==================== sseg_scan_mux_flat
sseg_scan_mux_flat, met2 routing:
Drawn at 3 px/micron. Cells faint in the background.
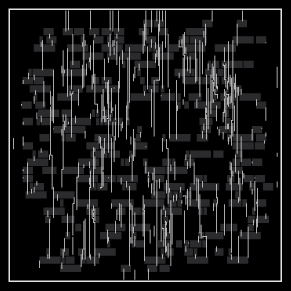

===== config.mk =====
export PLATFORM = sky130hd
export DESIGN_NAME = sseg_scan_mux_flat
export DESIGN_NICKNAME = d
export VERILOG_FILES = /design/src/rtl/sseg_scan_mux_if.sv /design/src/rtl/sseg_scan_mux.sv /design/src/flat_wrapper.sv
export SDC_FILE = /design/constraint.sdc
export NUM_CORES = 1
export LEC_CHECK = 0
export CELL_PAD_IN_SITES_DETAIL_PLACEMENT = 0
export CELL_PAD_IN_SITES_GLOBAL_PLACEMENT = 2
export CORE_MARGIN = 2
export CORE_UTILIZATION = 32
export CTS_CLUSTER_DIAMETER = 120
export DETAILED_ROUTE_END_ITERATION = 10
export GPL_ROUTABILITY_DRIVEN = 0
export HOLD_SLACK_MARGIN = 0.02
export PLACE_DENSITY_LB_ADDON = 0.1
export SYNTH_ARGS = -nofsm -noshare
export SYNTH_HDL_FRONTEND = slang
export SYNTH_SLANG_ARGS = --single-unit

===== constraint.sdc =====
create_clock -name clk -period 2.95 [get_ports clk]
set_clock_uncertainty 0.1 [all_clocks]
set_input_delay 0.4425 -clock clk [delete_from_list [all_inputs] [get_ports clk]]
set_output_delay 0.4425 -clock clk [all_outputs]
set_load 0.02 [all_outputs]

===== src/rtl/sseg_scan_mux_if.sv =====
// Bundle of the display-side signals for sseg_scan_mux.
// The master drives value/dp/brightness/freeze; the slave returns anode and segment lines.
interface sseg_scan_mux_if #(
    parameter int NUM_DIGITS = 4
);
    logic                    toggle;
    logic [4*NUM_DIGITS-1:0] value;
    logic [NUM_DIGITS-1:0]   dp;
    logic [3:0]              bright;
    logic [NUM_DIGITS-1:0]   an;
    logic [7:0]              sseg;

    modport master (
        output toggle,
        output value,
        output dp,
        output bright,
        input  an,
        input  sseg
    );

    modport slave (
        input  toggle,
        input  value,
        input  dp,
        input  bright,
        output an,
        output sseg
    );
endinterface


===== src/rtl/sseg_scan_mux.sv =====
// Time-multiplexed common-anode seven-segment driver: prescaled digit scan, frame shadow with freeze,
// 16-level PWM brightness. Define SSEG_LZ_BLANK_EN to enable leading-zero blanking.
module sseg_scan_mux #(
    parameter int NUM_DIGITS    = 4,
    parameter int PRESCALE_LOG2 = 16
) (
    input  logic           clk,
    input  logic           reset,
    sseg_scan_mux_if.slave bus
);
    localparam int IDX_W = (NUM_DIGITS > 1) ? $clog2(NUM_DIGITS) : 1;
    localparam logic [IDX_W-1:0] LAST_IDX = IDX_W'(NUM_DIGITS - 1);

    logic [PRESCALE_LOG2-1:0] r_cnt;
    logic [IDX_W-1:0]         r_idx;
    logic [4*NUM_DIGITS-1:0]  r_shadow_val;
    logic [NUM_DIGITS-1:0]    r_shadow_dp;
    logic [NUM_DIGITS-1:0]    r_an;
    logic [7:0]               r_sseg;

    logic                  w_slot_end;
    logic                  w_frame_end;
    logic [3:0]            w_phase;
    logic                  w_lit;
    logic [3:0]            w_digit;
    logic                  w_dp;
    logic                  w_blank;
    logic [NUM_DIGITS-1:0] w_sel;

    function automatic logic [6:0] hex_font(input logic [3:0] d);
        case (d)
            4'h0: hex_font = 7'b0000001;
            4'h1: hex_font = 7'b1001111;
            4'h2: hex_font = 7'b0010010;
            4'h3: hex_font = 7'b0000110;
            4'h4: hex_font = 7'b1001100;
            4'h5: hex_font = 7'b0100100;
            4'h6: hex_font = 7'b0100000;
            4'h7: hex_font = 7'b0001111;
            4'h8: hex_font = 7'b0000000;
            4'h9: hex_font = 7'b0000100;
            4'hA: hex_font = 7'b0001000;
            4'hB: hex_font = 7'b1100000;
            4'hC: hex_font = 7'b0110001;
            4'hD: hex_font = 7'b1000010;
            4'hE: hex_font = 7'b0110000;
            default: hex_font = 7'b0111000;
        endcase
    endfunction

    assign w_slot_end  = (r_cnt == '1);
    assign w_frame_end = w_slot_end && (r_idx == LAST_IDX);
    // PWM phase is the top nibble of the slot counter, so each slot holds 16 equal sub-periods
    assign w_phase     = r_cnt[PRESCALE_LOG2-1 -: 4];
    assign w_lit       = (bus.bright == 4'hF) || (w_phase < bus.bright);

    always_comb begin
        w_digit = '0;
        w_dp    = 1'b0;
        w_sel   = '0;
        for (int i = 0; i < NUM_DIGITS; i++) begin
            if (r_idx == IDX_W'(i)) begin
                w_sel[i] = 1'b1;
                w_digit  = r_shadow_val[4*i +: 4];
                w_dp     = r_shadow_dp[i];
            end
        end
    end

`ifdef SSEG_LZ_BLANK_EN
    logic [NUM_DIGITS-1:0] w_blank_vec;
    logic                  w_zero_above;

    // Walk from the most significant digit down; a digit is blank while everything above it is empty
    always_comb begin
        w_blank_vec  = '0;
        w_zero_above = 1'b1;
        for (int i = NUM_DIGITS - 1; i >= 0; i--) begin
            w_zero_above   = w_zero_above && (r_shadow_val[4*i +: 4] == 4'h0) && !r_shadow_dp[i];
            w_blank_vec[i] = (i > 0) && w_zero_above;
        end
    end

    assign w_blank = |(w_blank_vec & w_sel);
`else
    assign w_blank = 1'b0;
`endif

    always_ff @(posedge clk) begin
        if (reset) begin
            r_cnt        <= '0;
            r_idx        <= '0;
            r_shadow_val <= '0;
            r_shadow_dp  <= '0;
            r_an         <= '1;
            r_sseg       <= 8'hFF;
        end else begin
            r_cnt <= r_cnt + 1'b1;
            if (w_slot_end) begin
                r_idx <= (r_idx == LAST_IDX) ? '0 : r_idx + 1'b1;
            end
            if (w_frame_end && !bus.toggle) begin
                r_shadow_val <= bus.value;
                r_shadow_dp  <= bus.dp;
            end
            // Outputs are registered from the current scan state: one cycle behind cnt/idx
            if (w_lit && !w_blank) begin
                r_an   <= ~w_sel;
                r_sseg <= {~w_dp, hex_font(w_digit)};
            end else begin
                r_an   <= '1;
                r_sseg <= 8'hFF;
            end
        end
    end

    assign bus.an   = r_an;
    assign bus.sseg = r_sseg;

endmodule

===== src/flat_wrapper.sv =====
// flat-port wrapper written by rule: the top's interface ports become plain ports
module sseg_scan_mux_flat 
#(
    parameter int NUM_DIGITS    = 4,
    parameter int PRESCALE_LOG2 = 16
)
  (clk, reset, bus_toggle, bus_value, bus_dp, bus_bright, bus_an, bus_sseg);
  sseg_scan_mux_if #(.NUM_DIGITS(NUM_DIGITS)) bus_i ();
  input  logic clk;
  input  logic reset;
  input wire logic [$bits(bus_i.toggle)-1:0] bus_toggle;
  input wire logic [$bits(bus_i.value)-1:0] bus_value;
  input wire logic [$bits(bus_i.dp)-1:0] bus_dp;
  input wire logic [$bits(bus_i.bright)-1:0] bus_bright;
  output wire logic [$bits(bus_i.an)-1:0] bus_an;
  output wire logic [$bits(bus_i.sseg)-1:0] bus_sseg;
  assign bus_i.toggle = bus_toggle;
  assign bus_i.value = bus_value;
  assign bus_i.dp = bus_dp;
  assign bus_i.bright = bus_bright;
  assign bus_an = bus_i.an;
  assign bus_sseg = bus_i.sseg;
  sseg_scan_mux #(.NUM_DIGITS(NUM_DIGITS), .PRESCALE_LOG2(PRESCALE_LOG2)) u_core (.clk(clk), .reset(reset), .bus(bus_i));
endmodule

==================== io_responder
<file path="src/rtl/io_responder.sv">
// io_responder: CPU port/strobe responder with TX and RX byte FIFOs.
// Optional sticky TX overflow flag: define IO_OVERFLOW_FLAG_EN.
module io_responder #(
  parameter int DEPTH = 4,
  parameter int AW    = 2
) (
  input  logic       clk,
  input  logic       rst,
  input  logic       RD,
  input  logic       WR,
  input  logic [7:0] nSIG,
  input  logic [7:0] wdata,
  output logic [7:0] rdata,
  output logic       flag,
  output logic [7:0] tx_data,
  output logic       tx_valid,
  input  logic       tx_ready,
  input  logic [7:0] rx_data,
  input  logic       rx_valid,
  output logic       rx_ready
);

  localparam logic [AW:0] FULL = (AW+1)'(DEPTH);

  logic       rd_q, rd_d;
  logic       wr_q, wr_d;
  logic [7:0] sig_q, sig_d;
  logic       rd_edge, wr_edge;
  logic [7:0] sig_edge;

  logic [7:0]    tx_mem_q [DEPTH];
  logic [7:0]    tx_mem_d [DEPTH];
  logic [AW-1:0] tx_wp_q, tx_wp_d;
  logic [AW-1:0] tx_rp_q, tx_rp_d;
  logic [AW:0]   tx_cnt_q, tx_cnt_d;
  logic          tx_full, tx_push, tx_pop;

  logic [7:0]    rx_mem_q [DEPTH];
  logic [7:0]    rx_mem_d [DEPTH];
  logic [AW-1:0] rx_wp_q, rx_wp_d;
  logic [AW-1:0] rx_rp_q, rx_rp_d;
  logic [AW:0]   rx_cnt_q, rx_cnt_d;
  logic          rx_nempty, rx_push, rx_pop;

  logic [7:0] rdata_q, rdata_d;
  logic       flag_q, flag_d;

`ifdef IO_OVERFLOW_FLAG_EN
  logic ovf_q, ovf_d;
  logic unused_sig;
  assign unused_sig = sig_edge[7];
`else
  logic unused_sig;
  assign unused_sig = ^sig_edge[7:5];
`endif

  assign tx_data   = tx_mem_q[tx_rp_q];
  assign tx_valid  = (tx_cnt_q != '0);
  assign rx_ready  = (rx_cnt_q != FULL);
  assign rdata     = rdata_q;
  assign flag      = flag_q;
  assign tx_full   = (tx_cnt_q == FULL);
  assign rx_nempty = (rx_cnt_q != '0);

  // Strobe history and first-cycle edge detection
  always_comb begin
    rd_d     = RD;
    wr_d     = WR;
    sig_d    = ~nSIG;
    rd_edge  = RD & ~rd_q;
    wr_edge  = WR & ~wr_q;
    sig_edge = ~nSIG & ~sig_q;
  end

  // TX FIFO: WR pushes, device drains; a same-cycle pop frees a full slot
  always_comb begin
    tx_pop   = tx_valid & tx_ready;
    tx_push  = wr_edge & (~tx_full | tx_pop);
    tx_mem_d = tx_mem_q;
    tx_wp_d  = tx_wp_q;
    tx_rp_d  = tx_rp_q;
    tx_cnt_d = tx_cnt_q;
    if (sig_edge[0]) begin
      tx_wp_d  = '0;
      tx_rp_d  = '0;
      tx_cnt_d = '0;
    end else begin
      if (tx_push) begin
        tx_mem_d[tx_wp_q] = wdata;
        tx_wp_d = tx_wp_q + AW'(1);
      end
      if (tx_pop) tx_rp_d = tx_rp_q + AW'(1);
      tx_cnt_d = tx_cnt_q + (AW+1)'(tx_push)
               - (AW+1)'(tx_pop);
    end
  end

  // RX FIFO: device fills against registered rx_ready, RD pops into rdata
  always_comb begin
    rx_push  = rx_valid & rx_ready;
    rx_pop   = rd_edge & rx_nempty;
    rx_mem_d = rx_mem_q;
    rx_wp_d  = rx_wp_q;
    rx_rp_d  = rx_rp_q;
    rx_cnt_d = rx_cnt_q;
    rdata_d  = rdata_q;
    if (rd_edge) rdata_d = rx_pop ? rx_mem_q[rx_rp_q] : 8'h00;
    if (sig_edge[1]) begin
      rx_wp_d  = '0;
      rx_rp_d  = '0;
      rx_cnt_d = '0;
    end else begin
      if (rx_push) begin
        rx_mem_d[rx_wp_q] = rx_data;
        rx_wp_d = rx_wp_q + AW'(1);
      end
      if (rx_pop) rx_rp_d = rx_rp_q + AW'(1);
      rx_cnt_d = rx_cnt_q + (AW+1)'(rx_push)
               - (AW+1)'(rx_pop);
    end
  end

  // Status flag loads from pre-update FIFO state, highest strobe wins
  always_comb begin
    flag_d = flag_q;
    if (sig_edge[4]) flag_d = 1'b0;
`ifdef IO_OVERFLOW_FLAG_EN
    else if (sig_edge[5]) flag_d = ovf_q;
`endif
    else if (sig_edge[3]) flag_d = ~tx_full;
    else if (sig_edge[2]) flag_d = rx_nempty;
  end

`ifdef IO_OVERFLOW_FLAG_EN
  // Sticky overflow: a write edge against a full TX sets it, set beats clear
  always_comb begin
    ovf_d = ovf_q;
    if (sig_edge[6]) ovf_d = 1'b0;
    if (wr_edge && tx_full) ovf_d = 1'b1;
  end
`endif

  // State registers with synchronous reset
  always_ff @(posedge clk) begin
    if (rst) begin
      rd_q     <= 1'b0;
      wr_q     <= 1'b0;
      sig_q    <= '0;
      tx_wp_q  <= '0;
      tx_rp_q  <= '0;
      tx_cnt_q <= '0;
      rx_wp_q  <= '0;
      rx_rp_q  <= '0;
      rx_cnt_q <= '0;
      rdata_q  <= 8'h00;
      flag_q   <= 1'b0;
      for (int i = 0; i < DEPTH; i++) begin
        tx_mem_q[i] <= '0;
        rx_mem_q[i] <= '0;
      end
`ifdef IO_OVERFLOW_FLAG_EN
      ovf_q    <= 1'b0;
`endif
    end else begin
      rd_q     <= rd_d;
      wr_q     <= wr_d;
      sig_q    <= sig_d;
      tx_wp_q  <= tx_wp_d;
      tx_rp_q  <= tx_rp_d;
      tx_cnt_q <= tx_cnt_d;
      rx_wp_q  <= rx_wp_d;
      rx_rp_q  <= rx_rp_d;
      rx_cnt_q <= rx_cnt_d;
      rdata_q  <= rdata_d;
      flag_q   <= flag_d;
      tx_mem_q <= tx_mem_d;
      rx_mem_q <= rx_mem_d;
`ifdef IO_OVERFLOW_FLAG_EN
      ovf_q    <= ovf_d;
`endif
    end
  end

endmodule

</file>
<file path="config.mk">
export PLATFORM = sky130hd
export DESIGN_NAME = io_responder
export DESIGN_NICKNAME = d
export VERILOG_FILES = /design/src/rtl/io_responder.sv
export SDC_FILE = /design/constraint.sdc
export NUM_CORES = 1
export LEC_CHECK = 0
export ABC_AREA = 1
export CAP_MARGIN = 20
export CORE_MARGIN = 2
export CORE_UTILIZATION = 50
export CTS_CLUSTER_SIZE = 20
export DETAILED_ROUTE_END_ITERATION = 12
export GPL_ROUTABILITY_DRIVEN = 0
export HOLD_SLACK_MARGIN = 0.15
export PLACE_DENSITY = 0.79
export RECOVER_POWER = 50
export SLEW_MARGIN = 20
export SYNTH_ARGS = -nofsm -noshare
export SYNTH_HDL_FRONTEND = slang
export SYNTH_SLANG_ARGS = --single-unit
</file>
<file path="constraint.sdc">
create_clock -name clk -period 4.3 [get_ports clk]
set_input_delay 1.29 -clock clk [delete_from_list [all_inputs] [get_ports clk]]
set_output_delay 1.29 -clock clk [all_outputs]
set_load 0.02 [all_outputs]
</file>
==================== word_uart_bridge
**src/rtl/word_uart_bridge.sv**
```systemverilog
// Word-to-byte UART bridge: an ingress word FIFO feeds a byte serializer on TX,
// and RX bytes are assembled into words. Optional macro WORD_UART_BRIDGE_HEX_EN sends ASCII hex + CR LF.
module word_uart_bridge #(
    parameter int W       = 128,
    parameter int DEPTH   = 4,
    parameter int TIMEOUT = 50000
) (
    input  logic         clk,
    input  logic         reset_n,
    input  logic [W-1:0] word_data_i,
    input  logic         word_valid_i,
    output logic [7:0]   tx_data,
    output logic         tx_valid,
    input  logic         tx_ready,
    input  logic [7:0]   rx_data,
    input  logic         rx_valid,
    output logic         rx_ready,
    output logic [W-1:0] word_data_o,
    output logic         word_valid_o,
    output logic         ovf_o,
    output logic [7:0]   drop_cnt_o
);

    localparam int NB  = W / 8;
    localparam int AW  = $clog2(DEPTH);
`ifdef WORD_UART_BRIDGE_HEX_EN
    localparam int NSTEP = W / 4 + 2;
    localparam int SH    = 4;
`else
    localparam int NSTEP = NB;
    localparam int SH    = 8;
`endif
    localparam int CW  = $clog2(NSTEP + 1);
    localparam int RCW = $clog2(NB + 1);
    localparam int TW  = $clog2(TIMEOUT + 1);

    typedef enum logic [1:0] {IDLE, LOAD, SEND} tx_state_e;

    logic [W-1:0]   mem_q [DEPTH];
    logic [AW:0]    wr_ptr_q, wr_ptr_d, rd_ptr_q, rd_ptr_d;
    logic           fifo_empty, fifo_full, push, pop, drop;
    logic           ovf_q, ovf_d;
    logic [7:0]     drop_cnt_q, drop_cnt_d;
    tx_state_e      state_q, state_d;
    logic [W-1:0]   shift_q, shift_d;
    logic [CW-1:0]  step_q, step_d;
    logic           rx_ready_q, rx_ready_d, rx_acc;
    logic [W-1:0]   rx_shift_q, rx_shift_d, rx_next;
    logic [RCW-1:0] rx_cnt_q, rx_cnt_d;
    logic [TW-1:0]  idle_q, idle_d;
    logic [W-1:0]   word_data_q, word_data_d;
    logic           word_valid_q, word_valid_d;

    assign fifo_empty = (wr_ptr_q == rd_ptr_q);
    assign fifo_full  = (wr_ptr_q[AW] != rd_ptr_q[AW]) && (wr_ptr_q[AW-1:0] == rd_ptr_q[AW-1:0]);
    // LOAD is only reached with a non-empty FIFO, so its pop frees a slot for a same-cycle push.
    assign pop  = (state_q == LOAD);
    assign push = word_valid_i && (!fifo_full || pop);
    assign drop = word_valid_i && fifo_full && !pop;

    always_ff @(posedge clk) begin
        if (push) mem_q[wr_ptr_q[AW-1:0]] <= word_data_i;
    end

    always_comb begin
        wr_ptr_d   = push ? wr_ptr_q + (AW+1)'(1) : wr_ptr_q;
        rd_ptr_d   = pop  ? rd_ptr_q + (AW+1)'(1) : rd_ptr_q;
        ovf_d      = drop;
        drop_cnt_d = (drop && drop_cnt_q != 8'hFF) ? drop_cnt_q + 8'd1 : drop_cnt_q;
    end

`ifdef WORD_UART_BRIDGE_HEX_EN
    function automatic logic [7:0] hex_char(input logic [3:0] n);
        return (n < 4'd10) ? (8'h30 + {4'h0, n}) : (8'h37 + {4'h0, n});
    endfunction
`endif

    always_comb begin
        state_d = state_q;
        shift_d = shift_q;
        step_d  = step_q;
        case (state_q)
            IDLE: if (!fifo_empty) state_d = LOAD;
            LOAD: begin
                shift_d = mem_q[rd_ptr_q[AW-1:0]];
                step_d  = '0;
                state_d = SEND;
            end
            SEND: begin
                if (tx_ready) begin
                    shift_d = shift_q << SH;
                    if (step_q == CW'(NSTEP - 1)) begin
                        step_d  = '0;
                        state_d = IDLE;
                    end else begin
                        step_d = step_q + CW'(1);
                    end
                end
            end
            default: state_d = IDLE;
        endcase
    end

    always_comb begin
        tx_data = 8'h00;
        if (state_q == SEND) begin
`ifdef WORD_UART_BRIDGE_HEX_EN
            if (step_q < CW'(W / 4))       tx_data = hex_char(shift_q[W-1 -: 4]);
            else if (step_q == CW'(W / 4)) tx_data = 8'h0D;
            else                           tx_data = 8'h0A;
`else
            tx_data = shift_q[W-1 -: 8];
`endif
        end
    end
    assign tx_valid = (state_q == SEND);

    assign rx_acc  = rx_valid && rx_ready_q;
    assign rx_next = {rx_shift_q[W-9:0], rx_data};

    always_comb begin
        rx_ready_d   = 1'b1;
        rx_shift_d   = rx_shift_q;
        rx_cnt_d     = rx_cnt_q;
        idle_d       = idle_q;
        word_data_d  = word_data_q;
        word_valid_d = 1'b0;
        if (rx_acc) begin
            rx_shift_d = rx_next;
            idle_d     = '0;
            if (rx_cnt_q == RCW'(NB - 1)) begin
                word_data_d  = rx_next;
                word_valid_d = 1'b1;
                rx_cnt_d     = '0;
            end else begin
                rx_cnt_d = rx_cnt_q + RCW'(1);
            end
        end else if (rx_cnt_q != '0) begin
            // A stalled partial word is dropped; the stale shift contents get overwritten later.
            if (idle_q == TW'(TIMEOUT - 1)) begin
                rx_cnt_d = '0;
                idle_d   = '0;
            end else begin
                idle_d = idle_q + TW'(1);
            end
        end
    end

    always_ff @(posedge clk or negedge reset_n) begin
        if (!reset_n) begin
            wr_ptr_q     <= '0;
            rd_ptr_q     <= '0;
            ovf_q        <= 1'b0;
            drop_cnt_q   <= '0;
            state_q      <= IDLE;
            shift_q      <= '0;
            step_q       <= '0;
            rx_ready_q   <= 1'b0;
            rx_shift_q   <= '0;
            rx_cnt_q     <= '0;
            idle_q       <= '0;
            word_data_q  <= '0;
            word_valid_q <= 1'b0;
        end else begin
            wr_ptr_q     <= wr_ptr_d;
            rd_ptr_q     <= rd_ptr_d;
            ovf_q        <= ovf_d;
            drop_cnt_q   <= drop_cnt_d;
            state_q      <= state_d;
            shift_q      <= shift_d;
            step_q       <= step_d;
            rx_ready_q   <= rx_ready_d;
            rx_shift_q   <= rx_shift_d;
            rx_cnt_q     <= rx_cnt_d;
            idle_q       <= idle_d;
            word_data_q  <= word_data_d;
            word_valid_q <= word_valid_d;
        end
    end

    assign rx_ready     = rx_ready_q;
    assign word_data_o  = word_data_q;
    assign word_valid_o = word_valid_q;
    assign ovf_o        = ovf_q;
    assign drop_cnt_o   = drop_cnt_q;

endmodule

```
**config.mk**
```make
export PLATFORM = sky130hd
export DESIGN_NAME = word_uart_bridge
export DESIGN_NICKNAME = d
export VERILOG_FILES = /design/src/rtl/word_uart_bridge.sv
export SDC_FILE = /design/constraint.sdc
export NUM_CORES = 1
export LEC_CHECK = 0
export ABC_AREA = 0
export CORE_MARGIN = 4
export CORE_UTILIZATION = 60
export DETAILED_ROUTE_END_ITERATION = 6
export GPL_TIMING_DRIVEN = 1
export HOLD_SLACK_MARGIN = 0.05
export PLACE_DENSITY = 0.82
export SLEW_MARGIN = 15
export SYNTH_ARGS = -nofsm -noshare
export SYNTH_HDL_FRONTEND = slang
export SYNTH_SLANG_ARGS = --single-unit
```
**constraint.sdc**
```tcl
create_clock -name clk -period 9.58 [get_ports clk]
set_input_delay 1.916 -clock clk [delete_from_list [all_inputs] [get_ports clk]]
set_output_delay 1.916 -clock clk [all_outputs]
set_load 0.05 [all_outputs]
```
word_uart_bridge, signal wires on met3:
Drawn at 1 px/micron.
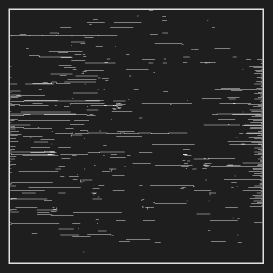
main direction: horizontal
wire length on this layer: 4,580 microns
nets with wire on the layer: 285
drt total wl: 75,100 microns
GRT met3 Usage: 0.0466
vias after detailed routing: 19,600

==> results_dict.tcl, word_uart_bridge <==
# metrics dict for downstream scripts
set metrics [dict create \
    status "finished, final reports clean" \
    fin_crit_ps 5120 \
    viasPerCell 5.82 \
    clock_latency_ps 640 \
    power.internal_mw 8.67 \
    synthCells 2241 \
    postPlaceCellArea_sq_um 39400 \
    clockBufferDepth 3 \
    mux_share 0.155 \
    crit_path_end_kind "primary output" \
    hold_ws_ps 480 \
    vdd_drop_max_uv 217 \
    rows 89 \
    critPathArrivalTime_ps 3210 \
    final-comb-area_sq_um 9380 \
    finalSetupViolCount 0 \
    dieArea_sq_um 63800 \
    leakage_nw 17.4 \
]
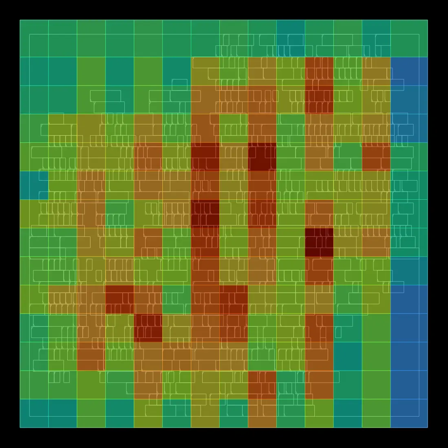
io_responder: routing congestion
post-DR wirelength/cell: 11.7 microns
GRT Total Usage: 0.207
met1 Use GR: 0.255

io_responder, gate families picked out:
Drawn at 4 px/micron.
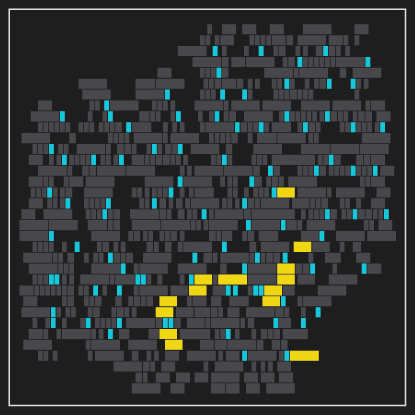
[yellow] adder and majority cells | cells: 14 | most used: ha_1
[cyan] inverters | cells: 90 | most used: inv_1
Final Non-Filler Cells: 813
logic share of the area: 0.407
dominant logic cell type in the layout: nand2_1

==> results_dict.tcl, io_responder <==
# metrics dict for downstream scripts
set metrics [dict create \
    final.setup.tns_ps 0 \
    final_nets 744 \
    power.internal_mw 1.38 \
    layout_top_cells "181 x nand2_1, 157 x nor2_1, 94 x dfxtp_1" \
    p_per_area_nw_per_um2 374 \
    fin_crit_ps 3520 \
    sh_seq_area 0.365 \
    fmax_ghz 0.284 \
    start_kind "input port" \
    drv_cap 0 \
    hold_depth 2 \
    grt.met3_usage 0.0411 \
    edf_count 0 \
    status "finished, final reports clean" \
    drc 0 \
    final_area_sq_um 5150 \
    r2r_end "rx_cnt_q[2]" \
]
sseg_scan_mux_flat, drive-strength map:
Drawn at 4 px/micron.
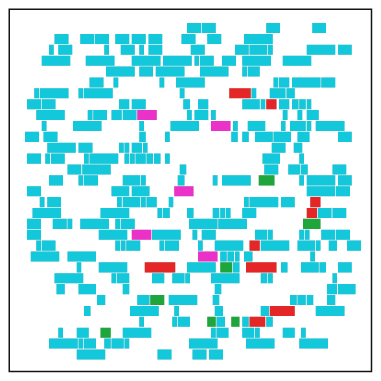
[cyan] _0 and _1 cells | cells: 270 | most used: dfxtp_1
[green] _2 cells | cells: 7 | most used: nand2_2
[red] _3 and _4 cells | cells: 9 | most used: buf_4
[magenta] _6 and larger | cells: 5 | most used: clkbuf_8
Finished Cell Area: 2910 sq um
Syn-to-layout area delta: 22.6%

Notes on 'met2 routing' of sseg_scan_mux_flat above:
wire length on this layer: 2,080 microns
main direction: vertical
vias after detailed routing: 1,753
drt total wl: 4930 microns
met2 Resource Use GR: 0.185

==> results_dict.tcl, sseg_scan_mux_flat <==
# metrics dict for downstream scripts
set metrics [dict create \
    status "finished, final reports clean" \
    yosysTopAreaCell "dfxtp_1" \
    synth-xor-area-share 0.0405 \
    yosys_cells 254 \
    warnings 33 \
    edf_count 0 \
    mux_share 0.122 \
    grt_start_max_net_pins 39 \
    drv_slew 0 \
    core_area_sq_um 7210 \
    nonClockInverterCount 12 \
    grt_pass1_wl_microns 8180 \
    diodes 0 \
    adder_share 0.0737 \
    cts_tree "yes" \
    post-place-ws_ps 394 \
    power_frac_seq 0.597 \
    dp_hpwl_microns 3520 \
    grt_pass1_vias 1645 \
    cts_resized 0 \
    yosys_warnings 0 \
    powerClk_mw 0.379 \
]

==================== spi_ss_decoder
spi_ss_decoder, drive-strength map:
Drawn at 10 px/micron.
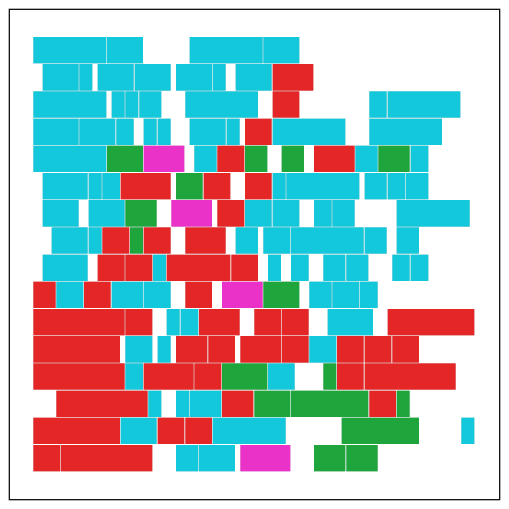

--- config.mk ---
export PLATFORM = sky130hd
export DESIGN_NAME = spi_ss_decoder
export DESIGN_NICKNAME = d
export VERILOG_FILES = /design/src/rtl/spi_ss_decoder.sv
export SDC_FILE = /design/constraint.sdc
export NUM_CORES = 1
export LEC_CHECK = 0
export CORE_MARGIN = 2
export CORE_UTILIZATION = 47
export DETAILED_ROUTE_END_ITERATION = 7
export GPL_TIMING_DRIVEN = 1
export PLACE_DENSITY = 0.72
export SYNTH_ARGS = -nofsm -noshare
export SYNTH_HDL_FRONTEND = slang
export SYNTH_SLANG_ARGS = --single-unit
--- constraint.sdc ---
create_clock -name i_clk -period 1.6 [get_ports i_clk]
set_input_delay 0.32 -clock i_clk [delete_from_list [all_inputs] [get_ports i_clk]]
set_output_delay 0.32 -clock i_clk [all_outputs]
set_load 0.02 [all_outputs]
--- src/rtl/spi_ss_decoder.sv ---
// Registered binary-index to one-hot active-low slave-select decoder with
// programmable setup/hold timing. Optional SS-high gap state: SPI_SS_IDLE_GAP_EN.
module spi_ss_decoder #(
    parameter  int SLAVES    = 4,
    parameter  int SETUP_CYC = 2,
    parameter  int HOLD_CYC  = 2,
    parameter  int GAP_CYC   = 3,
    localparam int BITS      = $clog2(SLAVES)
) (
    input  logic              i_clk,
    input  logic              i_rst,
    input  logic              i_req,
    input  logic [BITS-1:0]   i_nkb,
    input  logic              i_release,
    output logic [SLAVES-1:0] o_ss_n,
    output logic              o_ready,
    output logic              o_busy,
    output logic              o_err
);

    if (SLAVES < 2 || SLAVES > 32 || SETUP_CYC < 1 || SETUP_CYC > 255 ||
        HOLD_CYC < 1 || HOLD_CYC > 255 || GAP_CYC < 1 || GAP_CYC > 255) begin : g_bad_param
        $error("spi_ss_decoder: parameter out of range");
    end

    typedef enum logic [2:0] {
        S_IDLE,
        S_SETUP,
        S_ACTIVE,
        S_HOLD
`ifdef SPI_SS_IDLE_GAP_EN
        , S_GAP
`endif
    } state_t;

    localparam logic [SLAVES-1:0] SS_ONE  = SLAVES'(1);
    localparam logic [SLAVES-1:0] SS_NONE = '1;

    state_t            state_q, state_d;
    logic [7:0]        cnt_q, cnt_d;
    logic [SLAVES-1:0] ss_n_q, ss_n_d;
    logic              ready_q, ready_d;
    logic              busy_q, busy_d;
    logic              err_q, err_d;
    logic [31:0]       nkb_ext;
    logic              in_range;

    // Non-power-of-two SLAVES leaves encodable indices with no SS line.
    assign nkb_ext  = {{(32-BITS){1'b0}}, i_nkb};
    assign in_range = (nkb_ext < 32'(SLAVES));

    always_ff @(posedge i_clk) begin
        if (i_rst) begin
            state_q <= S_IDLE;
            cnt_q   <= '0;
            ss_n_q  <= SS_NONE;
            ready_q <= 1'b0;
            busy_q  <= 1'b0;
            err_q   <= 1'b0;
        end else begin
            state_q <= state_d;
            cnt_q   <= cnt_d;
            ss_n_q  <= ss_n_d;
            ready_q <= ready_d;
            busy_q  <= busy_d;
            err_q   <= err_d;
        end
    end

    always_comb begin
        state_d = state_q;
        cnt_d   = cnt_q;
        ss_n_d  = ss_n_q;
        ready_d = ready_q;
        busy_d  = busy_q;
        err_d   = 1'b0;
        case (state_q)
            S_IDLE: begin
                ss_n_d  = SS_NONE;
                ready_d = 1'b0;
                busy_d  = 1'b0;
                if (i_req) begin
                    if (in_range) begin
                        ss_n_d  = ~(SS_ONE << i_nkb);
                        busy_d  = 1'b1;
                        state_d = S_SETUP;
                        cnt_d   = 8'(SETUP_CYC - 1);
                    end else begin
                        err_d = 1'b1;
                    end
                end
            end
            S_SETUP: begin
                if (cnt_q == 8'd0) begin
                    state_d = S_ACTIVE;
                    ready_d = 1'b1;
                end else begin
                    cnt_d = cnt_q - 8'd1;
                end
            end
            S_ACTIVE: begin
                if (i_release) begin
                    ready_d = 1'b0;
                    state_d = S_HOLD;
                    cnt_d   = 8'(HOLD_CYC - 1);
                end
            end
            S_HOLD: begin
                if (cnt_q == 8'd0) begin
                    ss_n_d = SS_NONE;
`ifdef SPI_SS_IDLE_GAP_EN
                    state_d = S_GAP;
                    cnt_d   = 8'(GAP_CYC - 1);
`else
                    state_d = S_IDLE;
                    busy_d  = 1'b0;
`endif
                end else begin
                    cnt_d = cnt_q - 8'd1;
                end
            end
`ifdef SPI_SS_IDLE_GAP_EN
            S_GAP: begin
                // Busy stays high so the master cannot launch into the gap.
                if (cnt_q == 8'd0) begin
                    state_d = S_IDLE;
                    busy_d  = 1'b0;
                end else begin
                    cnt_d = cnt_q - 8'd1;
                end
            end
`endif
            default: begin
                state_d = S_IDLE;
                ss_n_d  = SS_NONE;
                ready_d = 1'b0;
                busy_d  = 1'b0;
            end
        endcase
    end

    assign o_ss_n  = ss_n_q;
    assign o_ready = ready_q;
    assign o_busy  = busy_q;
    assign o_err   = err_q;

endmodule

==================== xor_stream_cipher
==> src/rtl/xor_stream_cipher.sv <==
// XOR stream-cipher core: Galois LFSR keystream, one-stage registered datapath,
// valid/ready on both sides. Optional self-check enabled by XOR_CIPHER_CHECK_EN.
module xor_stream_cipher #(
  parameter int                DATA_W = 8,
  parameter int                LFSR_W = 16,
  parameter logic [LFSR_W-1:0] TAPS   = 16'hB400,
  parameter logic [LFSR_W-1:0] SEED   = 16'hACE1,
  parameter int                WARMUP = 4
) (
  input  logic              clk,
  input  logic              rst,
  input  logic              seed_load,
  input  logic [LFSR_W-1:0] seed_in,
  input  logic              in_valid,
  output logic              in_ready,
  input  logic [DATA_W-1:0] in_data,
  output logic              out_valid,
  input  logic              out_ready,
  output logic [DATA_W-1:0] out_data,
  output logic              busy,
  output logic              chk_err
);

  typedef enum logic {ST_WARM, ST_RUN} state_t;

  localparam state_t     ST_INIT   = (WARMUP == 0) ? ST_RUN : ST_WARM;
  localparam logic [7:0] WARM_LAST = 8'((WARMUP == 0) ? 0 : WARMUP - 1);

  // One advance = DATA_W Galois steps, so every keystream word is fresh bits.
  function automatic logic [LFSR_W-1:0] f_advance(input logic [LFSR_W-1:0] s);
    logic [LFSR_W-1:0] t;
    t = s;
    for (int unsigned i = 0; i < DATA_W; i++)
      t = (t >> 1) ^ (t[0] ? TAPS : '0);
    return t;
  endfunction

  state_t              r_state, w_state_nxt;
  logic [LFSR_W-1:0]   r_lfsr, w_lfsr_nxt;
  logic [7:0]          r_cnt, w_cnt_nxt;
  logic [DATA_W-1:0]   r_out_data;
  logic                r_out_valid;
  logic                w_in_ready;
  logic                w_in_fire;
  logic                w_out_fire;
  logic                w_adv;
  logic [LFSR_W-1:0]   w_seed;

  assign w_seed     = (seed_in == '0) ? SEED : seed_in;
  assign w_in_fire  = in_valid && w_in_ready;
  assign w_out_fire = r_out_valid && out_ready;

  always_comb begin
    w_state_nxt = r_state;
    w_lfsr_nxt  = r_lfsr;
    w_cnt_nxt   = r_cnt;
    w_in_ready  = 1'b0;
    w_adv       = 1'b0;
    busy        = (r_state == ST_WARM);
    if (seed_load) begin
      w_lfsr_nxt  = w_seed;
      w_cnt_nxt   = '0;
      w_state_nxt = ST_INIT;
    end else begin
      case (r_state)
        ST_WARM: begin
          w_adv     = 1'b1;
          w_cnt_nxt = r_cnt + 8'd1;
          if (r_cnt == WARM_LAST)
            w_state_nxt = ST_RUN;
        end
        default: begin
          w_in_ready = !r_out_valid || out_ready;
          w_adv      = in_valid && w_in_ready;
        end
      endcase
      if (w_adv)
        w_lfsr_nxt = f_advance(r_lfsr);
    end
  end

  always_ff @(posedge clk or posedge rst) begin
    if (rst) begin
      r_state     <= ST_INIT;
      r_lfsr      <= SEED;
      r_cnt       <= '0;
      r_out_data  <= '0;
      r_out_valid <= 1'b0;
    end else begin
      r_state <= w_state_nxt;
      r_lfsr  <= w_lfsr_nxt;
      r_cnt   <= w_cnt_nxt;
      if (w_in_fire) begin
        r_out_data  <= in_data ^ r_lfsr[DATA_W-1:0];
        r_out_valid <= 1'b1;
      end else if (w_out_fire) begin
        r_out_valid <= 1'b0;
      end
    end
  end

  assign in_ready  = w_in_ready;
  assign out_valid = r_out_valid;
  assign out_data  = r_out_data;

`ifdef XOR_CIPHER_CHECK_EN
  logic [LFSR_W-1:0] r_sh_lfsr;
  logic [DATA_W-1:0] r_chk_in;
  logic [DATA_W-1:0] r_chk_k;
  logic              r_chk_err;

  // Shadow keystream word is captured at accept so the check survives the advance.
  always_ff @(posedge clk or posedge rst) begin
    if (rst) begin
      r_sh_lfsr <= SEED;
      r_chk_in  <= '0;
      r_chk_k   <= '0;
      r_chk_err <= 1'b0;
    end else begin
      if (seed_load)
        r_sh_lfsr <= w_seed;
      else if (w_adv)
        r_sh_lfsr <= f_advance(r_sh_lfsr);
      if (w_in_fire) begin
        r_chk_in <= in_data;
        r_chk_k  <= r_sh_lfsr[DATA_W-1:0];
      end
      if (w_out_fire && ((r_out_data ^ r_chk_k) != r_chk_in))
        r_chk_err <= 1'b1;
    end
  end

  assign chk_err = r_chk_err;
`else
  assign chk_err = 1'b0;
`endif

endmodule
==> config.mk <==
export PLATFORM = sky130hd
export DESIGN_NAME = xor_stream_cipher
export DESIGN_NICKNAME = d
export VERILOG_FILES = /design/src/rtl/xor_stream_cipher.sv
export SDC_FILE = /design/constraint.sdc
export NUM_CORES = 1
export LEC_CHECK = 0
export ABC_AREA = 0
export CORE_ASPECT_RATIO = 1.25
export CORE_MARGIN = 2
export CORE_UTILIZATION = 40
export CTS_CLUSTER_DIAMETER = 40
export CTS_CLUSTER_SIZE = 28
export DETAILED_ROUTE_END_ITERATION = 8
export MAX_ROUTING_LAYER = met4
export PLACE_DENSITY = 0.63
export SLEW_MARGIN = 20
export SYNTH_ARGS = -nofsm -noshare
export SYNTH_HDL_FRONTEND = slang
export SYNTH_SLANG_ARGS = --single-unit
==> constraint.sdc <==
create_clock -name clk -period 3 [get_ports clk]
set_input_delay 0.6 -clock clk [delete_from_list [all_inputs] [get_ports clk]]
set_output_delay 0.6 -clock clk [all_outputs]
set_load 0.1 [all_outputs]
==================== pattern_scan_ctrl
### src/rtl/pattern_pkg.sv
// Shared types and reset defaults for the pattern-scan controller and its matcher.
package pattern_pkg;

  typedef enum logic {IDLE = 1'b0, SHIFT = 1'b1} state_t;

  localparam int         MATCH_CNT_W = 16;
  localparam logic [7:0] DEF_PATTERN = 8'b0000_1011;
  localparam logic [3:0] DEF_LEN     = 4'd4;
  localparam logic       DEF_OVERLAP = 1'b1;

  function automatic logic [MATCH_CNT_W-1:0] sat_inc(input logic [MATCH_CNT_W-1:0] v);
    return (v == '1) ? v : v + MATCH_CNT_W'(1);
  endfunction

endpackage

### src/rtl/pattern_match_shift.sv
// Serial pattern matcher: bit history, saturating fill counter and masked compare.
module pattern_match_shift
  import pattern_pkg::*;
#(
  parameter int PAT_W = 8
) (
  input  logic             clk,
  input  logic             reset,
  input  logic             clear,
  input  logic             bit_in,
  input  logic             bit_valid,
  input  logic [PAT_W-1:0] cfg_pattern,
  input  logic [3:0]       cfg_len,
  input  logic             cfg_overlap,
  output logic             match
);

  localparam int FILL_W = $clog2(PAT_W + 1);

  logic [PAT_W-1:0]  hist_q, hist_d, hist_shift, mask;
  logic [FILL_W-1:0] fill_q, fill_d, fill_inc;
  logic              hit;

  always_comb begin
    for (int i = 0; i < PAT_W; i++) begin
      mask[i] = (i < int'(cfg_len));
    end
    hist_shift = {hist_q[PAT_W-2:0], bit_in};
    fill_inc   = (fill_q == FILL_W'(PAT_W)) ? fill_q : fill_q + FILL_W'(1);
    hit        = bit_valid && (int'(fill_inc) >= int'(cfg_len)) &&
                 ((hist_shift & mask) == (cfg_pattern & mask));
    hist_d     = hist_q;
    fill_d     = fill_q;
    if (clear) begin
      hist_d = '0;
      fill_d = '0;
    end else if (bit_valid) begin
      hist_d = hist_shift;
      // Non-overlapping mode forgets the bits that formed the match.
      fill_d = (hit && !cfg_overlap) ? '0 : fill_inc;
    end
  end

  assign match = hit && !clear;

  always_ff @(posedge clk) begin
    if (reset) begin
      hist_q <= '0;
      fill_q <= '0;
    end else begin
      hist_q <= hist_d;
      fill_q <= fill_d;
    end
  end

endmodule

### src/rtl/pattern_scan_ctrl.sv
// Word serializer with handshake, run-time pattern configuration, match counting
// and a sticky threshold interrupt.
module pattern_scan_ctrl
  import pattern_pkg::*;
#(
  parameter int DATA_W = 8,
  parameter int PAT_W  = 8,
  parameter int CNT_W  = MATCH_CNT_W
) (
  input  logic              clk,
  input  logic              reset,
  input  logic              cfg_we,
  input  logic [PAT_W-1:0]  cfg_pattern,
  input  logic [3:0]        cfg_len,
  input  logic              cfg_overlap,
  input  logic [CNT_W-1:0]  cfg_threshold,
  input  logic              in_valid,
  input  logic [DATA_W-1:0] in_data,
  output logic              in_ready,
  output logic              ser_bit,
  output logic              ser_valid,
  output logic              match_pulse,
  output logic [CNT_W-1:0]  match_count,
  output logic              irq,
  input  logic              irq_clr,
  output logic              busy,
  output logic              cfg_err
);

  localparam int IDX_W = (DATA_W > 1) ? $clog2(DATA_W) : 1;

  state_t            state_q, state_d;
  logic [IDX_W-1:0]  idx_q, idx_d;
  logic [DATA_W-1:0] shreg_q, shreg_d;
  logic [PAT_W-1:0]  pattern_q, pattern_d;
  logic [3:0]        len_q, len_d;
  logic              overlap_q, overlap_d;
  logic [CNT_W-1:0]  threshold_q, threshold_d;
  logic [CNT_W-1:0]  count_q, count_d, count_inc;
  logic              match_pulse_q, match_pulse_d;
  logic              irq_q, irq_d;
  logic              cfg_err_q, cfg_err_d;
  logic              hs, cfg_ok, hit, irq_set;

  always_ff @(posedge clk) begin
    if (reset) begin
      state_q <= IDLE;
      idx_q   <= '0;
      shreg_q <= '0;
    end else begin
      state_q <= state_d;
      idx_q   <= idx_d;
      shreg_q <= shreg_d;
    end
  end

  assign hs = in_valid && in_ready;

  always_comb begin
    state_d = state_q;
    idx_d   = idx_q;
    shreg_d = shreg_q;
    case (state_q)
      IDLE: begin
        if (hs) begin
          state_d = SHIFT;
          idx_d   = IDX_W'(DATA_W - 1);
          shreg_d = in_data;
        end
      end
      SHIFT: begin
        if (idx_q != '0) begin
          idx_d = idx_q - IDX_W'(1);
        end else if (hs) begin
          idx_d   = IDX_W'(DATA_W - 1);
          shreg_d = in_data;
        end else begin
          state_d = IDLE;
        end
      end
      default: state_d = IDLE;
    endcase
  end

  // Reset forces the handshake and serial outputs low regardless of state.
  always_comb begin
    in_ready  = 1'b0;
    ser_valid = 1'b0;
    ser_bit   = 1'b0;
    busy      = 1'b0;
    if (!reset) begin
      case (state_q)
        IDLE: in_ready = 1'b1;
        SHIFT: begin
          busy      = 1'b1;
          ser_valid = 1'b1;
          ser_bit   = shreg_q[idx_q];
          in_ready  = (idx_q == '0);
        end
        default: in_ready = 1'b0;
      endcase
    end
  end

  pattern_match_shift #(.PAT_W(PAT_W)) u_match (
    .clk         (clk),
    .reset       (reset),
    .clear       (cfg_ok),
    .bit_in      (ser_bit),
    .bit_valid   (ser_valid),
    .cfg_pattern (pattern_q),
    .cfg_len     (len_q),
    .cfg_overlap (overlap_q),
    .match       (hit)
  );

  always_comb begin
    cfg_ok = cfg_we && (state_q == IDLE) && !hs &&
             (cfg_len != 4'd0) && (cfg_len <= 4'(PAT_W));
    cfg_err_d   = cfg_we && !cfg_ok;
    pattern_d   = pattern_q;
    len_d       = len_q;
    overlap_d   = overlap_q;
    threshold_d = threshold_q;
    if (cfg_ok) begin
      pattern_d   = cfg_pattern;
      len_d       = cfg_len;
      overlap_d   = cfg_overlap;
      threshold_d = cfg_threshold;
    end
    count_inc     = sat_inc(count_q);
    irq_set       = hit && (count_q != '1) && (threshold_q != '0) &&
                    (count_inc >= threshold_q);
    match_pulse_d = hit;
    count_d       = count_q;
    irq_d         = irq_q;
    if (cfg_ok) begin
      count_d = '0;
      irq_d   = 1'b0;
    end else begin
      if (hit) count_d = count_inc;
      if (irq_set)      irq_d = 1'b1;
      else if (irq_clr) irq_d = 1'b0;
    end
  end

  always_ff @(posedge clk) begin
    if (reset) begin
      pattern_q     <= PAT_W'(DEF_PATTERN);
      len_q         <= DEF_LEN;
      overlap_q     <= DEF_OVERLAP;
      threshold_q   <= '0;
      count_q       <= '0;
      match_pulse_q <= 1'b0;
      irq_q         <= 1'b0;
      cfg_err_q     <= 1'b0;
    end else begin
      pattern_q     <= pattern_d;
      len_q         <= len_d;
      overlap_q     <= overlap_d;
      threshold_q   <= threshold_d;
      count_q       <= count_d;
      match_pulse_q <= match_pulse_d;
      irq_q         <= irq_d;
      cfg_err_q     <= cfg_err_d;
    end
  end

  assign match_pulse = match_pulse_q;
  assign match_count = count_q;
  assign irq         = irq_q;
  assign cfg_err     = cfg_err_q;

endmodule
### config.mk
export PLATFORM = sky130hd
export DESIGN_NAME = pattern_scan_ctrl
export DESIGN_NICKNAME = d
export VERILOG_FILES = /design/src/rtl/pattern_pkg.sv /design/src/rtl/pattern_match_shift.sv /design/src/rtl/pattern_scan_ctrl.sv
export SDC_FILE = /design/constraint.sdc
export NUM_CORES = 1
export LEC_CHECK = 0
export CORE_UTILIZATION = 53
export CTS_CLUSTER_DIAMETER = 200
export DETAILED_ROUTE_END_ITERATION = 8
export GPL_TIMING_DRIVEN = 0
export PLACE_DENSITY = 0.8
export SKIP_LAST_GASP = 1
export SLEW_MARGIN = 20
export SYNTH_ARGS = -nofsm -noshare
export SYNTH_HDL_FRONTEND = slang
export SYNTH_SLANG_ARGS = --single-unit
### constraint.sdc
create_clock -name clk -period 3.43 [get_ports clk]
set_input_delay 0.5145 -clock clk [delete_from_list [all_inputs] [get_ports clk]]
set_output_delay 0.5145 -clock clk [all_outputs]
set_load 0.02 [all_outputs]
==================== fetch_sequencer
===== config.mk =====
export PLATFORM = sky130hd
export DESIGN_NAME = fetch_sequencer
export DESIGN_NICKNAME = d
export VERILOG_FILES = /design/src/rtl/fetch_sequencer.sv
export SDC_FILE = /design/constraint.sdc
export NUM_CORES = 1
export LEC_CHECK = 0
export CAP_MARGIN = 10
export CORE_ASPECT_RATIO = 1.75
export CORE_MARGIN = 4
export CORE_UTILIZATION = 35
export CTS_BUF_LIST = sky130_fd_sc_hd__clkbuf_8 sky130_fd_sc_hd__clkbuf_16
export CTS_CLUSTER_DIAMETER = 200
export DETAILED_ROUTE_END_ITERATION = 10
export PLACE_DENSITY = 0.69
export SLEW_MARGIN = 25
export SYNTH_ARGS = -nofsm -noshare
export SYNTH_HDL_FRONTEND = slang
export SYNTH_SLANG_ARGS = --single-unit

===== constraint.sdc =====
create_clock -name clk -period 1.7 [get_ports clk]
set_clock_uncertainty 0.1 [all_clocks]
set_input_delay 0.255 -clock clk [delete_from_list [all_inputs] [get_ports clk]]
set_output_delay 0.255 -clock clk [all_outputs]
set_load 0.02 [all_outputs]

===== src/rtl/fetch_sequencer.sv =====
// Instruction fetch sequencer.
// Walks an external PC register and a byte-wide memory to assemble one- or
// two-byte instructions (bit W-1 of the opcode marks a two-byte instruction)
// and presents them to a consumer through a valid/ready handshake.
// A jump request in any state redirects the PC and discards in-flight work.
//
// Handshake: instr_valid is high only in HOLD; the instruction is consumed on
// a rising clk edge where instr_valid and instr_ready are both high. While
// instr_valid is high and instr_ready is low, all instr_* outputs hold steady.
module fetch_sequencer #(
    parameter int             N         = 8,
    parameter int             W         = 8,
    parameter logic [N-1:0]   RESET_VEC = '0
) (
    input  logic         clk,
    input  logic         reset,
    input  logic [N-1:0] pc_value,
    output logic         pc_read,
    output logic         pc_increment,
    output logic         pc_write,
    output logic [N-1:0] pc_load,
    output logic [N-1:0] mem_addr,
    output logic         mem_rd,
    input  logic [W-1:0] mem_data,
    input  logic         mem_ready,
    input  logic         jump_valid,
    input  logic [N-1:0] jump_addr,
    output logic         instr_valid,
    input  logic         instr_ready,
    output logic [W-1:0] instr_opcode,
    output logic [W-1:0] instr_operand,
    output logic [N-1:0] instr_pc,
    output logic [2:0]   state_dbg
);

    typedef enum logic [2:0] {
        ST_JUMP      = 3'd0,
        ST_FETCH_OP  = 3'd1,
        ST_INC_OP    = 3'd2,
        ST_FETCH_ARG = 3'd3,
        ST_INC_ARG   = 3'd4,
        ST_HOLD      = 3'd5
    } state_t;

    state_t       state;
    logic [N-1:0] jump_reg;

    // Sequencing and capture; a jump overrides every state, so a half-built
    // or held instruction is simply abandoned and never reaches HOLD.
    always_ff @(posedge clk or posedge reset) begin
        if (reset) begin
            state         <= ST_JUMP;
            jump_reg      <= RESET_VEC;
            instr_opcode  <= '0;
            instr_operand <= '0;
            instr_pc      <= '0;
        end else if (jump_valid) begin
            jump_reg <= jump_addr;
            state    <= ST_JUMP;
        end else begin
            case (state)
                ST_JUMP: state <= ST_FETCH_OP;
                ST_FETCH_OP: begin
                    if (mem_ready) begin
                        instr_opcode  <= mem_data;
                        instr_operand <= '0;
                        instr_pc      <= pc_value;
                        state         <= ST_INC_OP;
                    end
                end
                ST_INC_OP: state <= instr_opcode[W-1] ? ST_FETCH_ARG : ST_HOLD;
                ST_FETCH_ARG: begin
                    if (mem_ready) begin
                        instr_operand <= mem_data;
                        state         <= ST_INC_ARG;
                    end
                end
                ST_INC_ARG: state <= ST_HOLD;
                ST_HOLD: begin
                    if (instr_ready) state <= ST_FETCH_OP;
                end
                default: state <= ST_JUMP;
            endcase
        end
    end

    // Moore decode of the PC/memory/consumer controls from the current state.
    always_comb begin
        pc_write     = 1'b0;
        pc_load      = '0;
        pc_read      = 1'b0;
        mem_rd       = 1'b0;
        mem_addr     = '0;
        pc_increment = 1'b0;
        instr_valid  = 1'b0;
        case (state)
            ST_JUMP: begin
                pc_write = 1'b1;
                pc_load  = jump_reg;
            end
            ST_FETCH_OP, ST_FETCH_ARG: begin
                pc_read  = 1'b1;
                mem_rd   = 1'b1;
                mem_addr = pc_value;
            end
            ST_INC_OP, ST_INC_ARG: pc_increment = 1'b1;
            ST_HOLD:               instr_valid  = 1'b1;
            default: ;
        endcase
    end

    assign state_dbg = state;

endmodule


pattern_scan_ctrl, signal wires on met3:
Drawn at 3 px/micron.
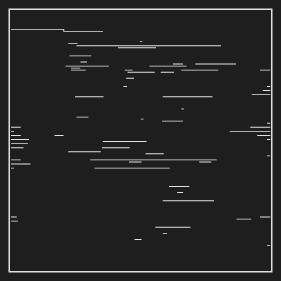
nets with wire on the layer: 51
wire length on this layer: 458 microns
share of all routed wire: 4.9%
main direction: horizontal
GRT met3 Usage: 0.0493
drt total wl: 9390 microns
vias after detailed routing: 3,428

pattern_scan_ctrl, routing congestion:
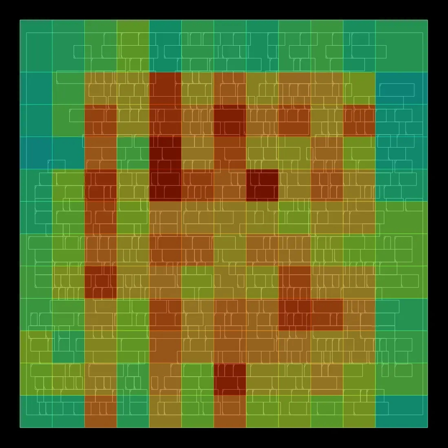
GRT Total Usage: 0.265
post-DR wirelength/cell: 15.2 microns

==> results_dict.tcl, pattern_scan_ctrl <==
# metrics dict for downstream scripts
set metrics [dict create \
    clkbuf_count 11 \
    cts_tree "yes" \
    post_cts_buffers 0 \
    cp-endpoint "irq" \
    buffer_area_frac 0.152 \
    comb_power_mw 0.252 \
    core_area_sq_um 6910 \
    grt_pass1_wl_microns 15300 \
    dieArea_sq_um 7580 \
    p_per_area_nw_per_um2 396 \
    dp_hpwl_microns 6930 \
    top_logic_kind "simple AND/OR/NAND/NOR gates" \
    clockBufferDepth 2 \
    ys_ff 71 \
    path_delay_family "simple AND/OR/NAND/NOR gates" \
    diodes 0 \
    critPathBufInv 2 \
    maxUsedRoutingLayer "met4" \
    hold_ws_ps 475 \
    async_flop_share 0 \
    p_seq_mw 0.886 \
    fin_skew_ps 5.77 \
    gp_congestion 0.862 \
    drc 0 \
    yosys_cells 441 \
    status "finished, final reports clean" \
]
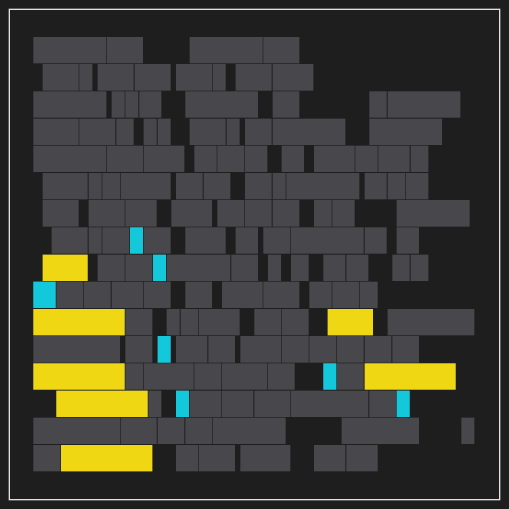
spi_ss_decoder: gate families picked out
Drawn at 10 px/micron.
[cyan] inverters | cells: 7
[yellow] adder and majority cells | cells: 7 | most used: ha_4
Final Non-Filler Cells: 176
dominant logic cell type in the layout: buf_4
logic share of the area: 0.487

spi_ss_decoder, met2 routing:
Drawn at 6 px/micron. Cells faint in the background.
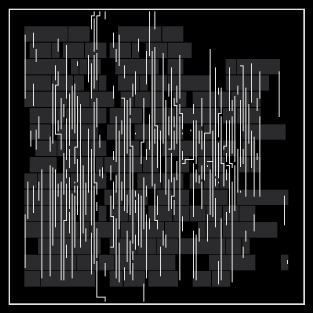
nets with wire on the layer: 139
wire length on this layer: 1,280 microns
longest straight run: 27.2 microns
share of all routed wire: 53%
drt total wl: 2440 microns
met2 Resource Use GR: 0.370
vias after detailed routing: 983

## Picture notes: 'drive-strength map' of spi_ss_decoder
[magenta] _6 and larger | cells: 4 | most used: buf_6
[cyan] _0 and _1 cells | cells: 83 | most used: dfxtp_1
[green] _2 cells | cells: 16
[red] _3 and _4 cells | cells: 46 | most used: buf_4
Finished Cell Area: 1480 sq um
PnR worst setup slack: -24.8 ps

==> results_dict.tcl, spi_ss_decoder <==
# metrics dict for downstream scripts
set metrics [dict create \
    status "complete, but fails checks" \
    violations "negative setup slack" \
    r2r_slack_ps -20 \
    final-comb-area_sq_um 719 \
    clkbuf_count 4 \
    setup_slack_ps -24.8 \
    critPathArrivalTime_ps 1840 \
    final_util 0.769 \
    grt_start_max_net_pins 10 \
    cts_sinks 16 \
    reg2regPathDepth 6 \
    yosys_cells 111 \
    min_from "o_busy" \
    synth_nets 124 \
    synthCells 111 \
    grt_util_all_layers 0.221 \
    synthFlopType "dfxtp_1" \
    layout_top_cells "24 x buf_4, 12 x dfxtp_1, 9 x nor2_1, 9 x clkdlybuf4s50_1" \
    core_area_sq_um 1920 \
    async_flop_share 0 \
    hold_ws_ps 466 \
    clk_pin_slew_worst_paths_ps 100 \
    post_cts_buffers 7 \
    dieArea_sq_um 2390 \
    hold_class "flip-flop to flip-flop" \
    path_cells "inv_4 > ha_4 > or2_4 > and3_4 > or4_1 > a21oi_1" \
    finalSetupViolCount 3 \
    nWellTaps 27 \
    clk_share 0.0246 \
]
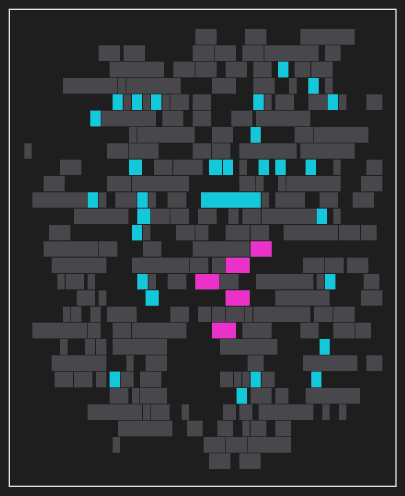
xor_stream_cipher: gate families picked out
Drawn at 6 px/micron.
[magenta] AND-OR and OR-AND gates | cells: 5 | most used: o221a_2 | where: center
[cyan] inverting AOI/OAI gates | cells: 29 | most used: a21oi_1
dominant logic cell type in the layout: clkdlybuf4s50_1
Final Non-Filler Cells: 274
logic share of the area: 0.384

==> results_dict.tcl, xor_stream_cipher <==
# metrics dict for downstream scripts
set metrics [dict create \
    status "finished, final reports clean" \
    power_frac_clock 0.138 \
    top_logic_kind "XOR/XNOR gates" \
    simple_gate_area_frac 0.154 \
    p_seq_mw 0.809 \
    routedWlPerCell_microns 14.1 \
    seq_area_sq_um 861 \
    dp.cells 267 \
    rr_startpoint "r_state" \
    sh_seq_area 0.375 \
    comb_power_share 0.500 \
    rows 27 \
    crit_fanout 8 \
    p_per_area_nw_per_um2 972 \
    p_sw_mw 1.01 \
    setup_slack_ps 712 \
    buffer_area_frac 0.173 \
    ys_chip_area_sq_um 1810 \
    top_area_frac 0.359 \
    wl_met2_microns 1910 \
    fillers 420 \
    nonClockBufferCount 42 \
    yosys.stat.seqShare 0.475 \
    path_cells "clkdlybuf4s50_1 > or4_4 > o41ai_4 > o22ai_1 > o21ai_1" \
    antenna_found_initial 0 \
    met3_length_microns 188 \
    max_flop_register "r_lfsr" \
    die_x_microns 64.2 \
    final_nets 246 \
    drive_gt1_frac 0.162 \
    yosysTopAreaCell "dfrtp_1" \
    post-place-ws_ps 433 \
    fin_skew_ps 2.15 \
    synthCells 182 \
    fmax_ghz 0.437 \
    r2r_end "out_data[5]" \
    dieArea_sq_um 5090 \
    cts_tree "yes" \
    avgSynthCellArea_sq_um 9.96 \
    io_buffers 39 \
    clock_latency_ps 280 \
    power.internal_mw 1.23 \
    layout_top_cells "28 x clkdlybuf4s50_1, 26 x dfrtp_1, 25 x xnor2_1" \
]
fetch_sequencer, signal wires on met3:
Drawn at 4 px/micron.
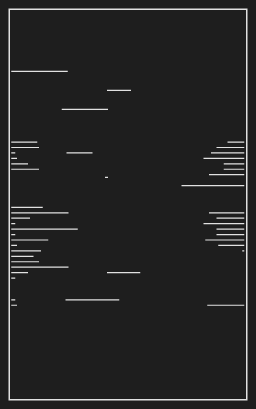
main direction: horizontal
nets with wire on the layer: 41
longest straight run: 16.3 microns
drt total wl: 4420 microns
vias after detailed routing: 1,329
GRT met3 Usage: 0.0399

==> results_dict.tcl, fetch_sequencer <==
# metrics dict for downstream scripts
set metrics [dict create \
    maxUsedRoutingLayer "met4" \
    finalNonFillerCells 280 \
    crit_path_end_kind "primary output" \
    hold_ws_ps 269 \
    synth-xor-area-share 0.0110 \
    final_area_sq_um 2780 \
    topCellsByArea "dfrtp_1 55%, mux2_2 9.9%, mux2_4 9.4%, and2_1 6.3%, nand2_1 3.8%" \
    setup_slack_ps -89.0 \
    synthCells 127 \
    drc 0 \
    crit_start "state_dbg[0]" \
    status "complete, but fails checks" \
    finalSetupViolCount 24 \
    fin_crit_ps 1790 \
    drv_cap 0 \
    reg2regPathDepth 6 \
    final.setup.tns_ps -1320 \
    drv_slew 0 \
    mostFrequentLayoutCell "clkdlybuf4s50_1" \
    clockBufferDepth 2 \
    yosys_cells 127 \
    grt_util_all_layers 0.162 \
    cts_tree "yes" \
    grt_pass1_wl_microns 7110 \
    flops 35 \
    comb_area_frac 0.262 \
    aoi_share 0.0463 \
    violations "negative setup slack" \
    synthFlopType "dfrtp_1" \
]

==================== sevenseg_scan_ctrl
sevenseg_scan_ctrl, routing congestion:
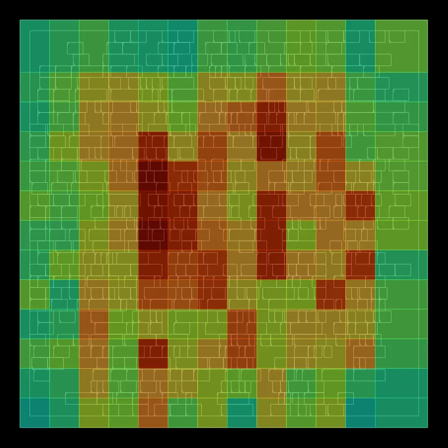

[src/rtl/sevenseg_pkg.sv]
// Shared types, pin constants and the hex-to-segment table for the seven-segment scan controller.
package sevenseg_pkg;

    typedef enum logic [1:0] {S_LATCH, S_BLANK, S_ON} scan_state_t;

    localparam logic [6:0] SEG_BLANK = 7'h7F;
    localparam logic [7:0] AN_OFF    = 8'hFF;

    // Active-low segments ordered {a,b,c,d,e,f,g}
    function automatic logic [6:0] seg_decode(input logic [3:0] nib);
        logic [6:0] seg;
        case (nib)
            4'h0: seg = 7'h01;
            4'h1: seg = 7'h4F;
            4'h2: seg = 7'h12;
            4'h3: seg = 7'h06;
            4'h4: seg = 7'h4C;
            4'h5: seg = 7'h24;
            4'h6: seg = 7'h20;
            4'h7: seg = 7'h0F;
            4'h8: seg = 7'h00;
            4'h9: seg = 7'h04;
            4'hA: seg = 7'h08;
            4'hB: seg = 7'h60;
            4'hC: seg = 7'h31;
            4'hD: seg = 7'h42;
            4'hE: seg = 7'h30;
            default: seg = 7'h38;
        endcase
        return seg;
    endfunction

endpackage

[src/rtl/sevenseg_decoder.sv]
// Combinational nibble-to-segment ROM.
module sevenseg_decoder
    import sevenseg_pkg::*;
(
    input  logic [3:0] nibble,
    output logic [6:0] seg
);

    assign seg = seg_decode(nibble);

endmodule

[src/rtl/sevenseg_scan_ctrl.sv]
// Eight-digit multiplexed seven-segment scan controller: per-frame source latch,
// anti-ghost blanking, brightness PWM, digit masking and leading-zero suppression.
module sevenseg_scan_ctrl
    import sevenseg_pkg::*;
#(
    parameter int BLANK_CYC = 2,
    parameter int ON_STEP   = 4
) (
    input  logic        clk_7seg,
    input  logic        Rst,
    input  logic        core_sel,
    input  logic [31:0] core_data,
    input  logic [31:0] mmio_data,
    input  logic [7:0]  digit_en,
    input  logic        lz_en,
    input  logic [2:0]  bright,
    input  logic [7:0]  dp_mask,
    output logic [7:0]  an,
    output logic [6:0]  sev_out,
    output logic        dp,
    output logic        frame_done,
    output logic        src_core
);

    localparam int ON_LEN  = 8 * ON_STEP;
    localparam int ON_W    = $clog2(ON_LEN) + 1;
    localparam int BLANK_W = $clog2(BLANK_CYC) + 1;

    scan_state_t        state_reg, state_next;
    logic [2:0]         idx_reg, idx_next;
    logic [BLANK_W-1:0] blank_cnt_reg, blank_cnt_next;
    logic [ON_W-1:0]    on_cnt_reg, on_cnt_next;
    logic [31:0]        frame_q_reg, frame_q_next;
    logic               src_core_reg, src_core_next;

    logic [7:0]         an_reg, an_next;
    logic [6:0]         sev_reg, sev_next;
    logic               dp_reg, dp_next;
    logic               frame_done_reg, frame_done_next;

    logic [7:0]         upper_zero;
    logic [ON_W-1:0]    on_thresh;
    logic [6:0]         dec_seg;
    logic               lit;

    // upper_zero[i]: every nibble from i upward is zero; digit 0 can never be blanked.
    assign upper_zero[0] = 1'b0;
    generate
        for (genvar gi = 1; gi < 8; gi++) begin : g_upper_zero
            assign upper_zero[gi] = (frame_q_reg[31:4*gi] == '0);
        end
    endgenerate

    assign on_thresh = (ON_W'(bright) + ON_W'(1)) * ON_W'(ON_STEP);

    sevenseg_decoder u_decoder (
        .nibble (frame_q_reg[{idx_next, 2'b00} +: 4]),
        .seg    (dec_seg)
    );

    always_comb begin
        state_next     = state_reg;
        idx_next       = idx_reg;
        blank_cnt_next = blank_cnt_reg;
        on_cnt_next    = on_cnt_reg;
        frame_q_next   = frame_q_reg;
        src_core_next  = src_core_reg;
        case (state_reg)
            S_LATCH: begin
                frame_q_next   = core_sel ? core_data : mmio_data;
                src_core_next  = core_sel;
                idx_next       = 3'd0;
                blank_cnt_next = '0;
                state_next     = S_BLANK;
            end
            S_BLANK: begin
                if (blank_cnt_reg == BLANK_W'(BLANK_CYC - 1)) begin
                    on_cnt_next = '0;
                    state_next  = S_ON;
                end else begin
                    blank_cnt_next = blank_cnt_reg + BLANK_W'(1);
                end
            end
            S_ON: begin
                if (on_cnt_reg == ON_W'(ON_LEN - 1)) begin
                    if (idx_reg == 3'd7) begin
                        state_next = S_LATCH;
                    end else begin
                        idx_next       = idx_reg + 3'd1;
                        blank_cnt_next = '0;
                        state_next     = S_BLANK;
                    end
                end else begin
                    on_cnt_next = on_cnt_reg + ON_W'(1);
                end
            end
            default: state_next = S_LATCH;
        endcase
    end

    // Pins are computed from the upcoming state so the registered value lines up with it.
    // frame_q only changes on the way out of S_LATCH, never while entering S_ON.
    always_comb begin
        lit = (state_next == S_ON) && digit_en[idx_next]
              && !(lz_en && upper_zero[idx_next])
              && (on_cnt_next < on_thresh);
        an_next         = AN_OFF;
        sev_next        = SEG_BLANK;
        dp_next         = 1'b1;
        frame_done_next = (state_next == S_ON) && (idx_next == 3'd7)
                          && (on_cnt_next == ON_W'(ON_LEN - 1));
        if (lit) begin
            an_next  = ~(8'b1 << idx_next);
            sev_next = dec_seg;
            dp_next  = ~dp_mask[idx_next];
        end
    end

    always_ff @(posedge clk_7seg) begin
        if (Rst) begin
            state_reg      <= S_LATCH;
            idx_reg        <= 3'd0;
            blank_cnt_reg  <= '0;
            on_cnt_reg     <= '0;
            frame_q_reg    <= '0;
            src_core_reg   <= 1'b0;
            an_reg         <= AN_OFF;
            sev_reg        <= SEG_BLANK;
            dp_reg         <= 1'b1;
            frame_done_reg <= 1'b0;
        end else begin
            state_reg      <= state_next;
            idx_reg        <= idx_next;
            blank_cnt_reg  <= blank_cnt_next;
            on_cnt_reg     <= on_cnt_next;
            frame_q_reg    <= frame_q_next;
            src_core_reg   <= src_core_next;
            an_reg         <= an_next;
            sev_reg        <= sev_next;
            dp_reg         <= dp_next;
            frame_done_reg <= frame_done_next;
        end
    end

    assign an         = an_reg;
    assign sev_out    = sev_reg;
    assign dp         = dp_reg;
    assign frame_done = frame_done_reg;
    assign src_core   = src_core_reg;

endmodule

[config.mk]
export PLATFORM = sky130hd
export DESIGN_NAME = sevenseg_scan_ctrl
export DESIGN_NICKNAME = d
export VERILOG_FILES = /design/src/rtl/sevenseg_pkg.sv /design/src/rtl/sevenseg_decoder.sv /design/src/rtl/sevenseg_scan_ctrl.sv
export SDC_FILE = /design/constraint.sdc
export NUM_CORES = 1
export LEC_CHECK = 0
export ABC_CLOCK_PERIOD_IN_PS = 4200
export CORE_MARGIN = 2
export CORE_UTILIZATION = 50
export DETAILED_ROUTE_END_ITERATION = 10
export PLACE_DENSITY = 0.81
export SLEW_MARGIN = 20
export SYNTH_ARGS = -nofsm -noshare
export SYNTH_HDL_FRONTEND = slang
export SYNTH_SLANG_ARGS = --single-unit
[constraint.sdc]
create_clock -name clk_7seg -period 4.2 [get_ports clk_7seg]
set_clock_uncertainty 0.05 [all_clocks]
set_input_delay 0.42 -clock clk_7seg [delete_from_list [all_inputs] [get_ports clk_7seg]]
set_output_delay 0.42 -clock clk_7seg [all_outputs]
set_load 0.01 [all_outputs]
==================== io_stim_seq
===== src/rtl/io_stim_seq.sv =====
// Table-driven stimulus player for io_rdata: plays up to DEPTH {word, hold} entries after start,
// with optional looping, pause and abort.
module io_stim_seq #(
    parameter int                DATA_W    = 24,
    parameter int                DEPTH     = 16,
    parameter int                DLY_W     = 24,
    parameter int                START_DLY = 0,
    parameter logic [DATA_W-1:0] IDLE_WORD = '0,
    localparam int               AW        = $clog2(DEPTH)
) (
    input  logic              clk,
    input  logic              fpga_rst,
    input  logic              load_en,
    input  logic [AW-1:0]     load_addr,
    input  logic [DATA_W-1:0] load_word,
    input  logic [DLY_W-1:0]  load_dly,
    input  logic [AW:0]       seq_len,
    input  logic              loop_mode,
    input  logic              start,
    input  logic              pause,
    input  logic              abort,
    output logic [DATA_W-1:0] io_rdata,
    output logic [AW-1:0]     step_idx,
    output logic              step_strobe,
    output logic              busy,
    output logic              done
);

    typedef enum logic [1:0] {
        S_IDLE = 2'd0,
        S_PRE  = 2'd1,
        S_HOLD = 2'd2,
        S_DONE = 2'd3
    } state_t;

    localparam logic [DLY_W-1:0] START_CNT = DLY_W'(START_DLY);
    localparam logic [AW:0]      DEPTH_LEN = (AW+1)'(DEPTH);

    state_t              state_q, state_d;
    logic [DLY_W-1:0]    cnt_q, cnt_d;
    logic [AW-1:0]       idx_q, idx_d;
    logic [DATA_W-1:0]   rdata_q, rdata_d;
    logic                strobe_q, strobe_d;
    logic [AW:0]         len_q, len_d;
    logic                loop_q, loop_d;

    logic [DATA_W-1:0]   tbl_word_q [DEPTH];
    logic [DLY_W-1:0]    tbl_dly_q  [DEPTH];

    logic                apply;
    logic [AW-1:0]       apply_idx;
    logic [AW:0]         len_clamp;
    logic [AW:0]         last_idx;
    logic                table_open;

    assign table_open = (state_q == S_IDLE) || (state_q == S_DONE);
    assign len_clamp  = (seq_len > DEPTH_LEN) ? DEPTH_LEN : seq_len;
    assign last_idx   = len_q - (AW+1)'(1);

    // Table storage is deliberately outside the reset domain so a reset keeps the loaded program.
    always_ff @(posedge clk) begin
        if (load_en && table_open) begin
            tbl_word_q[load_addr] <= load_word;
            tbl_dly_q[load_addr]  <= load_dly;
        end
    end

    always_ff @(posedge clk or posedge fpga_rst) begin
        if (fpga_rst) begin
            state_q  <= S_IDLE;
            cnt_q    <= '0;
            idx_q    <= '0;
            rdata_q  <= IDLE_WORD;
            strobe_q <= 1'b0;
            len_q    <= '0;
            loop_q   <= 1'b0;
        end else begin
            state_q  <= state_d;
            cnt_q    <= cnt_d;
            idx_q    <= idx_d;
            rdata_q  <= rdata_d;
            strobe_q <= strobe_d;
            len_q    <= len_d;
            loop_q   <= loop_d;
        end
    end

    always_comb begin
        state_d   = state_q;
        cnt_d     = cnt_q;
        idx_d     = idx_q;
        rdata_d   = rdata_q;
        strobe_d  = 1'b0;
        len_d     = len_q;
        loop_d    = loop_q;
        apply     = 1'b0;
        apply_idx = '0;

        if (abort) begin
            state_d = S_IDLE;
            rdata_d = IDLE_WORD;
            idx_d   = '0;
            cnt_d   = '0;
        end else begin
            unique case (state_q)
                S_IDLE, S_DONE: begin
                    if (start) begin
                        len_d  = len_clamp;
                        loop_d = loop_mode;
                        if (len_clamp == '0) begin
                            state_d = S_DONE;
                        end else begin
                            state_d = S_PRE;
                            cnt_d   = START_CNT;
                        end
                    end
                end
                S_PRE: begin
                    if (!pause) begin
                        if (cnt_q == '0) apply = 1'b1;
                        else             cnt_d = cnt_q - DLY_W'(1);
                    end
                end
                S_HOLD: begin
                    if (!pause) begin
                        if (cnt_q != '0) begin
                            cnt_d = cnt_q - DLY_W'(1);
                        end else if ({1'b0, idx_q} != last_idx) begin
                            apply     = 1'b1;
                            apply_idx = idx_q + AW'(1);
                        end else if (loop_q) begin
                            apply = 1'b1;
                        end else begin
                            state_d = S_DONE;
                        end
                    end
                end
                default: state_d = S_IDLE;
            endcase
        end

        // Hold of 0 behaves as 1, so the reload value saturates at zero.
        if (apply) begin
            state_d  = S_HOLD;
            idx_d    = apply_idx;
            rdata_d  = tbl_word_q[apply_idx];
            cnt_d    = (tbl_dly_q[apply_idx] == '0) ? '0 : tbl_dly_q[apply_idx] - DLY_W'(1);
            strobe_d = 1'b1;
        end
    end

    assign io_rdata    = rdata_q;
    assign step_idx    = idx_q;
    assign step_strobe = strobe_q && !pause;
    assign busy        = (state_q == S_PRE) || (state_q == S_HOLD);
    assign done        = (state_q == S_DONE);

endmodule


===== config.mk =====
export PLATFORM = sky130hd
export DESIGN_NAME = io_stim_seq
export DESIGN_NICKNAME = d
export VERILOG_FILES = /design/src/rtl/io_stim_seq.sv
export SDC_FILE = /design/constraint.sdc
export NUM_CORES = 1
export LEC_CHECK = 0
export CAP_MARGIN = 20
export CORE_AREA = 2 2 261 263
export CTS_CLUSTER_SIZE = 24
export DETAILED_ROUTE_END_ITERATION = 10
export DIE_AREA = 0 0 263 265
export PLACE_DENSITY = 0.7
export SYNTH_ARGS = -nofsm -noshare
export SYNTH_HDL_FRONTEND = slang
export SYNTH_SLANG_ARGS = --single-unit

===== constraint.sdc =====
create_clock -name clk -period 5.8 [get_ports clk]
set_clock_uncertainty 0.2 [all_clocks]
set_input_delay 0.58 -clock clk [delete_from_list [all_inputs] [get_ports clk]]
set_output_delay 0.58 -clock clk [all_outputs]
set_load 0.02 [all_outputs]

==================== branch_predict_resolve_flat
**config.mk**
```make
export PLATFORM = sky130hd
export DESIGN_NAME = branch_predict_resolve_flat
export DESIGN_NICKNAME = d
export VERILOG_FILES = /design/src/rtl/branch_predict_resolve_pkg.sv /design/src/rtl/branch_predict_resolve_if.sv /design/src/rtl/branch_predict_resolve_branch_cmp.sv /design/src/rtl/branch_predict_resolve.sv /design/src/flat_wrapper.sv
export SDC_FILE = /design/constraint.sdc
export NUM_CORES = 1
export LEC_CHECK = 0
export CAP_MARGIN = 10
export CELL_PAD_IN_SITES_DETAIL_PLACEMENT = 0
export CELL_PAD_IN_SITES_GLOBAL_PLACEMENT = 1
export CORE_MARGIN = 1
export CORE_UTILIZATION = 40
export CTS_CLUSTER_SIZE = 10
export DETAILED_ROUTE_END_ITERATION = 10
export PLACE_DENSITY_LB_ADDON = 0.1
export SLEW_MARGIN = 0
export SYNTH_ARGS = -nofsm -noshare
export SYNTH_HDL_FRONTEND = slang
export SYNTH_HIERARCHICAL = 1
export SYNTH_SLANG_ARGS = --single-unit
export TNS_END_PERCENT = 1
```
**constraint.sdc**
```tcl
create_clock -name clk -period 5.33 [get_ports clk]
set_clock_uncertainty 0.2 [all_clocks]
set_input_delay 0.7995 -clock clk [delete_from_list [all_inputs] [get_ports clk]]
set_output_delay 0.7995 -clock clk [all_outputs]
set_load 0.01 [all_outputs]
```
**src/rtl/branch_predict_resolve_pkg.sv**
```systemverilog
// Shared definitions for the branch resolution unit: branch-type codes,
// 2-bit counter states and the counter training rule.
package branch_predict_resolve_pkg;

    typedef enum logic [2:0] {
        BR_NONE = 3'd0,
        BR_EQ   = 3'd1,
        BR_NE   = 3'd2,
        BR_LT   = 3'd3,
        BR_LTU  = 3'd4,
        BR_GE   = 3'd5,
        BR_GEU  = 3'd6,
        BR_RSVD = 3'd7
    } br_type_e;

    localparam logic [1:0] BHT_SNT = 2'd0;
    localparam logic [1:0] BHT_WNT = 2'd1;
    localparam logic [1:0] BHT_WT  = 2'd2;
    localparam logic [1:0] BHT_ST  = 2'd3;

    // Codes 0 and 7 are not branches and must never train or count.
    function automatic logic is_branch(input logic [2:0] br_type);
        return (br_type >= 3'd1) && (br_type <= 3'd6);
    endfunction

    function automatic logic [1:0] bht_train(input logic [1:0] cnt, input logic taken);
        if (taken)
            return (cnt == BHT_ST) ? BHT_ST : cnt + 2'd1;
        else
            return (cnt == BHT_SNT) ? BHT_SNT : cnt - 2'd1;
    endfunction

endpackage

```
**src/rtl/branch_predict_resolve_if.sv**
```systemverilog
// Fetch lookup, resolution request and result/statistics bundle.
interface branch_predict_resolve_if #(
    parameter int XLEN  = 32,
    parameter int CNT_W = 32
);
    logic [XLEN-1:0]  pred_pc;
    logic             pred_taken;
    logic             res_valid;
    logic             res_flush;
    logic [2:0]       res_type;
    logic [XLEN-1:0]  res_pc;
    logic [XLEN-1:0]  res_op1;
    logic [XLEN-1:0]  res_op2;
    logic             res_pred_taken;
    logic             out_valid;
    logic             out_taken;
    logic             out_mispredict;
    logic [CNT_W-1:0] stat_branches;
    logic [CNT_W-1:0] stat_mispredicts;

    modport master (
        output pred_pc, res_valid, res_flush, res_type, res_pc,
               res_op1, res_op2, res_pred_taken,
        input  pred_taken, out_valid, out_taken, out_mispredict,
               stat_branches, stat_mispredicts
    );

    modport slave (
        input  pred_pc, res_valid, res_flush, res_type, res_pc,
               res_op1, res_op2, res_pred_taken,
        output pred_taken, out_valid, out_taken, out_mispredict,
               stat_branches, stat_mispredicts
    );
endinterface

```
**src/rtl/branch_predict_resolve_branch_cmp.sv**
```systemverilog
// Combinational branch condition evaluator; non-branch codes evaluate
// to not-taken.
module branch_cmp
    import branch_predict_resolve_pkg::*;
#(
    parameter int XLEN = 32
) (
    input  logic [2:0]      br_type,
    input  logic [XLEN-1:0] op1,
    input  logic [XLEN-1:0] op2,
    output logic            taken
);
    logic eq;
    logic lt;
    logic ltu;

    assign eq  = (op1 == op2);
    assign lt  = ($signed(op1) < $signed(op2));
    assign ltu = (op1 < op2);

    always_comb begin
        taken = 1'b0;
        case (br_type)
            BR_EQ:   taken = eq;
            BR_NE:   taken = !eq;
            BR_LT:   taken = lt;
            BR_LTU:  taken = ltu;
            BR_GE:   taken = !lt;
            BR_GEU:  taken = !ltu;
            default: taken = 1'b0;
        endcase
    end
endmodule

```
**src/rtl/branch_predict_resolve.sv**
```systemverilog
// Branch resolution with a bimodal predictor: evaluates the condition,
// flags mispredictions one cycle later, trains the counters, keeps statistics.
module branch_predict_resolve
    import branch_predict_resolve_pkg::*;
#(
    parameter int XLEN        = 32,
    parameter int BHT_ENTRIES = 64,
    parameter int PC_LSB      = 2,
    parameter int CNT_W       = 32
) (
    input logic                    clk,
    input logic                    rst,
    branch_predict_resolve_if.slave bus
);
    localparam int IDX_W = $clog2(BHT_ENTRIES);

    // Flip-flop table: fetch reads it asynchronously, so it cannot be a RAM.
    logic [1:0] bht_reg  [BHT_ENTRIES];
    logic [1:0] bht_next [BHT_ENTRIES];

    logic [IDX_W-1:0] pred_idx;
    logic [IDX_W-1:0] res_idx;
    logic             accept;
    logic             cond_taken;
    logic             mispredict;
    logic             unused_pc_bits;

    logic             out_valid_reg;
    logic             out_taken_reg;
    logic             out_mispredict_reg;
    logic [CNT_W-1:0] stat_branches_reg;
    logic [CNT_W-1:0] stat_mispredicts_reg;

    assign pred_idx       = bus.pred_pc[PC_LSB +: IDX_W];
    assign res_idx        = bus.res_pc[PC_LSB +: IDX_W];
    assign unused_pc_bits = ^{bus.pred_pc, bus.res_pc};

    assign accept     = bus.res_valid && !bus.res_flush && is_branch(bus.res_type);
    assign mispredict = cond_taken != bus.res_pred_taken;

    branch_cmp #(
        .XLEN (XLEN)
    ) u_cmp (
        .br_type (bus.res_type),
        .op1     (bus.res_op1),
        .op2     (bus.res_op2),
        .taken   (cond_taken)
    );

    for (genvar gi = 0; gi < BHT_ENTRIES; gi++) begin : g_bht
        assign bht_next[gi] = (accept && (res_idx == IDX_W'(gi)))
                            ? bht_train(bht_reg[gi], cond_taken)
                            : bht_reg[gi];
    end

    always_ff @(posedge clk) begin
        for (int i = 0; i < BHT_ENTRIES; i++) begin
            bht_reg[i] <= rst ? BHT_WNT : bht_next[i];
        end
    end

    // Statistics hold at all-ones instead of wrapping.
    always_ff @(posedge clk) begin
        if (rst) begin
            out_valid_reg        <= 1'b0;
            out_taken_reg        <= 1'b0;
            out_mispredict_reg   <= 1'b0;
            stat_branches_reg    <= '0;
            stat_mispredicts_reg <= '0;
        end else begin
            out_valid_reg      <= accept;
            out_taken_reg      <= accept && cond_taken;
            out_mispredict_reg <= accept && mispredict;
            if (accept && (stat_branches_reg != '1))
                stat_branches_reg <= stat_branches_reg + 1'b1;
            if (accept && mispredict && (stat_mispredicts_reg != '1))
                stat_mispredicts_reg <= stat_mispredicts_reg + 1'b1;
        end
    end

    assign bus.pred_taken       = bht_reg[pred_idx][1];
    assign bus.out_valid        = out_valid_reg;
    assign bus.out_taken        = out_taken_reg;
    assign bus.out_mispredict   = out_mispredict_reg;
    assign bus.stat_branches    = stat_branches_reg;
    assign bus.stat_mispredicts = stat_mispredicts_reg;
endmodule
```
**src/flat_wrapper.sv**
```systemverilog
// flat-port wrapper written by rule: the top's interface ports become plain ports
module branch_predict_resolve_flat import branch_predict_resolve_pkg::*;
#(
    parameter int XLEN        = 32,
    parameter int BHT_ENTRIES = 64,
    parameter int PC_LSB      = 2,
    parameter int CNT_W       = 32
)
  (clk, rst, bus_pred_pc, bus_res_valid, bus_res_flush, bus_res_type, bus_res_pc, bus_res_op1, bus_res_op2, bus_res_pred_taken, bus_pred_taken, bus_out_valid, bus_out_taken, bus_out_mispredict, bus_stat_branches, bus_stat_mispredicts);
  branch_predict_resolve_if #(.XLEN(XLEN), .CNT_W(CNT_W)) bus_i ();
  input logic clk;
  input logic rst;
  input wire logic [$bits(bus_i.pred_pc)-1:0] bus_pred_pc;
  input wire logic [$bits(bus_i.res_valid)-1:0] bus_res_valid;
  input wire logic [$bits(bus_i.res_flush)-1:0] bus_res_flush;
  input wire logic [$bits(bus_i.res_type)-1:0] bus_res_type;
  input wire logic [$bits(bus_i.res_pc)-1:0] bus_res_pc;
  input wire logic [$bits(bus_i.res_op1)-1:0] bus_res_op1;
  input wire logic [$bits(bus_i.res_op2)-1:0] bus_res_op2;
  input wire logic [$bits(bus_i.res_pred_taken)-1:0] bus_res_pred_taken;
  output wire logic [$bits(bus_i.pred_taken)-1:0] bus_pred_taken;
  output wire logic [$bits(bus_i.out_valid)-1:0] bus_out_valid;
  output wire logic [$bits(bus_i.out_taken)-1:0] bus_out_taken;
  output wire logic [$bits(bus_i.out_mispredict)-1:0] bus_out_mispredict;
  output wire logic [$bits(bus_i.stat_branches)-1:0] bus_stat_branches;
  output wire logic [$bits(bus_i.stat_mispredicts)-1:0] bus_stat_mispredicts;
  assign bus_i.pred_pc = bus_pred_pc;
  assign bus_i.res_valid = bus_res_valid;
  assign bus_i.res_flush = bus_res_flush;
  assign bus_i.res_type = bus_res_type;
  assign bus_i.res_pc = bus_res_pc;
  assign bus_i.res_op1 = bus_res_op1;
  assign bus_i.res_op2 = bus_res_op2;
  assign bus_i.res_pred_taken = bus_res_pred_taken;
  assign bus_pred_taken = bus_i.pred_taken;
  assign bus_out_valid = bus_i.out_valid;
  assign bus_out_taken = bus_i.out_taken;
  assign bus_out_mispredict = bus_i.out_mispredict;
  assign bus_stat_branches = bus_i.stat_branches;
  assign bus_stat_mispredicts = bus_i.stat_mispredicts;
  branch_predict_resolve #(.XLEN(XLEN), .BHT_ENTRIES(BHT_ENTRIES), .PC_LSB(PC_LSB), .CNT_W(CNT_W)) u_core (.clk(clk), .rst(rst), .bus(bus_i));
endmodule
```
==================== seq_detect_moore_flat
===== config.mk =====
export PLATFORM = sky130hd
export DESIGN_NAME = seq_detect_moore_flat
export DESIGN_NICKNAME = d
export VERILOG_FILES = /design/src/rtl/seq_detect_moore_if.sv /design/src/rtl/seq_detect_moore.sv /design/src/flat_wrapper.sv
export SDC_FILE = /design/constraint.sdc
export NUM_CORES = 1
export LEC_CHECK = 0
export ABC_AREA = 1
export CAP_MARGIN = 5
export CORE_MARGIN = 8
export CORE_UTILIZATION = 25
export DETAILED_ROUTE_END_ITERATION = 10
export MAX_ROUTING_LAYER = met4
export PLACE_DENSITY = 0.5
export SYNTH_ARGS = -nofsm -noshare
export SYNTH_HDL_FRONTEND = slang
export SYNTH_SLANG_ARGS = --single-unit
export TNS_END_PERCENT = 5

===== constraint.sdc =====
create_clock -name clk -period 1.9 [get_ports clk]
set_clock_uncertainty 0.15 [all_clocks]
set_input_delay 0.19 -clock clk [delete_from_list [all_inputs] [get_ports clk]]
set_output_delay 0.19 -clock clk [all_outputs]
set_load 0.02 [all_outputs]

===== src/rtl/seq_detect_moore_if.sv =====
// seq_detect_moore_if: serial stream, control and status bundle of the pattern detector
interface seq_detect_moore_if #(
  parameter int PAT_LEN = 4,
  parameter int CNT_W = 8
);
  localparam int SW = $clog2(PAT_LEN + 1);
  logic din;
  logic din_valid;
  logic clear;
  logic dout;
  logic [CNT_W-1:0] match_count;
  logic [SW-1:0] state_o;
  modport master (output din, din_valid, clear, input dout, match_count, state_o);
  modport slave (input din, din_valid, clear, output dout, match_count, state_o);
endinterface


===== src/rtl/seq_detect_moore.sv =====
// seq_detect_moore: Moore detector for a parametrised serial pattern with prefix fallback and saturating match count
module seq_detect_moore #(
  parameter int PAT_LEN = 4,
  parameter logic [PAT_LEN-1:0] PATTERN = 4'b1011,
  parameter bit OVERLAP = 1'b1,
  parameter int CNT_W = 8
) (
  input logic clk,
  input logic reset,
  seq_detect_moore_if.slave bus
);
  localparam int SW = $clog2(PAT_LEN + 1);
  localparam logic [SW-1:0] FULL = SW'(PAT_LEN);
  localparam logic [CNT_W-1:0] CMAX = '1;
  if (PAT_LEN < 2 || PAT_LEN > 32) begin : g_bad_len
    $error("PAT_LEN out of range 2..32");
  end
  if (CNT_W < 1 || CNT_W > 32) begin : g_bad_cnt
    $error("CNT_W out of range 1..32");
  end
  logic [SW-1:0] m, len, lim, nk, nlen;
  logic [PAT_LEN-1:0] hist, nhist;
  logic restart;
  // nk is the longest suffix of the new history that is a pattern prefix, bounded by lim
  always_comb begin
    restart = (m == FULL) && !OVERLAP;
    nhist = restart ? PAT_LEN'(bus.din) : {hist[PAT_LEN-2:0], bus.din};
    nlen = restart ? SW'(1) : (len == FULL ? FULL : len + 1'b1);
    lim = restart ? SW'(1) : (m == FULL ? FULL : m + 1'b1);
    lim = lim > nlen ? nlen : lim;
    nk = '0;
    for (int k = 1; k <= PAT_LEN; k++)
      if (SW'(k) <= lim && ((nhist ^ (PATTERN >> (PAT_LEN - k))) & ({PAT_LEN{1'b1}} >> (PAT_LEN - k))) == '0)
        nk = SW'(k);
  end
  always_ff @(posedge clk or negedge reset)
    if (!reset) begin
      m <= '0;
      len <= '0;
      hist <= '0;
      bus.dout <= 1'b0;
      bus.match_count <= '0;
    end else if (bus.clear) begin
      m <= '0;
      len <= '0;
      hist <= '0;
      bus.dout <= 1'b0;
      bus.match_count <= '0;
    end else if (bus.din_valid) begin
      m <= nk;
      len <= nlen;
      hist <= nhist;
      bus.dout <= nk == FULL;
      if (nk == FULL && bus.match_count != CMAX) bus.match_count <= bus.match_count + 1'b1;
    end
  assign bus.state_o = m;
endmodule


===== src/flat_wrapper.sv =====
// flat-port wrapper written by rule: the top's interface ports become plain ports
module seq_detect_moore_flat 
#(
  parameter int PAT_LEN = 4,
  parameter logic [PAT_LEN-1:0] PATTERN = 4'b1011,
  parameter bit OVERLAP = 1'b1,
  parameter int CNT_W = 8
)
  (clk, reset, bus_din, bus_din_valid, bus_clear, bus_dout, bus_match_count, bus_state_o);
  seq_detect_moore_if #(.PAT_LEN(PAT_LEN), .CNT_W(CNT_W)) bus_i ();
  input logic clk;
  input logic reset;
  input wire logic [$bits(bus_i.din)-1:0] bus_din;
  input wire logic [$bits(bus_i.din_valid)-1:0] bus_din_valid;
  input wire logic [$bits(bus_i.clear)-1:0] bus_clear;
  output wire logic [$bits(bus_i.dout)-1:0] bus_dout;
  output wire logic [$bits(bus_i.match_count)-1:0] bus_match_count;
  output wire logic [$bits(bus_i.state_o)-1:0] bus_state_o;
  assign bus_i.din = bus_din;
  assign bus_i.din_valid = bus_din_valid;
  assign bus_i.clear = bus_clear;
  assign bus_dout = bus_i.dout;
  assign bus_match_count = bus_i.match_count;
  assign bus_state_o = bus_i.state_o;
  seq_detect_moore #(.PAT_LEN(PAT_LEN), .PATTERN(PATTERN), .OVERLAP(OVERLAP), .CNT_W(CNT_W)) u_core (.clk(clk), .reset(reset), .bus(bus_i));
endmodule

sevenseg_scan_ctrl, met2 routing:
Drawn at 3 px/micron. Cells faint in the background.
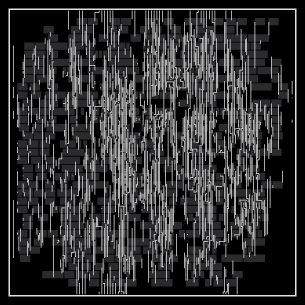
longest straight run: 41.1 microns
main direction: vertical
nets with wire on the layer: 571
wire length on this layer: 5,640 microns
share of all routed wire: 47%
met2 Resource Use GR: 0.439
vias after detailed routing: 4,226
drt total wl: 11,900 microns

About 'routing congestion' of sevenseg_scan_ctrl:
met1 Use GR: 0.373
post-DR wirelength/cell: 17.4 microns

==> results_dict.tcl, sevenseg_scan_ctrl <==
# metrics dict for downstream scripts
set metrics [dict create \
    clockBufferDepth 2 \
    final_nets 679 \
    rows 33 \
    ys_ff 63 \
    met3_length_microns 974 \
    simple_gate_area_frac 0.211 \
    gp_congestion 0.985 \
    cts_resized 0 \
    fmax_ghz 0.282 \
    core_area_sq_um 8130 \
    postPlaceCellArea_sq_um 5210 \
    status "finished, final reports clean" \
    drv_slew 0 \
    post_cts_buffers 0 \
    rr_startpoint "state_reg[0]" \
    relSlewSlack 0.412 \
]
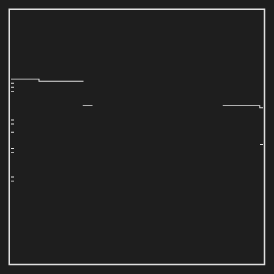
seq_detect_moore_flat: signal wires on met3
Drawn at 3 px/micron.
share of all routed wire: 1.7%
longest straight run: 14.7 microns
GRT met3 Usage: 0.00976
drt total wl: 2820 microns
vias after detailed routing: 1,134

==> results_dict.tcl, seq_detect_moore_flat <==
# metrics dict for downstream scripts
set metrics [dict create \
    seq_area_sq_um 453 \
    grtUsageMet1 0.107 \
    antenna_found_initial 0 \
    use_met2 0.136 \
    aoi_share 0.105 \
    comb_cells 108 \
    first_iter_violations 21 \
    clk_pin_slew_worst_paths_ps 60 \
    wl_met2_microns 1260 \
    reg2regPathDepth 15 \
    clock_latency_ps 250 \
    relSlewSlack 0.757 \
    top_area_frac 0.383 \
    clockBufferDepth 2 \
    leakage_nw 0.830 \
    diodes 0 \
    critPathBufInv 2 \
    dp_hpwl_microns 2170 \
    drive_gt1_frac 0.351 \
    edf_count 0 \
    fin_crit_ps 1930 \
    gp_congestion 0.822 \
    finalSetupViolCount 2 \
    final_nets 215 \
    nonClockBufferCount 41 \
    drv_slew 0 \
    setup_slack_ps -30.4 \
    crit_path_end_kind "flip-flop" \
    status "complete, but fails checks" \
    violations "negative setup slack" \
    grt_util_all_layers 0.0835 \
    rsz0062_at_grt "true" \
    cts-root-buf "clkbuf_8" \
    p_per_area_nw_per_um2 583 \
    final.setup.tns_ps -37.7 \
    max_flop_register "u_core.bus.match_count" \
    powerClk_mw 0.303 \
    comb_power_mw 0.326 \
    fin_crit_sh 1.02 \
    fillers 474 \
    cpMostUsedCell "nand2_1" \
    critPathMaxStageDelay_ps 430 \
    r2r_slack_ps -30 \
]
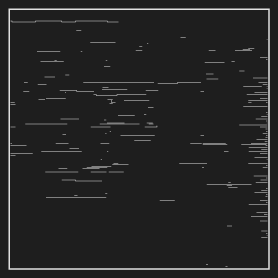
branch_predict_resolve_flat: signal wires on met3
Drawn at 1.5 px/micron.
share of all routed wire: 4.0%
main direction: horizontal
GRT met3 Usage: 0.0291
drt total wl: 31,900 microns
vias after detailed routing: 11,100

==> results_dict.tcl, branch_predict_resolve_flat <==
# metrics dict for downstream scripts
set metrics [dict create \
    status "finished, final reports clean" \
    hold_class "flip-flop to flip-flop" \
    ys_ff 195 \
    nonClockBufferCount 169 \
    rr_startpoint "u_core/bus.stat_mispredicts[0]" \
    htreeDepth 4 \
    ctsHoldBuffers 0 \
    seq_area_sq_um 3900 \
    crit_start "bus_res_op2[31]" \
    viasPerCell 5.80 \
    comb_area_frac 0.503 \
    maxUsedRoutingLayer "met4" \
    first_iter_violations 733 \
    yosys.stat.seqShare 0.337 \
    cts_buffers 17 \
    overflow 0 \
    power.internal_mw 2.47 \
    top_logic_kind "simple AND/OR/NAND/NOR gates" \
    clkbuf_count 18 \
]
io_stim_seq, drive-strength map:
Drawn at 2 px/micron.
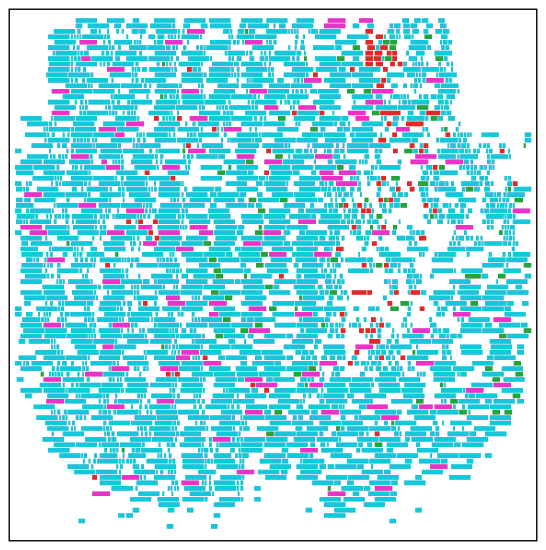
[green] _2 cells | cells: 103 | most used: mux2_2
[cyan] _0 and _1 cells | cells: 2,490 | most used: edfxtp_1
[magenta] _6 and larger | cells: 111 | most used: clkbuf_16
[red] _3 and _4 cells | cells: 99 | most used: buf_4
Syn-to-layout area delta: 14.8%
Signal buffers: 180
Finished Cell Area: 39,500 sq um

==> results_dict.tcl, io_stim_seq <==
# metrics dict for downstream scripts
set metrics [dict create \
    fp_util 0.515 \
    dp.cells 3519 \
    warnings 34 \
    drive_gt1_frac 0.112 \
    path_cells "inv_1 > ha_1 > xnor2_1 > a211o_1 > a211oi_4 > buf_4 > nor3_1 > a221o_1 > o211ai_1 > nand4_1 > or3_4 > or3_1 > xor2_1 > a211o_1" \
    yosys_warnings 0 \
    die_h_microns 265 \
    final.setup.tns_ps 0 \
    avgSynthCellArea_sq_um 13.1 \
    top_logic_kind "simple AND/OR/NAND/NOR gates" \
    critPathArrivalTime_ps 5340 \
    syn_area_sq_um 34400 \
    leakage_nw 13.0 \
    ys_ff 829 \
    status "finished, final reports clean" \
    fin_crit_ps 5040 \
    power_frac_clock 0.400 \
    comb_area_frac 0.235 \
    worstMarginPinSlew_ps 1100 \
    hold_class "input port to flip-flop" \
    flops 829 \
    post-place-ws_ps 721 \
]

==> layout pictures side by side <==
Gate families picked out.
image #1
Drawn at 4 px/micron.
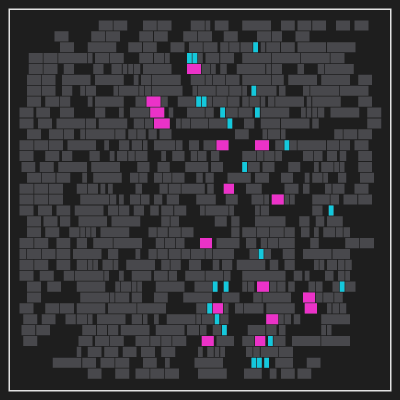
image #2
Drawn at 6 px/micron.
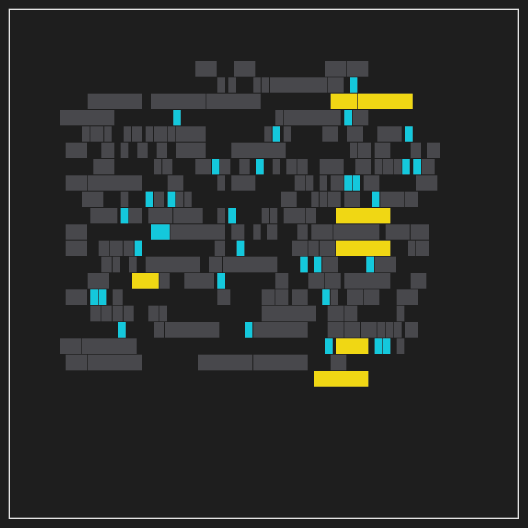
image #3
Drawn at 3 px/micron.
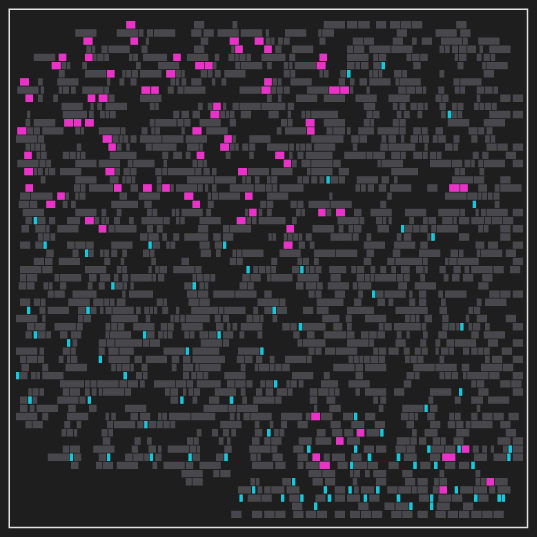
image #4
Drawn at 2 px/micron.
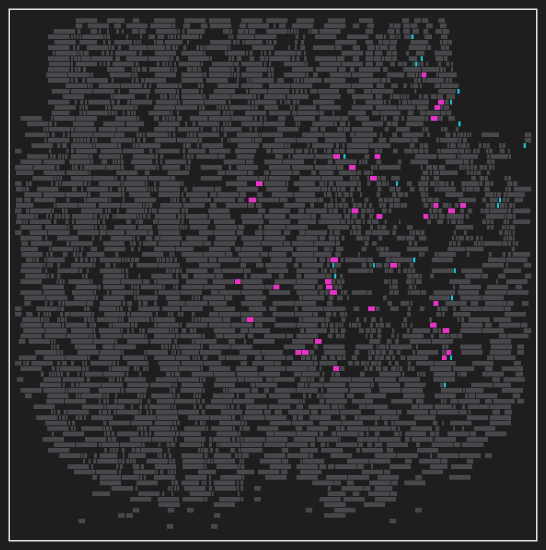
The one with the smallest die is image #2.
image #1: sevenseg_scan_ctrl
image #3: branch_predict_resolve_flat
image #4: io_stim_seq
image #2: seq_detect_moore_flat

Key to image #2:
[yellow] adder and majority cells | cells: 7 | most used: ha_4
[cyan] inverters | cells: 31 | most used: inv_1


==================== sparse_index_intersect
sparse_index_intersect, signal wires on met3:
Drawn at 1.5 px/micron.
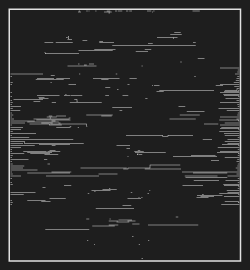

File: src/rtl/sparse_index_intersect_pkg.sv
// Shared types for the sparse merge units: compare result, intersect FSM states and default widths.
package sparse_pkg;

  localparam int IDX_W_DEF = 32;
  localparam int VAL_W_DEF = 32;
  localparam int CNT_W_DEF = 16;

  typedef enum logic [1:0] {
    CMP_LT,
    CMP_EQ,
    CMP_GT
  } cmp_e;

  typedef enum logic [2:0] {
    ST_IDLE,
    ST_RUN,
    ST_DRAIN_A,
    ST_DRAIN_B,
    ST_FLUSH
  } isect_state_e;

endpackage

File: src/rtl/sparse_index_intersect_cmp.sv
// Combinational three-way index comparator, signed or unsigned by parameter.
module idx_cmp
  import sparse_pkg::*;
#(
  parameter int IDX_W      = IDX_W_DEF,
  parameter bit SIGNED_CMP = 1'b0
) (
  input  logic [IDX_W-1:0] a_i,
  input  logic [IDX_W-1:0] b_i,
  output cmp_e             cmp_o
);

  logic lt;

  always_comb begin
    if (SIGNED_CMP) lt = $signed(a_i) < $signed(b_i);
    else            lt = a_i < b_i;
    if (a_i == b_i) cmp_o = CMP_EQ;
    else if (lt)    cmp_o = CMP_LT;
    else            cmp_o = CMP_GT;
  end

endmodule

File: src/rtl/sparse_index_intersect.sv
// Merges two ascending (index, value) streams and emits only pairs with equal indices.
module sparse_index_intersect
  import sparse_pkg::*;
#(
  parameter int IDX_W      = IDX_W_DEF,
  parameter int VAL_W      = VAL_W_DEF,
  parameter bit SIGNED_CMP = 1'b0,
  parameter int CNT_W      = CNT_W_DEF
) (
  input  logic             clk,
  input  logic             rst_n,
  input  logic             start,
  input  logic             a_valid,
  output logic             a_ready,
  input  logic [IDX_W-1:0] a_idx,
  input  logic [VAL_W-1:0] a_val,
  input  logic             a_last,
  input  logic             b_valid,
  output logic             b_ready,
  input  logic [IDX_W-1:0] b_idx,
  input  logic [VAL_W-1:0] b_val,
  input  logic             b_last,
  output logic             m_valid,
  input  logic             m_ready,
  output logic [IDX_W-1:0] m_idx,
  output logic [VAL_W-1:0] m_a_val,
  output logic [VAL_W-1:0] m_b_val,
  output logic             busy,
  output logic             done,
  output logic [CNT_W-1:0] match_cnt
);

  isect_state_e     state_q;
  logic             a_hv_q, a_last_q, b_hv_q, b_last_q;
  logic [IDX_W-1:0] a_idx_q, b_idx_q, m_idx_q;
  logic [VAL_W-1:0] a_val_q, b_val_q, m_a_val_q, m_b_val_q;
  logic             m_valid_q, done_q;
  logic [CNT_W-1:0] match_cnt_q;

  cmp_e cmp;
  logic out_free, pop_a, pop_b, match, a_take, b_take, a_ex, b_ex;

  idx_cmp #(.IDX_W(IDX_W), .SIGNED_CMP(SIGNED_CMP)) u_cmp (
    .a_i  (a_idx_q),
    .b_i  (b_idx_q),
    .cmp_o(cmp)
  );

  // Pops depend only on registered heads and m_ready, never on the input valids.
  always_comb begin
    out_free = !m_valid_q || m_ready;
    pop_a    = 1'b0;
    pop_b    = 1'b0;
    match    = 1'b0;
    case (state_q)
      ST_RUN: begin
        if (a_hv_q && b_hv_q) begin
          match = (cmp == CMP_EQ) && out_free;
          pop_a = (cmp == CMP_LT) || match;
          pop_b = (cmp == CMP_GT) || match;
        end
      end
      ST_DRAIN_A: pop_a = a_hv_q;
      ST_DRAIN_B: pop_b = b_hv_q;
      default: ;
    endcase
  end

  // A head that held the last beat is never refilled in the cycle it is popped.
  assign a_ready = (state_q == ST_RUN || state_q == ST_DRAIN_A) && (!a_hv_q || (pop_a && !a_last_q));
  assign b_ready = (state_q == ST_RUN || state_q == ST_DRAIN_B) && (!b_hv_q || (pop_b && !b_last_q));
  assign a_take  = a_valid && a_ready;
  assign b_take  = b_valid && b_ready;
  assign a_ex    = pop_a && a_last_q;
  assign b_ex    = pop_b && b_last_q;

  always_ff @(posedge clk) begin
    if (!rst_n) begin
      state_q     <= ST_IDLE;
      a_hv_q      <= 1'b0;
      a_last_q    <= 1'b0;
      a_idx_q     <= '0;
      a_val_q     <= '0;
      b_hv_q      <= 1'b0;
      b_last_q    <= 1'b0;
      b_idx_q     <= '0;
      b_val_q     <= '0;
      m_valid_q   <= 1'b0;
      m_idx_q     <= '0;
      m_a_val_q   <= '0;
      m_b_val_q   <= '0;
      done_q      <= 1'b0;
      match_cnt_q <= '0;
    end else begin
      done_q <= 1'b0;
      if (a_take) begin
        a_hv_q   <= 1'b1;
        a_idx_q  <= a_idx;
        a_val_q  <= a_val;
        a_last_q <= a_last;
      end else if (pop_a) begin
        a_hv_q <= 1'b0;
      end
      if (b_take) begin
        b_hv_q   <= 1'b1;
        b_idx_q  <= b_idx;
        b_val_q  <= b_val;
        b_last_q <= b_last;
      end else if (pop_b) begin
        b_hv_q <= 1'b0;
      end
      if (match) begin
        m_valid_q <= 1'b1;
        m_idx_q   <= a_idx_q;
        m_a_val_q <= a_val_q;
        m_b_val_q <= b_val_q;
        if (match_cnt_q != '1) match_cnt_q <= match_cnt_q + 1'b1;
      end else if (m_ready) begin
        m_valid_q <= 1'b0;
      end
      case (state_q)
        ST_IDLE: begin
          if (start) begin
            state_q     <= ST_RUN;
            match_cnt_q <= '0;
            a_hv_q      <= 1'b0;
            b_hv_q      <= 1'b0;
          end
        end
        ST_RUN: begin
          if (a_ex && b_ex) state_q <= ST_FLUSH;
          else if (a_ex)    state_q <= ST_DRAIN_B;
          else if (b_ex)    state_q <= ST_DRAIN_A;
        end
        ST_DRAIN_A: if (a_ex) state_q <= ST_FLUSH;
        ST_DRAIN_B: if (b_ex) state_q <= ST_FLUSH;
        ST_FLUSH: begin
          if (out_free) begin
            done_q  <= 1'b1;
            state_q <= ST_IDLE;
          end
        end
        default: state_q <= ST_IDLE;
      endcase
    end
  end

  assign m_valid   = m_valid_q;
  assign m_idx     = m_idx_q;
  assign m_a_val   = m_a_val_q;
  assign m_b_val   = m_b_val_q;
  assign busy      = state_q != ST_IDLE;
  assign done      = done_q;
  assign match_cnt = match_cnt_q;

endmodule

File: config.mk
export PLATFORM = sky130hd
export DESIGN_NAME = sparse_index_intersect
export DESIGN_NICKNAME = d
export VERILOG_FILES = /design/src/rtl/sparse_index_intersect_pkg.sv /design/src/rtl/sparse_index_intersect_cmp.sv /design/src/rtl/sparse_index_intersect.sv
export SDC_FILE = /design/constraint.sdc
export NUM_CORES = 1
export LEC_CHECK = 0
export ABC_AREA = 1
export CAP_MARGIN = 30
export CORE_ASPECT_RATIO = 1.1
export CORE_MARGIN = 8
export CORE_UTILIZATION = 49
export CTS_CLUSTER_SIZE = 16
export DETAILED_ROUTE_END_ITERATION = 10
export PLACE_DENSITY = 0.89
export SLEW_MARGIN = 20
export SYNTH_ARGS = -nofsm -noshare
export SYNTH_HDL_FRONTEND = slang
export SYNTH_SLANG_ARGS = --single-unit
File: constraint.sdc
create_clock -name clk -period 2.95 [get_ports clk]
set_clock_uncertainty 0.15 [all_clocks]
set_input_delay 0.4425 -clock clk [delete_from_list [all_inputs] [get_ports clk]]
set_output_delay 0.4425 -clock clk [all_outputs]
set_load 0.02 [all_outputs]
==================== ifetch
[src/rtl/mips_pkg.sv]
// mips_pkg: shared types and defaults for the instruction-fetch stage.
//   fetch_state_t    : fetch FSM encoding (REQ, READY, ERROR)
//   RESET_PC_DEFAULT : address fetched first after reset
//   TIMEOUT_DEFAULT  : REQ cycles without ack before a fetch error
package mips_pkg;

  typedef enum logic [1:0] {
    ST_REQ   = 2'd0,
    ST_READY = 2'd1,
    ST_ERROR = 2'd2
  } fetch_state_t;

  localparam logic [31:0] RESET_PC_DEFAULT = 32'h0000_3000;
  localparam int          TIMEOUT_DEFAULT  = 8;

endpackage

[src/rtl/fetch_timer.sv]
// fetch_timer: wait counter for an outstanding instruction request.
// Ports:
//   clk, rst  : clock, synchronous active-high reset
//   clear     : force the count back to zero (wins over enable)
//   enable    : count one more waiting cycle
//   expired   : combinational, high in the enabled cycle whose count is
//               TIMEOUT-1, i.e. the last waiting cycle before a timeout
// The count wraps to zero on the expiring cycle so a retry starts fresh.
module fetch_timer #(
  parameter int TIMEOUT = 8
) (
  input  logic clk,
  input  logic rst,
  input  logic clear,
  input  logic enable,
  output logic expired
);

  localparam int CW = (TIMEOUT > 1) ? $clog2(TIMEOUT) : 1;
  localparam logic [CW-1:0] LAST = CW'(TIMEOUT - 1);

  logic [CW-1:0] cnt;

  assign expired = enable && (cnt == LAST);

  always_ff @(posedge clk) begin
    if (rst || clear) begin
      cnt <= '0;
    end else if (enable) begin
      if (expired) cnt <= '0;
      else         cnt <= cnt + 1'b1;
    end
  end

endmodule

[src/rtl/ifetch.sv]
// ifetch: instruction-fetch stage holding PC, instruction register and the
// fetch FSM (REQ -> READY on ack, REQ -> ERROR on timeout, ERROR -> REQ retry).
// Ports:
//   clk, rst            : clock, synchronous active-high reset
//   npc_in, pc_we, stall: next-PC value, load request, hazard stall
//   imem_req, imem_addr : instruction-memory read request and word address
//   imem_ack, imem_rdata: memory response and instruction word
//   pc_out, pc_plus4    : current PC and PC+4 (combinational, wraps)
//   instr, instr_valid  : instruction register and its valid flag
//   misalign            : pulse the cycle after loading an npc_in with [1:0]!=0
//   fetch_err           : pulse during the single ERROR cycle
//   state_dbg           : current FSM state for observation
// Memory handshake: imem_req stays high for every REQ cycle until a cycle in
// which imem_ack is high; that edge transfers imem_rdata. imem_ack seen in any
// other state is ignored, and no new request is accepted until READY.
module ifetch
  import mips_pkg::*;
#(
  parameter logic [31:0] RESET_PC = RESET_PC_DEFAULT,
  parameter int          TIMEOUT  = TIMEOUT_DEFAULT
) (
  input  logic         clk,
  input  logic         rst,
  input  logic [31:0]  npc_in,
  input  logic         pc_we,
  input  logic         stall,
  output logic         imem_req,
  output logic [31:0]  imem_addr,
  input  logic         imem_ack,
  input  logic [31:0]  imem_rdata,
  output logic [31:0]  pc_out,
  output logic [31:0]  pc_plus4,
  output logic [31:0]  instr,
  output logic         instr_valid,
  output logic         misalign,
  output logic         fetch_err,
  output fetch_state_t state_dbg
);

  fetch_state_t state, state_nxt;
  logic [31:0]  pc_q, instr_q;
  logic         misalign_q;
  logic         timer_expired;
  logic         load_ir, load_pc;

  // Ack takes priority over a same-cycle timeout.
  assign load_ir = (state == ST_REQ) && imem_ack;
  assign load_pc = (state == ST_READY) && pc_we && !stall;

  fetch_timer #(.TIMEOUT(TIMEOUT)) u_timer (
    .clk    (clk),
    .rst    (rst),
    .clear  ((state != ST_REQ) || imem_ack),
    .enable (state == ST_REQ),
    .expired(timer_expired)
  );

  always_ff @(posedge clk) begin
    if (rst) begin
      state      <= ST_REQ;
      pc_q       <= RESET_PC;
      instr_q    <= 32'h0;
      misalign_q <= 1'b0;
    end else begin
      state      <= state_nxt;
      if (load_ir) instr_q <= imem_rdata;
      if (load_pc) pc_q    <= {npc_in[31:2], 2'b00};
      misalign_q <= load_pc && (npc_in[1:0] != 2'b00);
    end
  end

  always_comb begin
    state_nxt = state;
    case (state)
      ST_REQ: begin
        if (imem_ack)           state_nxt = ST_READY;
        else if (timer_expired) state_nxt = ST_ERROR;
      end
      ST_READY: begin
        if (pc_we && !stall)    state_nxt = ST_REQ;
      end
      ST_ERROR:                 state_nxt = ST_REQ;
      default:                  state_nxt = ST_REQ;
    endcase
  end

  assign imem_req    = (state == ST_REQ);
  assign imem_addr   = pc_q;
  assign pc_out      = pc_q;
  assign pc_plus4    = pc_q + 32'd4;
  assign instr       = instr_q;
  assign instr_valid = (state == ST_READY);
  assign misalign    = misalign_q;
  assign fetch_err   = (state == ST_ERROR);
  assign state_dbg   = state;

endmodule

[config.mk]
export PLATFORM = sky130hd
export DESIGN_NAME = ifetch
export DESIGN_NICKNAME = d
export VERILOG_FILES = /design/src/rtl/mips_pkg.sv /design/src/rtl/fetch_timer.sv /design/src/rtl/ifetch.sv
export SDC_FILE = /design/constraint.sdc
export NUM_CORES = 1
export LEC_CHECK = 0
export CAP_MARGIN = 30
export CORE_MARGIN = 4
export CORE_UTILIZATION = 40
export CTS_CLUSTER_SIZE = 24
export DETAILED_ROUTE_END_ITERATION = 10
export GPL_TIMING_DRIVEN = 0
export PLACE_DENSITY = 0.95
export SLEW_MARGIN = 25
export SYNTH_ARGS = -nofsm -noshare
export SYNTH_HDL_FRONTEND = slang
export SYNTH_SLANG_ARGS = --single-unit
[constraint.sdc]
create_clock -name clk -period 2.5 [get_ports clk]
set_clock_uncertainty 0.15 [all_clocks]
set_input_delay 0.25 -clock clk [delete_from_list [all_inputs] [get_ports clk]]
set_output_delay 0.25 -clock clk [all_outputs]
set_load 0.01 [all_outputs]
ifetch, signal wires on met3:
Drawn at 3 px/micron.
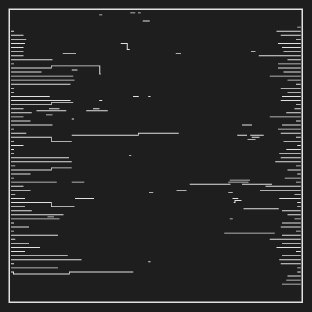
nets with wire on the layer: 149
share of all routed wire: 9.3%
wire length on this layer: 1,080 microns
main direction: horizontal
vias after detailed routing: 3,625
drt total wl: 11,600 microns

==> results_dict.tcl, ifetch <==
# metrics dict for downstream scripts
set metrics [dict create \
    fp_util 0.412 \
    powerClk_mw 0.885 \
    die_h_microns 97.2 \
    power_frac_seq 0.464 \
    dp_hpwl_microns 8770 \
    status "finished, final reports clean" \
    nonClockInverterCount 3 \
    cpMostUsedCell "buf_4" \
    aoi_share 0.100 \
    hold_ws_ps 304 \
    clockBufferDepth 2 \
    crit_path_end_kind "primary output" \
    critPathSlowestCell "dfxtp_4" \
    hold_viol 0 \
    reg2regPathDepth 5 \
    fin_crit_ps 2400 \
    yosysTopAreaCell "dfxtp_1" \
    power.internal_mw 1.86 \
    topCellsByArea "dfxtp_1 43%, nand2_1 16%, a21oi_1 9.6%, buf_4 8.5%, xnor2_1 6.3%" \
    buffer_area_frac 0.420 \
    hold_class "input port to flip-flop" \
    finalNonFillerCells 736 \
    dp.cells 710 \
    crit_fanout 7 \
    crit_start "imem_addr[3]" \
    yosys_cells 407 \
    start_kind "flip-flop" \
    vdd_drop_max_uv 382 \
    switching_share 0.263 \
    postPlaceCellArea_sq_um 5290 \
    cts-root-buf "clkbuf_8" \
]
sparse_index_intersect, routing congestion:
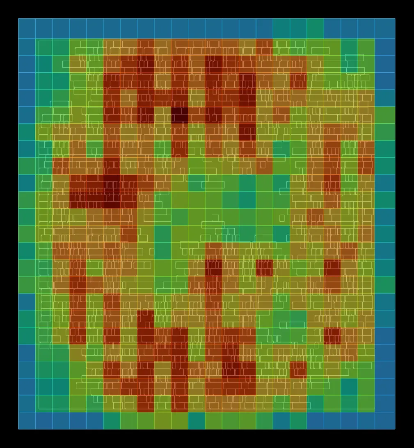
GRT met3 Usage: 0.0479
GRT Total Usage: 0.235
Final Util: 0.678
met2 Resource Use GR: 0.410
grt peak-use layer: met2

About 'signal wires on met3' of sparse_index_intersect:
wire length on this layer: 2,320 microns
share of all routed wire: 7.5%
main direction: horizontal
nets with wire on the layer: 204
drt total wl: 31,000 microns
vias after detailed routing: 9,920

==> results_dict.tcl, sparse_index_intersect <==
# metrics dict for downstream scripts
set metrics [dict create \
    path_cells "inv_2 > ha_4 > nand4_1 > nor2_2 > nand3_2 > nor2_4 > nand2_1 > nand2_1 > inv_1 > nand2_2 > nand3_2 > nand2_2 > inv_4 > buf_6" \
    post_cts_buffers 2 \
    nonClockInverterCount 73 \
    rows 55 \
    overflow 0 \
    critPathArrivalTime_ps 2360 \
    top_area_frac 0.492 \
    synth.distinct_cells 31 \
    edf_count 0 \
    r2r_end "a_val_q[11]" \
    viasPerCell 5.47 \
    critPathMaxStageDelay_ps 340 \
    comb_power_share 0.258 \
    synth_nets 1490 \
    r2r_slack_ps 190 \
    setup_slack_ps -6.23 \
    crit_start "b_idx_q[27]" \
    crit_path_end_kind "primary output" \
    firstDrtPassIters 5 \
    finalSetupViolCount 1 \
    violations "negative setup slack" \
    start_kind "flip-flop" \
    cts_tree "yes" \
    flops 249 \
    yosysTopAreaCell "dfxtp_1" \
    required_ps 2360 \
    comb_area_frac 0.329 \
    yosys_cells 1321 \
    crit_fanout 3 \
    hold_class "input port to flip-flop" \
    p_seq_mw 3.94 \
    critPathBufInv 4 \
    status "complete, but fails checks" \
    nonClockBufferCount 277 \
    comb_cells 910 \
    aoi_share 0.135 \
]

==> layout pictures side by side <==
Gate families picked out.
picture 1
Drawn at 4 px/micron.
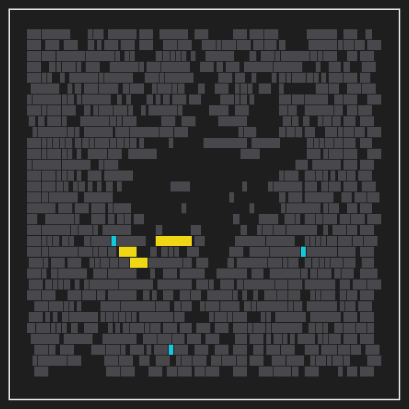
picture 2
Drawn at 3 px/micron.
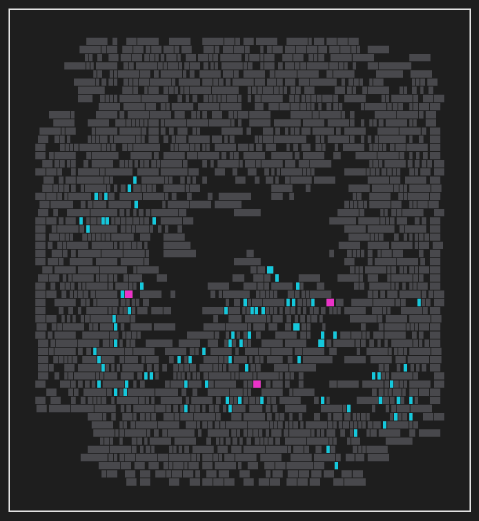
- largest die: picture 2
- most cells: picture 2
ifetch: picture 1
sparse_index_intersect: picture 2



==> layout pictures side by side <==
Drive-strength map.
Plate I
Drawn at 6 px/micron.
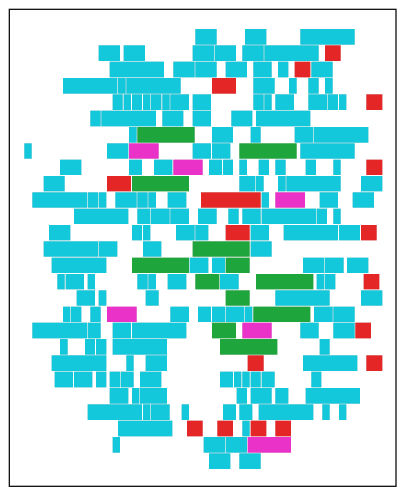
Plate II
Drawn at 6 px/micron.
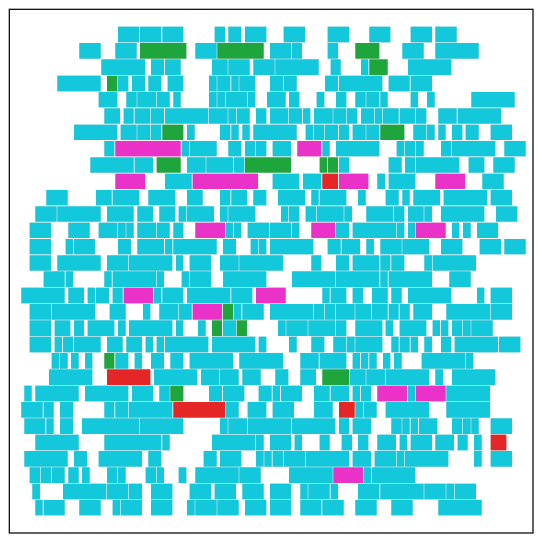
Plate III
Drawn at 6 px/micron.
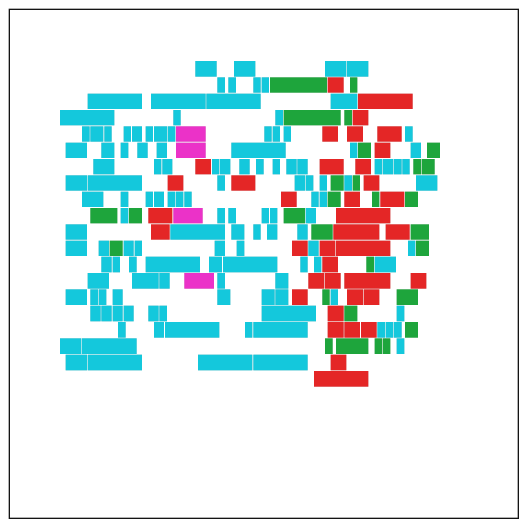
Plate IV
Drawn at 2 px/micron.
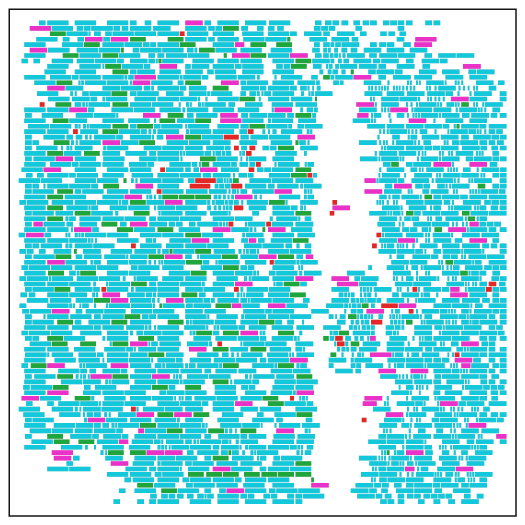
Plate V
Drawn at 4 px/micron.
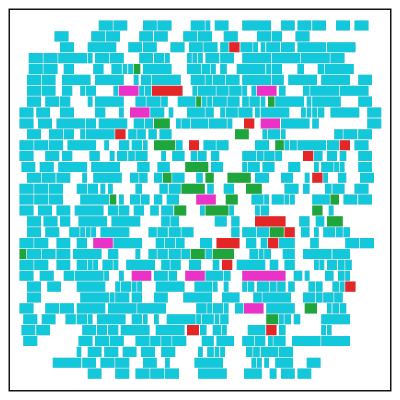
Plate VI
Drawn at 4 px/micron.
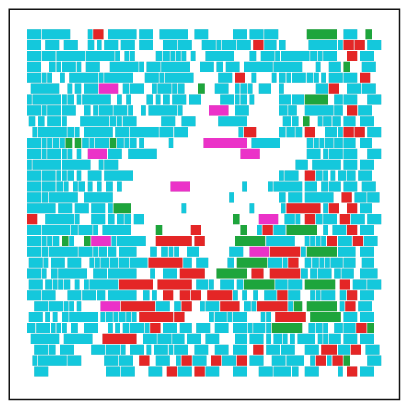
For xor_stream_cipher, see Plate I.
For seq_detect_moore_flat, see Plate III.
For sevenseg_scan_ctrl, see Plate V.
For word_uart_bridge, see Plate IV.
For pattern_scan_ctrl, see Plate II.
For ifetch, see Plate VI.


==> notes/layouts.md <==
Pictures saved along the way, in no particular order.

Routing congestion.
(a)
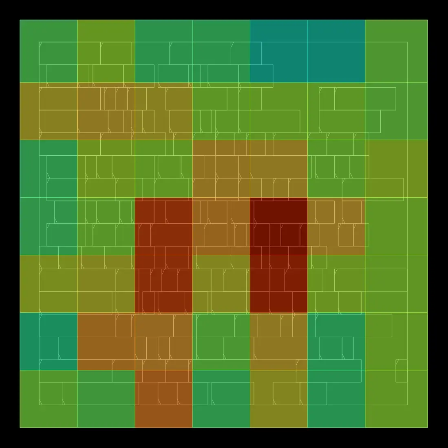
(b)
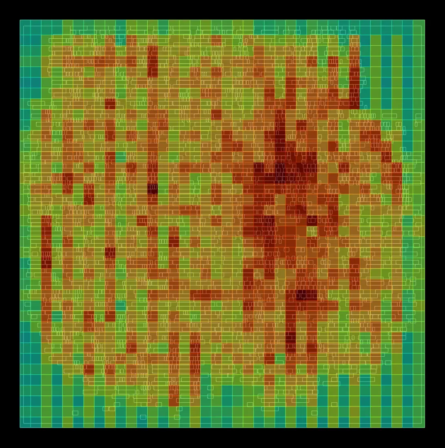
(c)
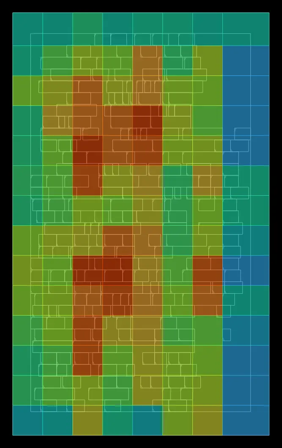
(d)
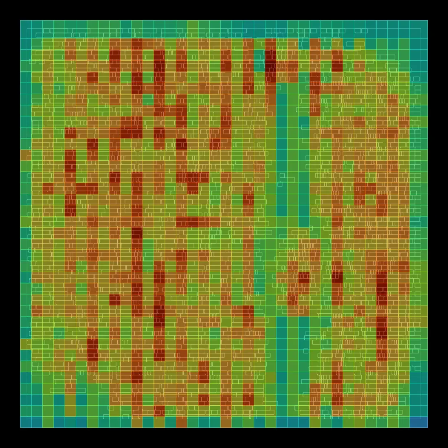
(e)
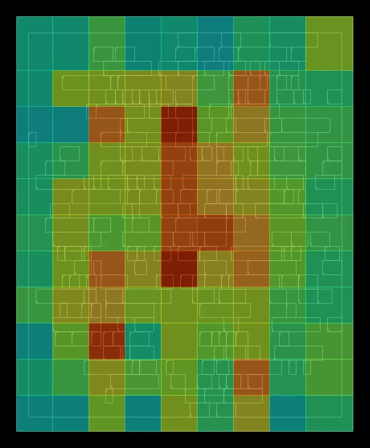
(f)
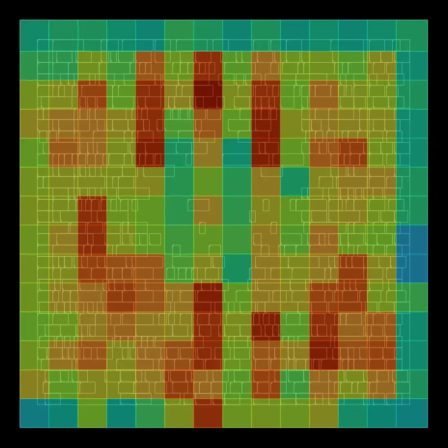
| picture | from |
|---|---|
| (b) | io_stim_seq |
| (d) | word_uart_bridge |
| (c) | fetch_sequencer |
| (f) | ifetch |
| (a) | spi_ss_decoder |
| (e) | xor_stream_cipher |

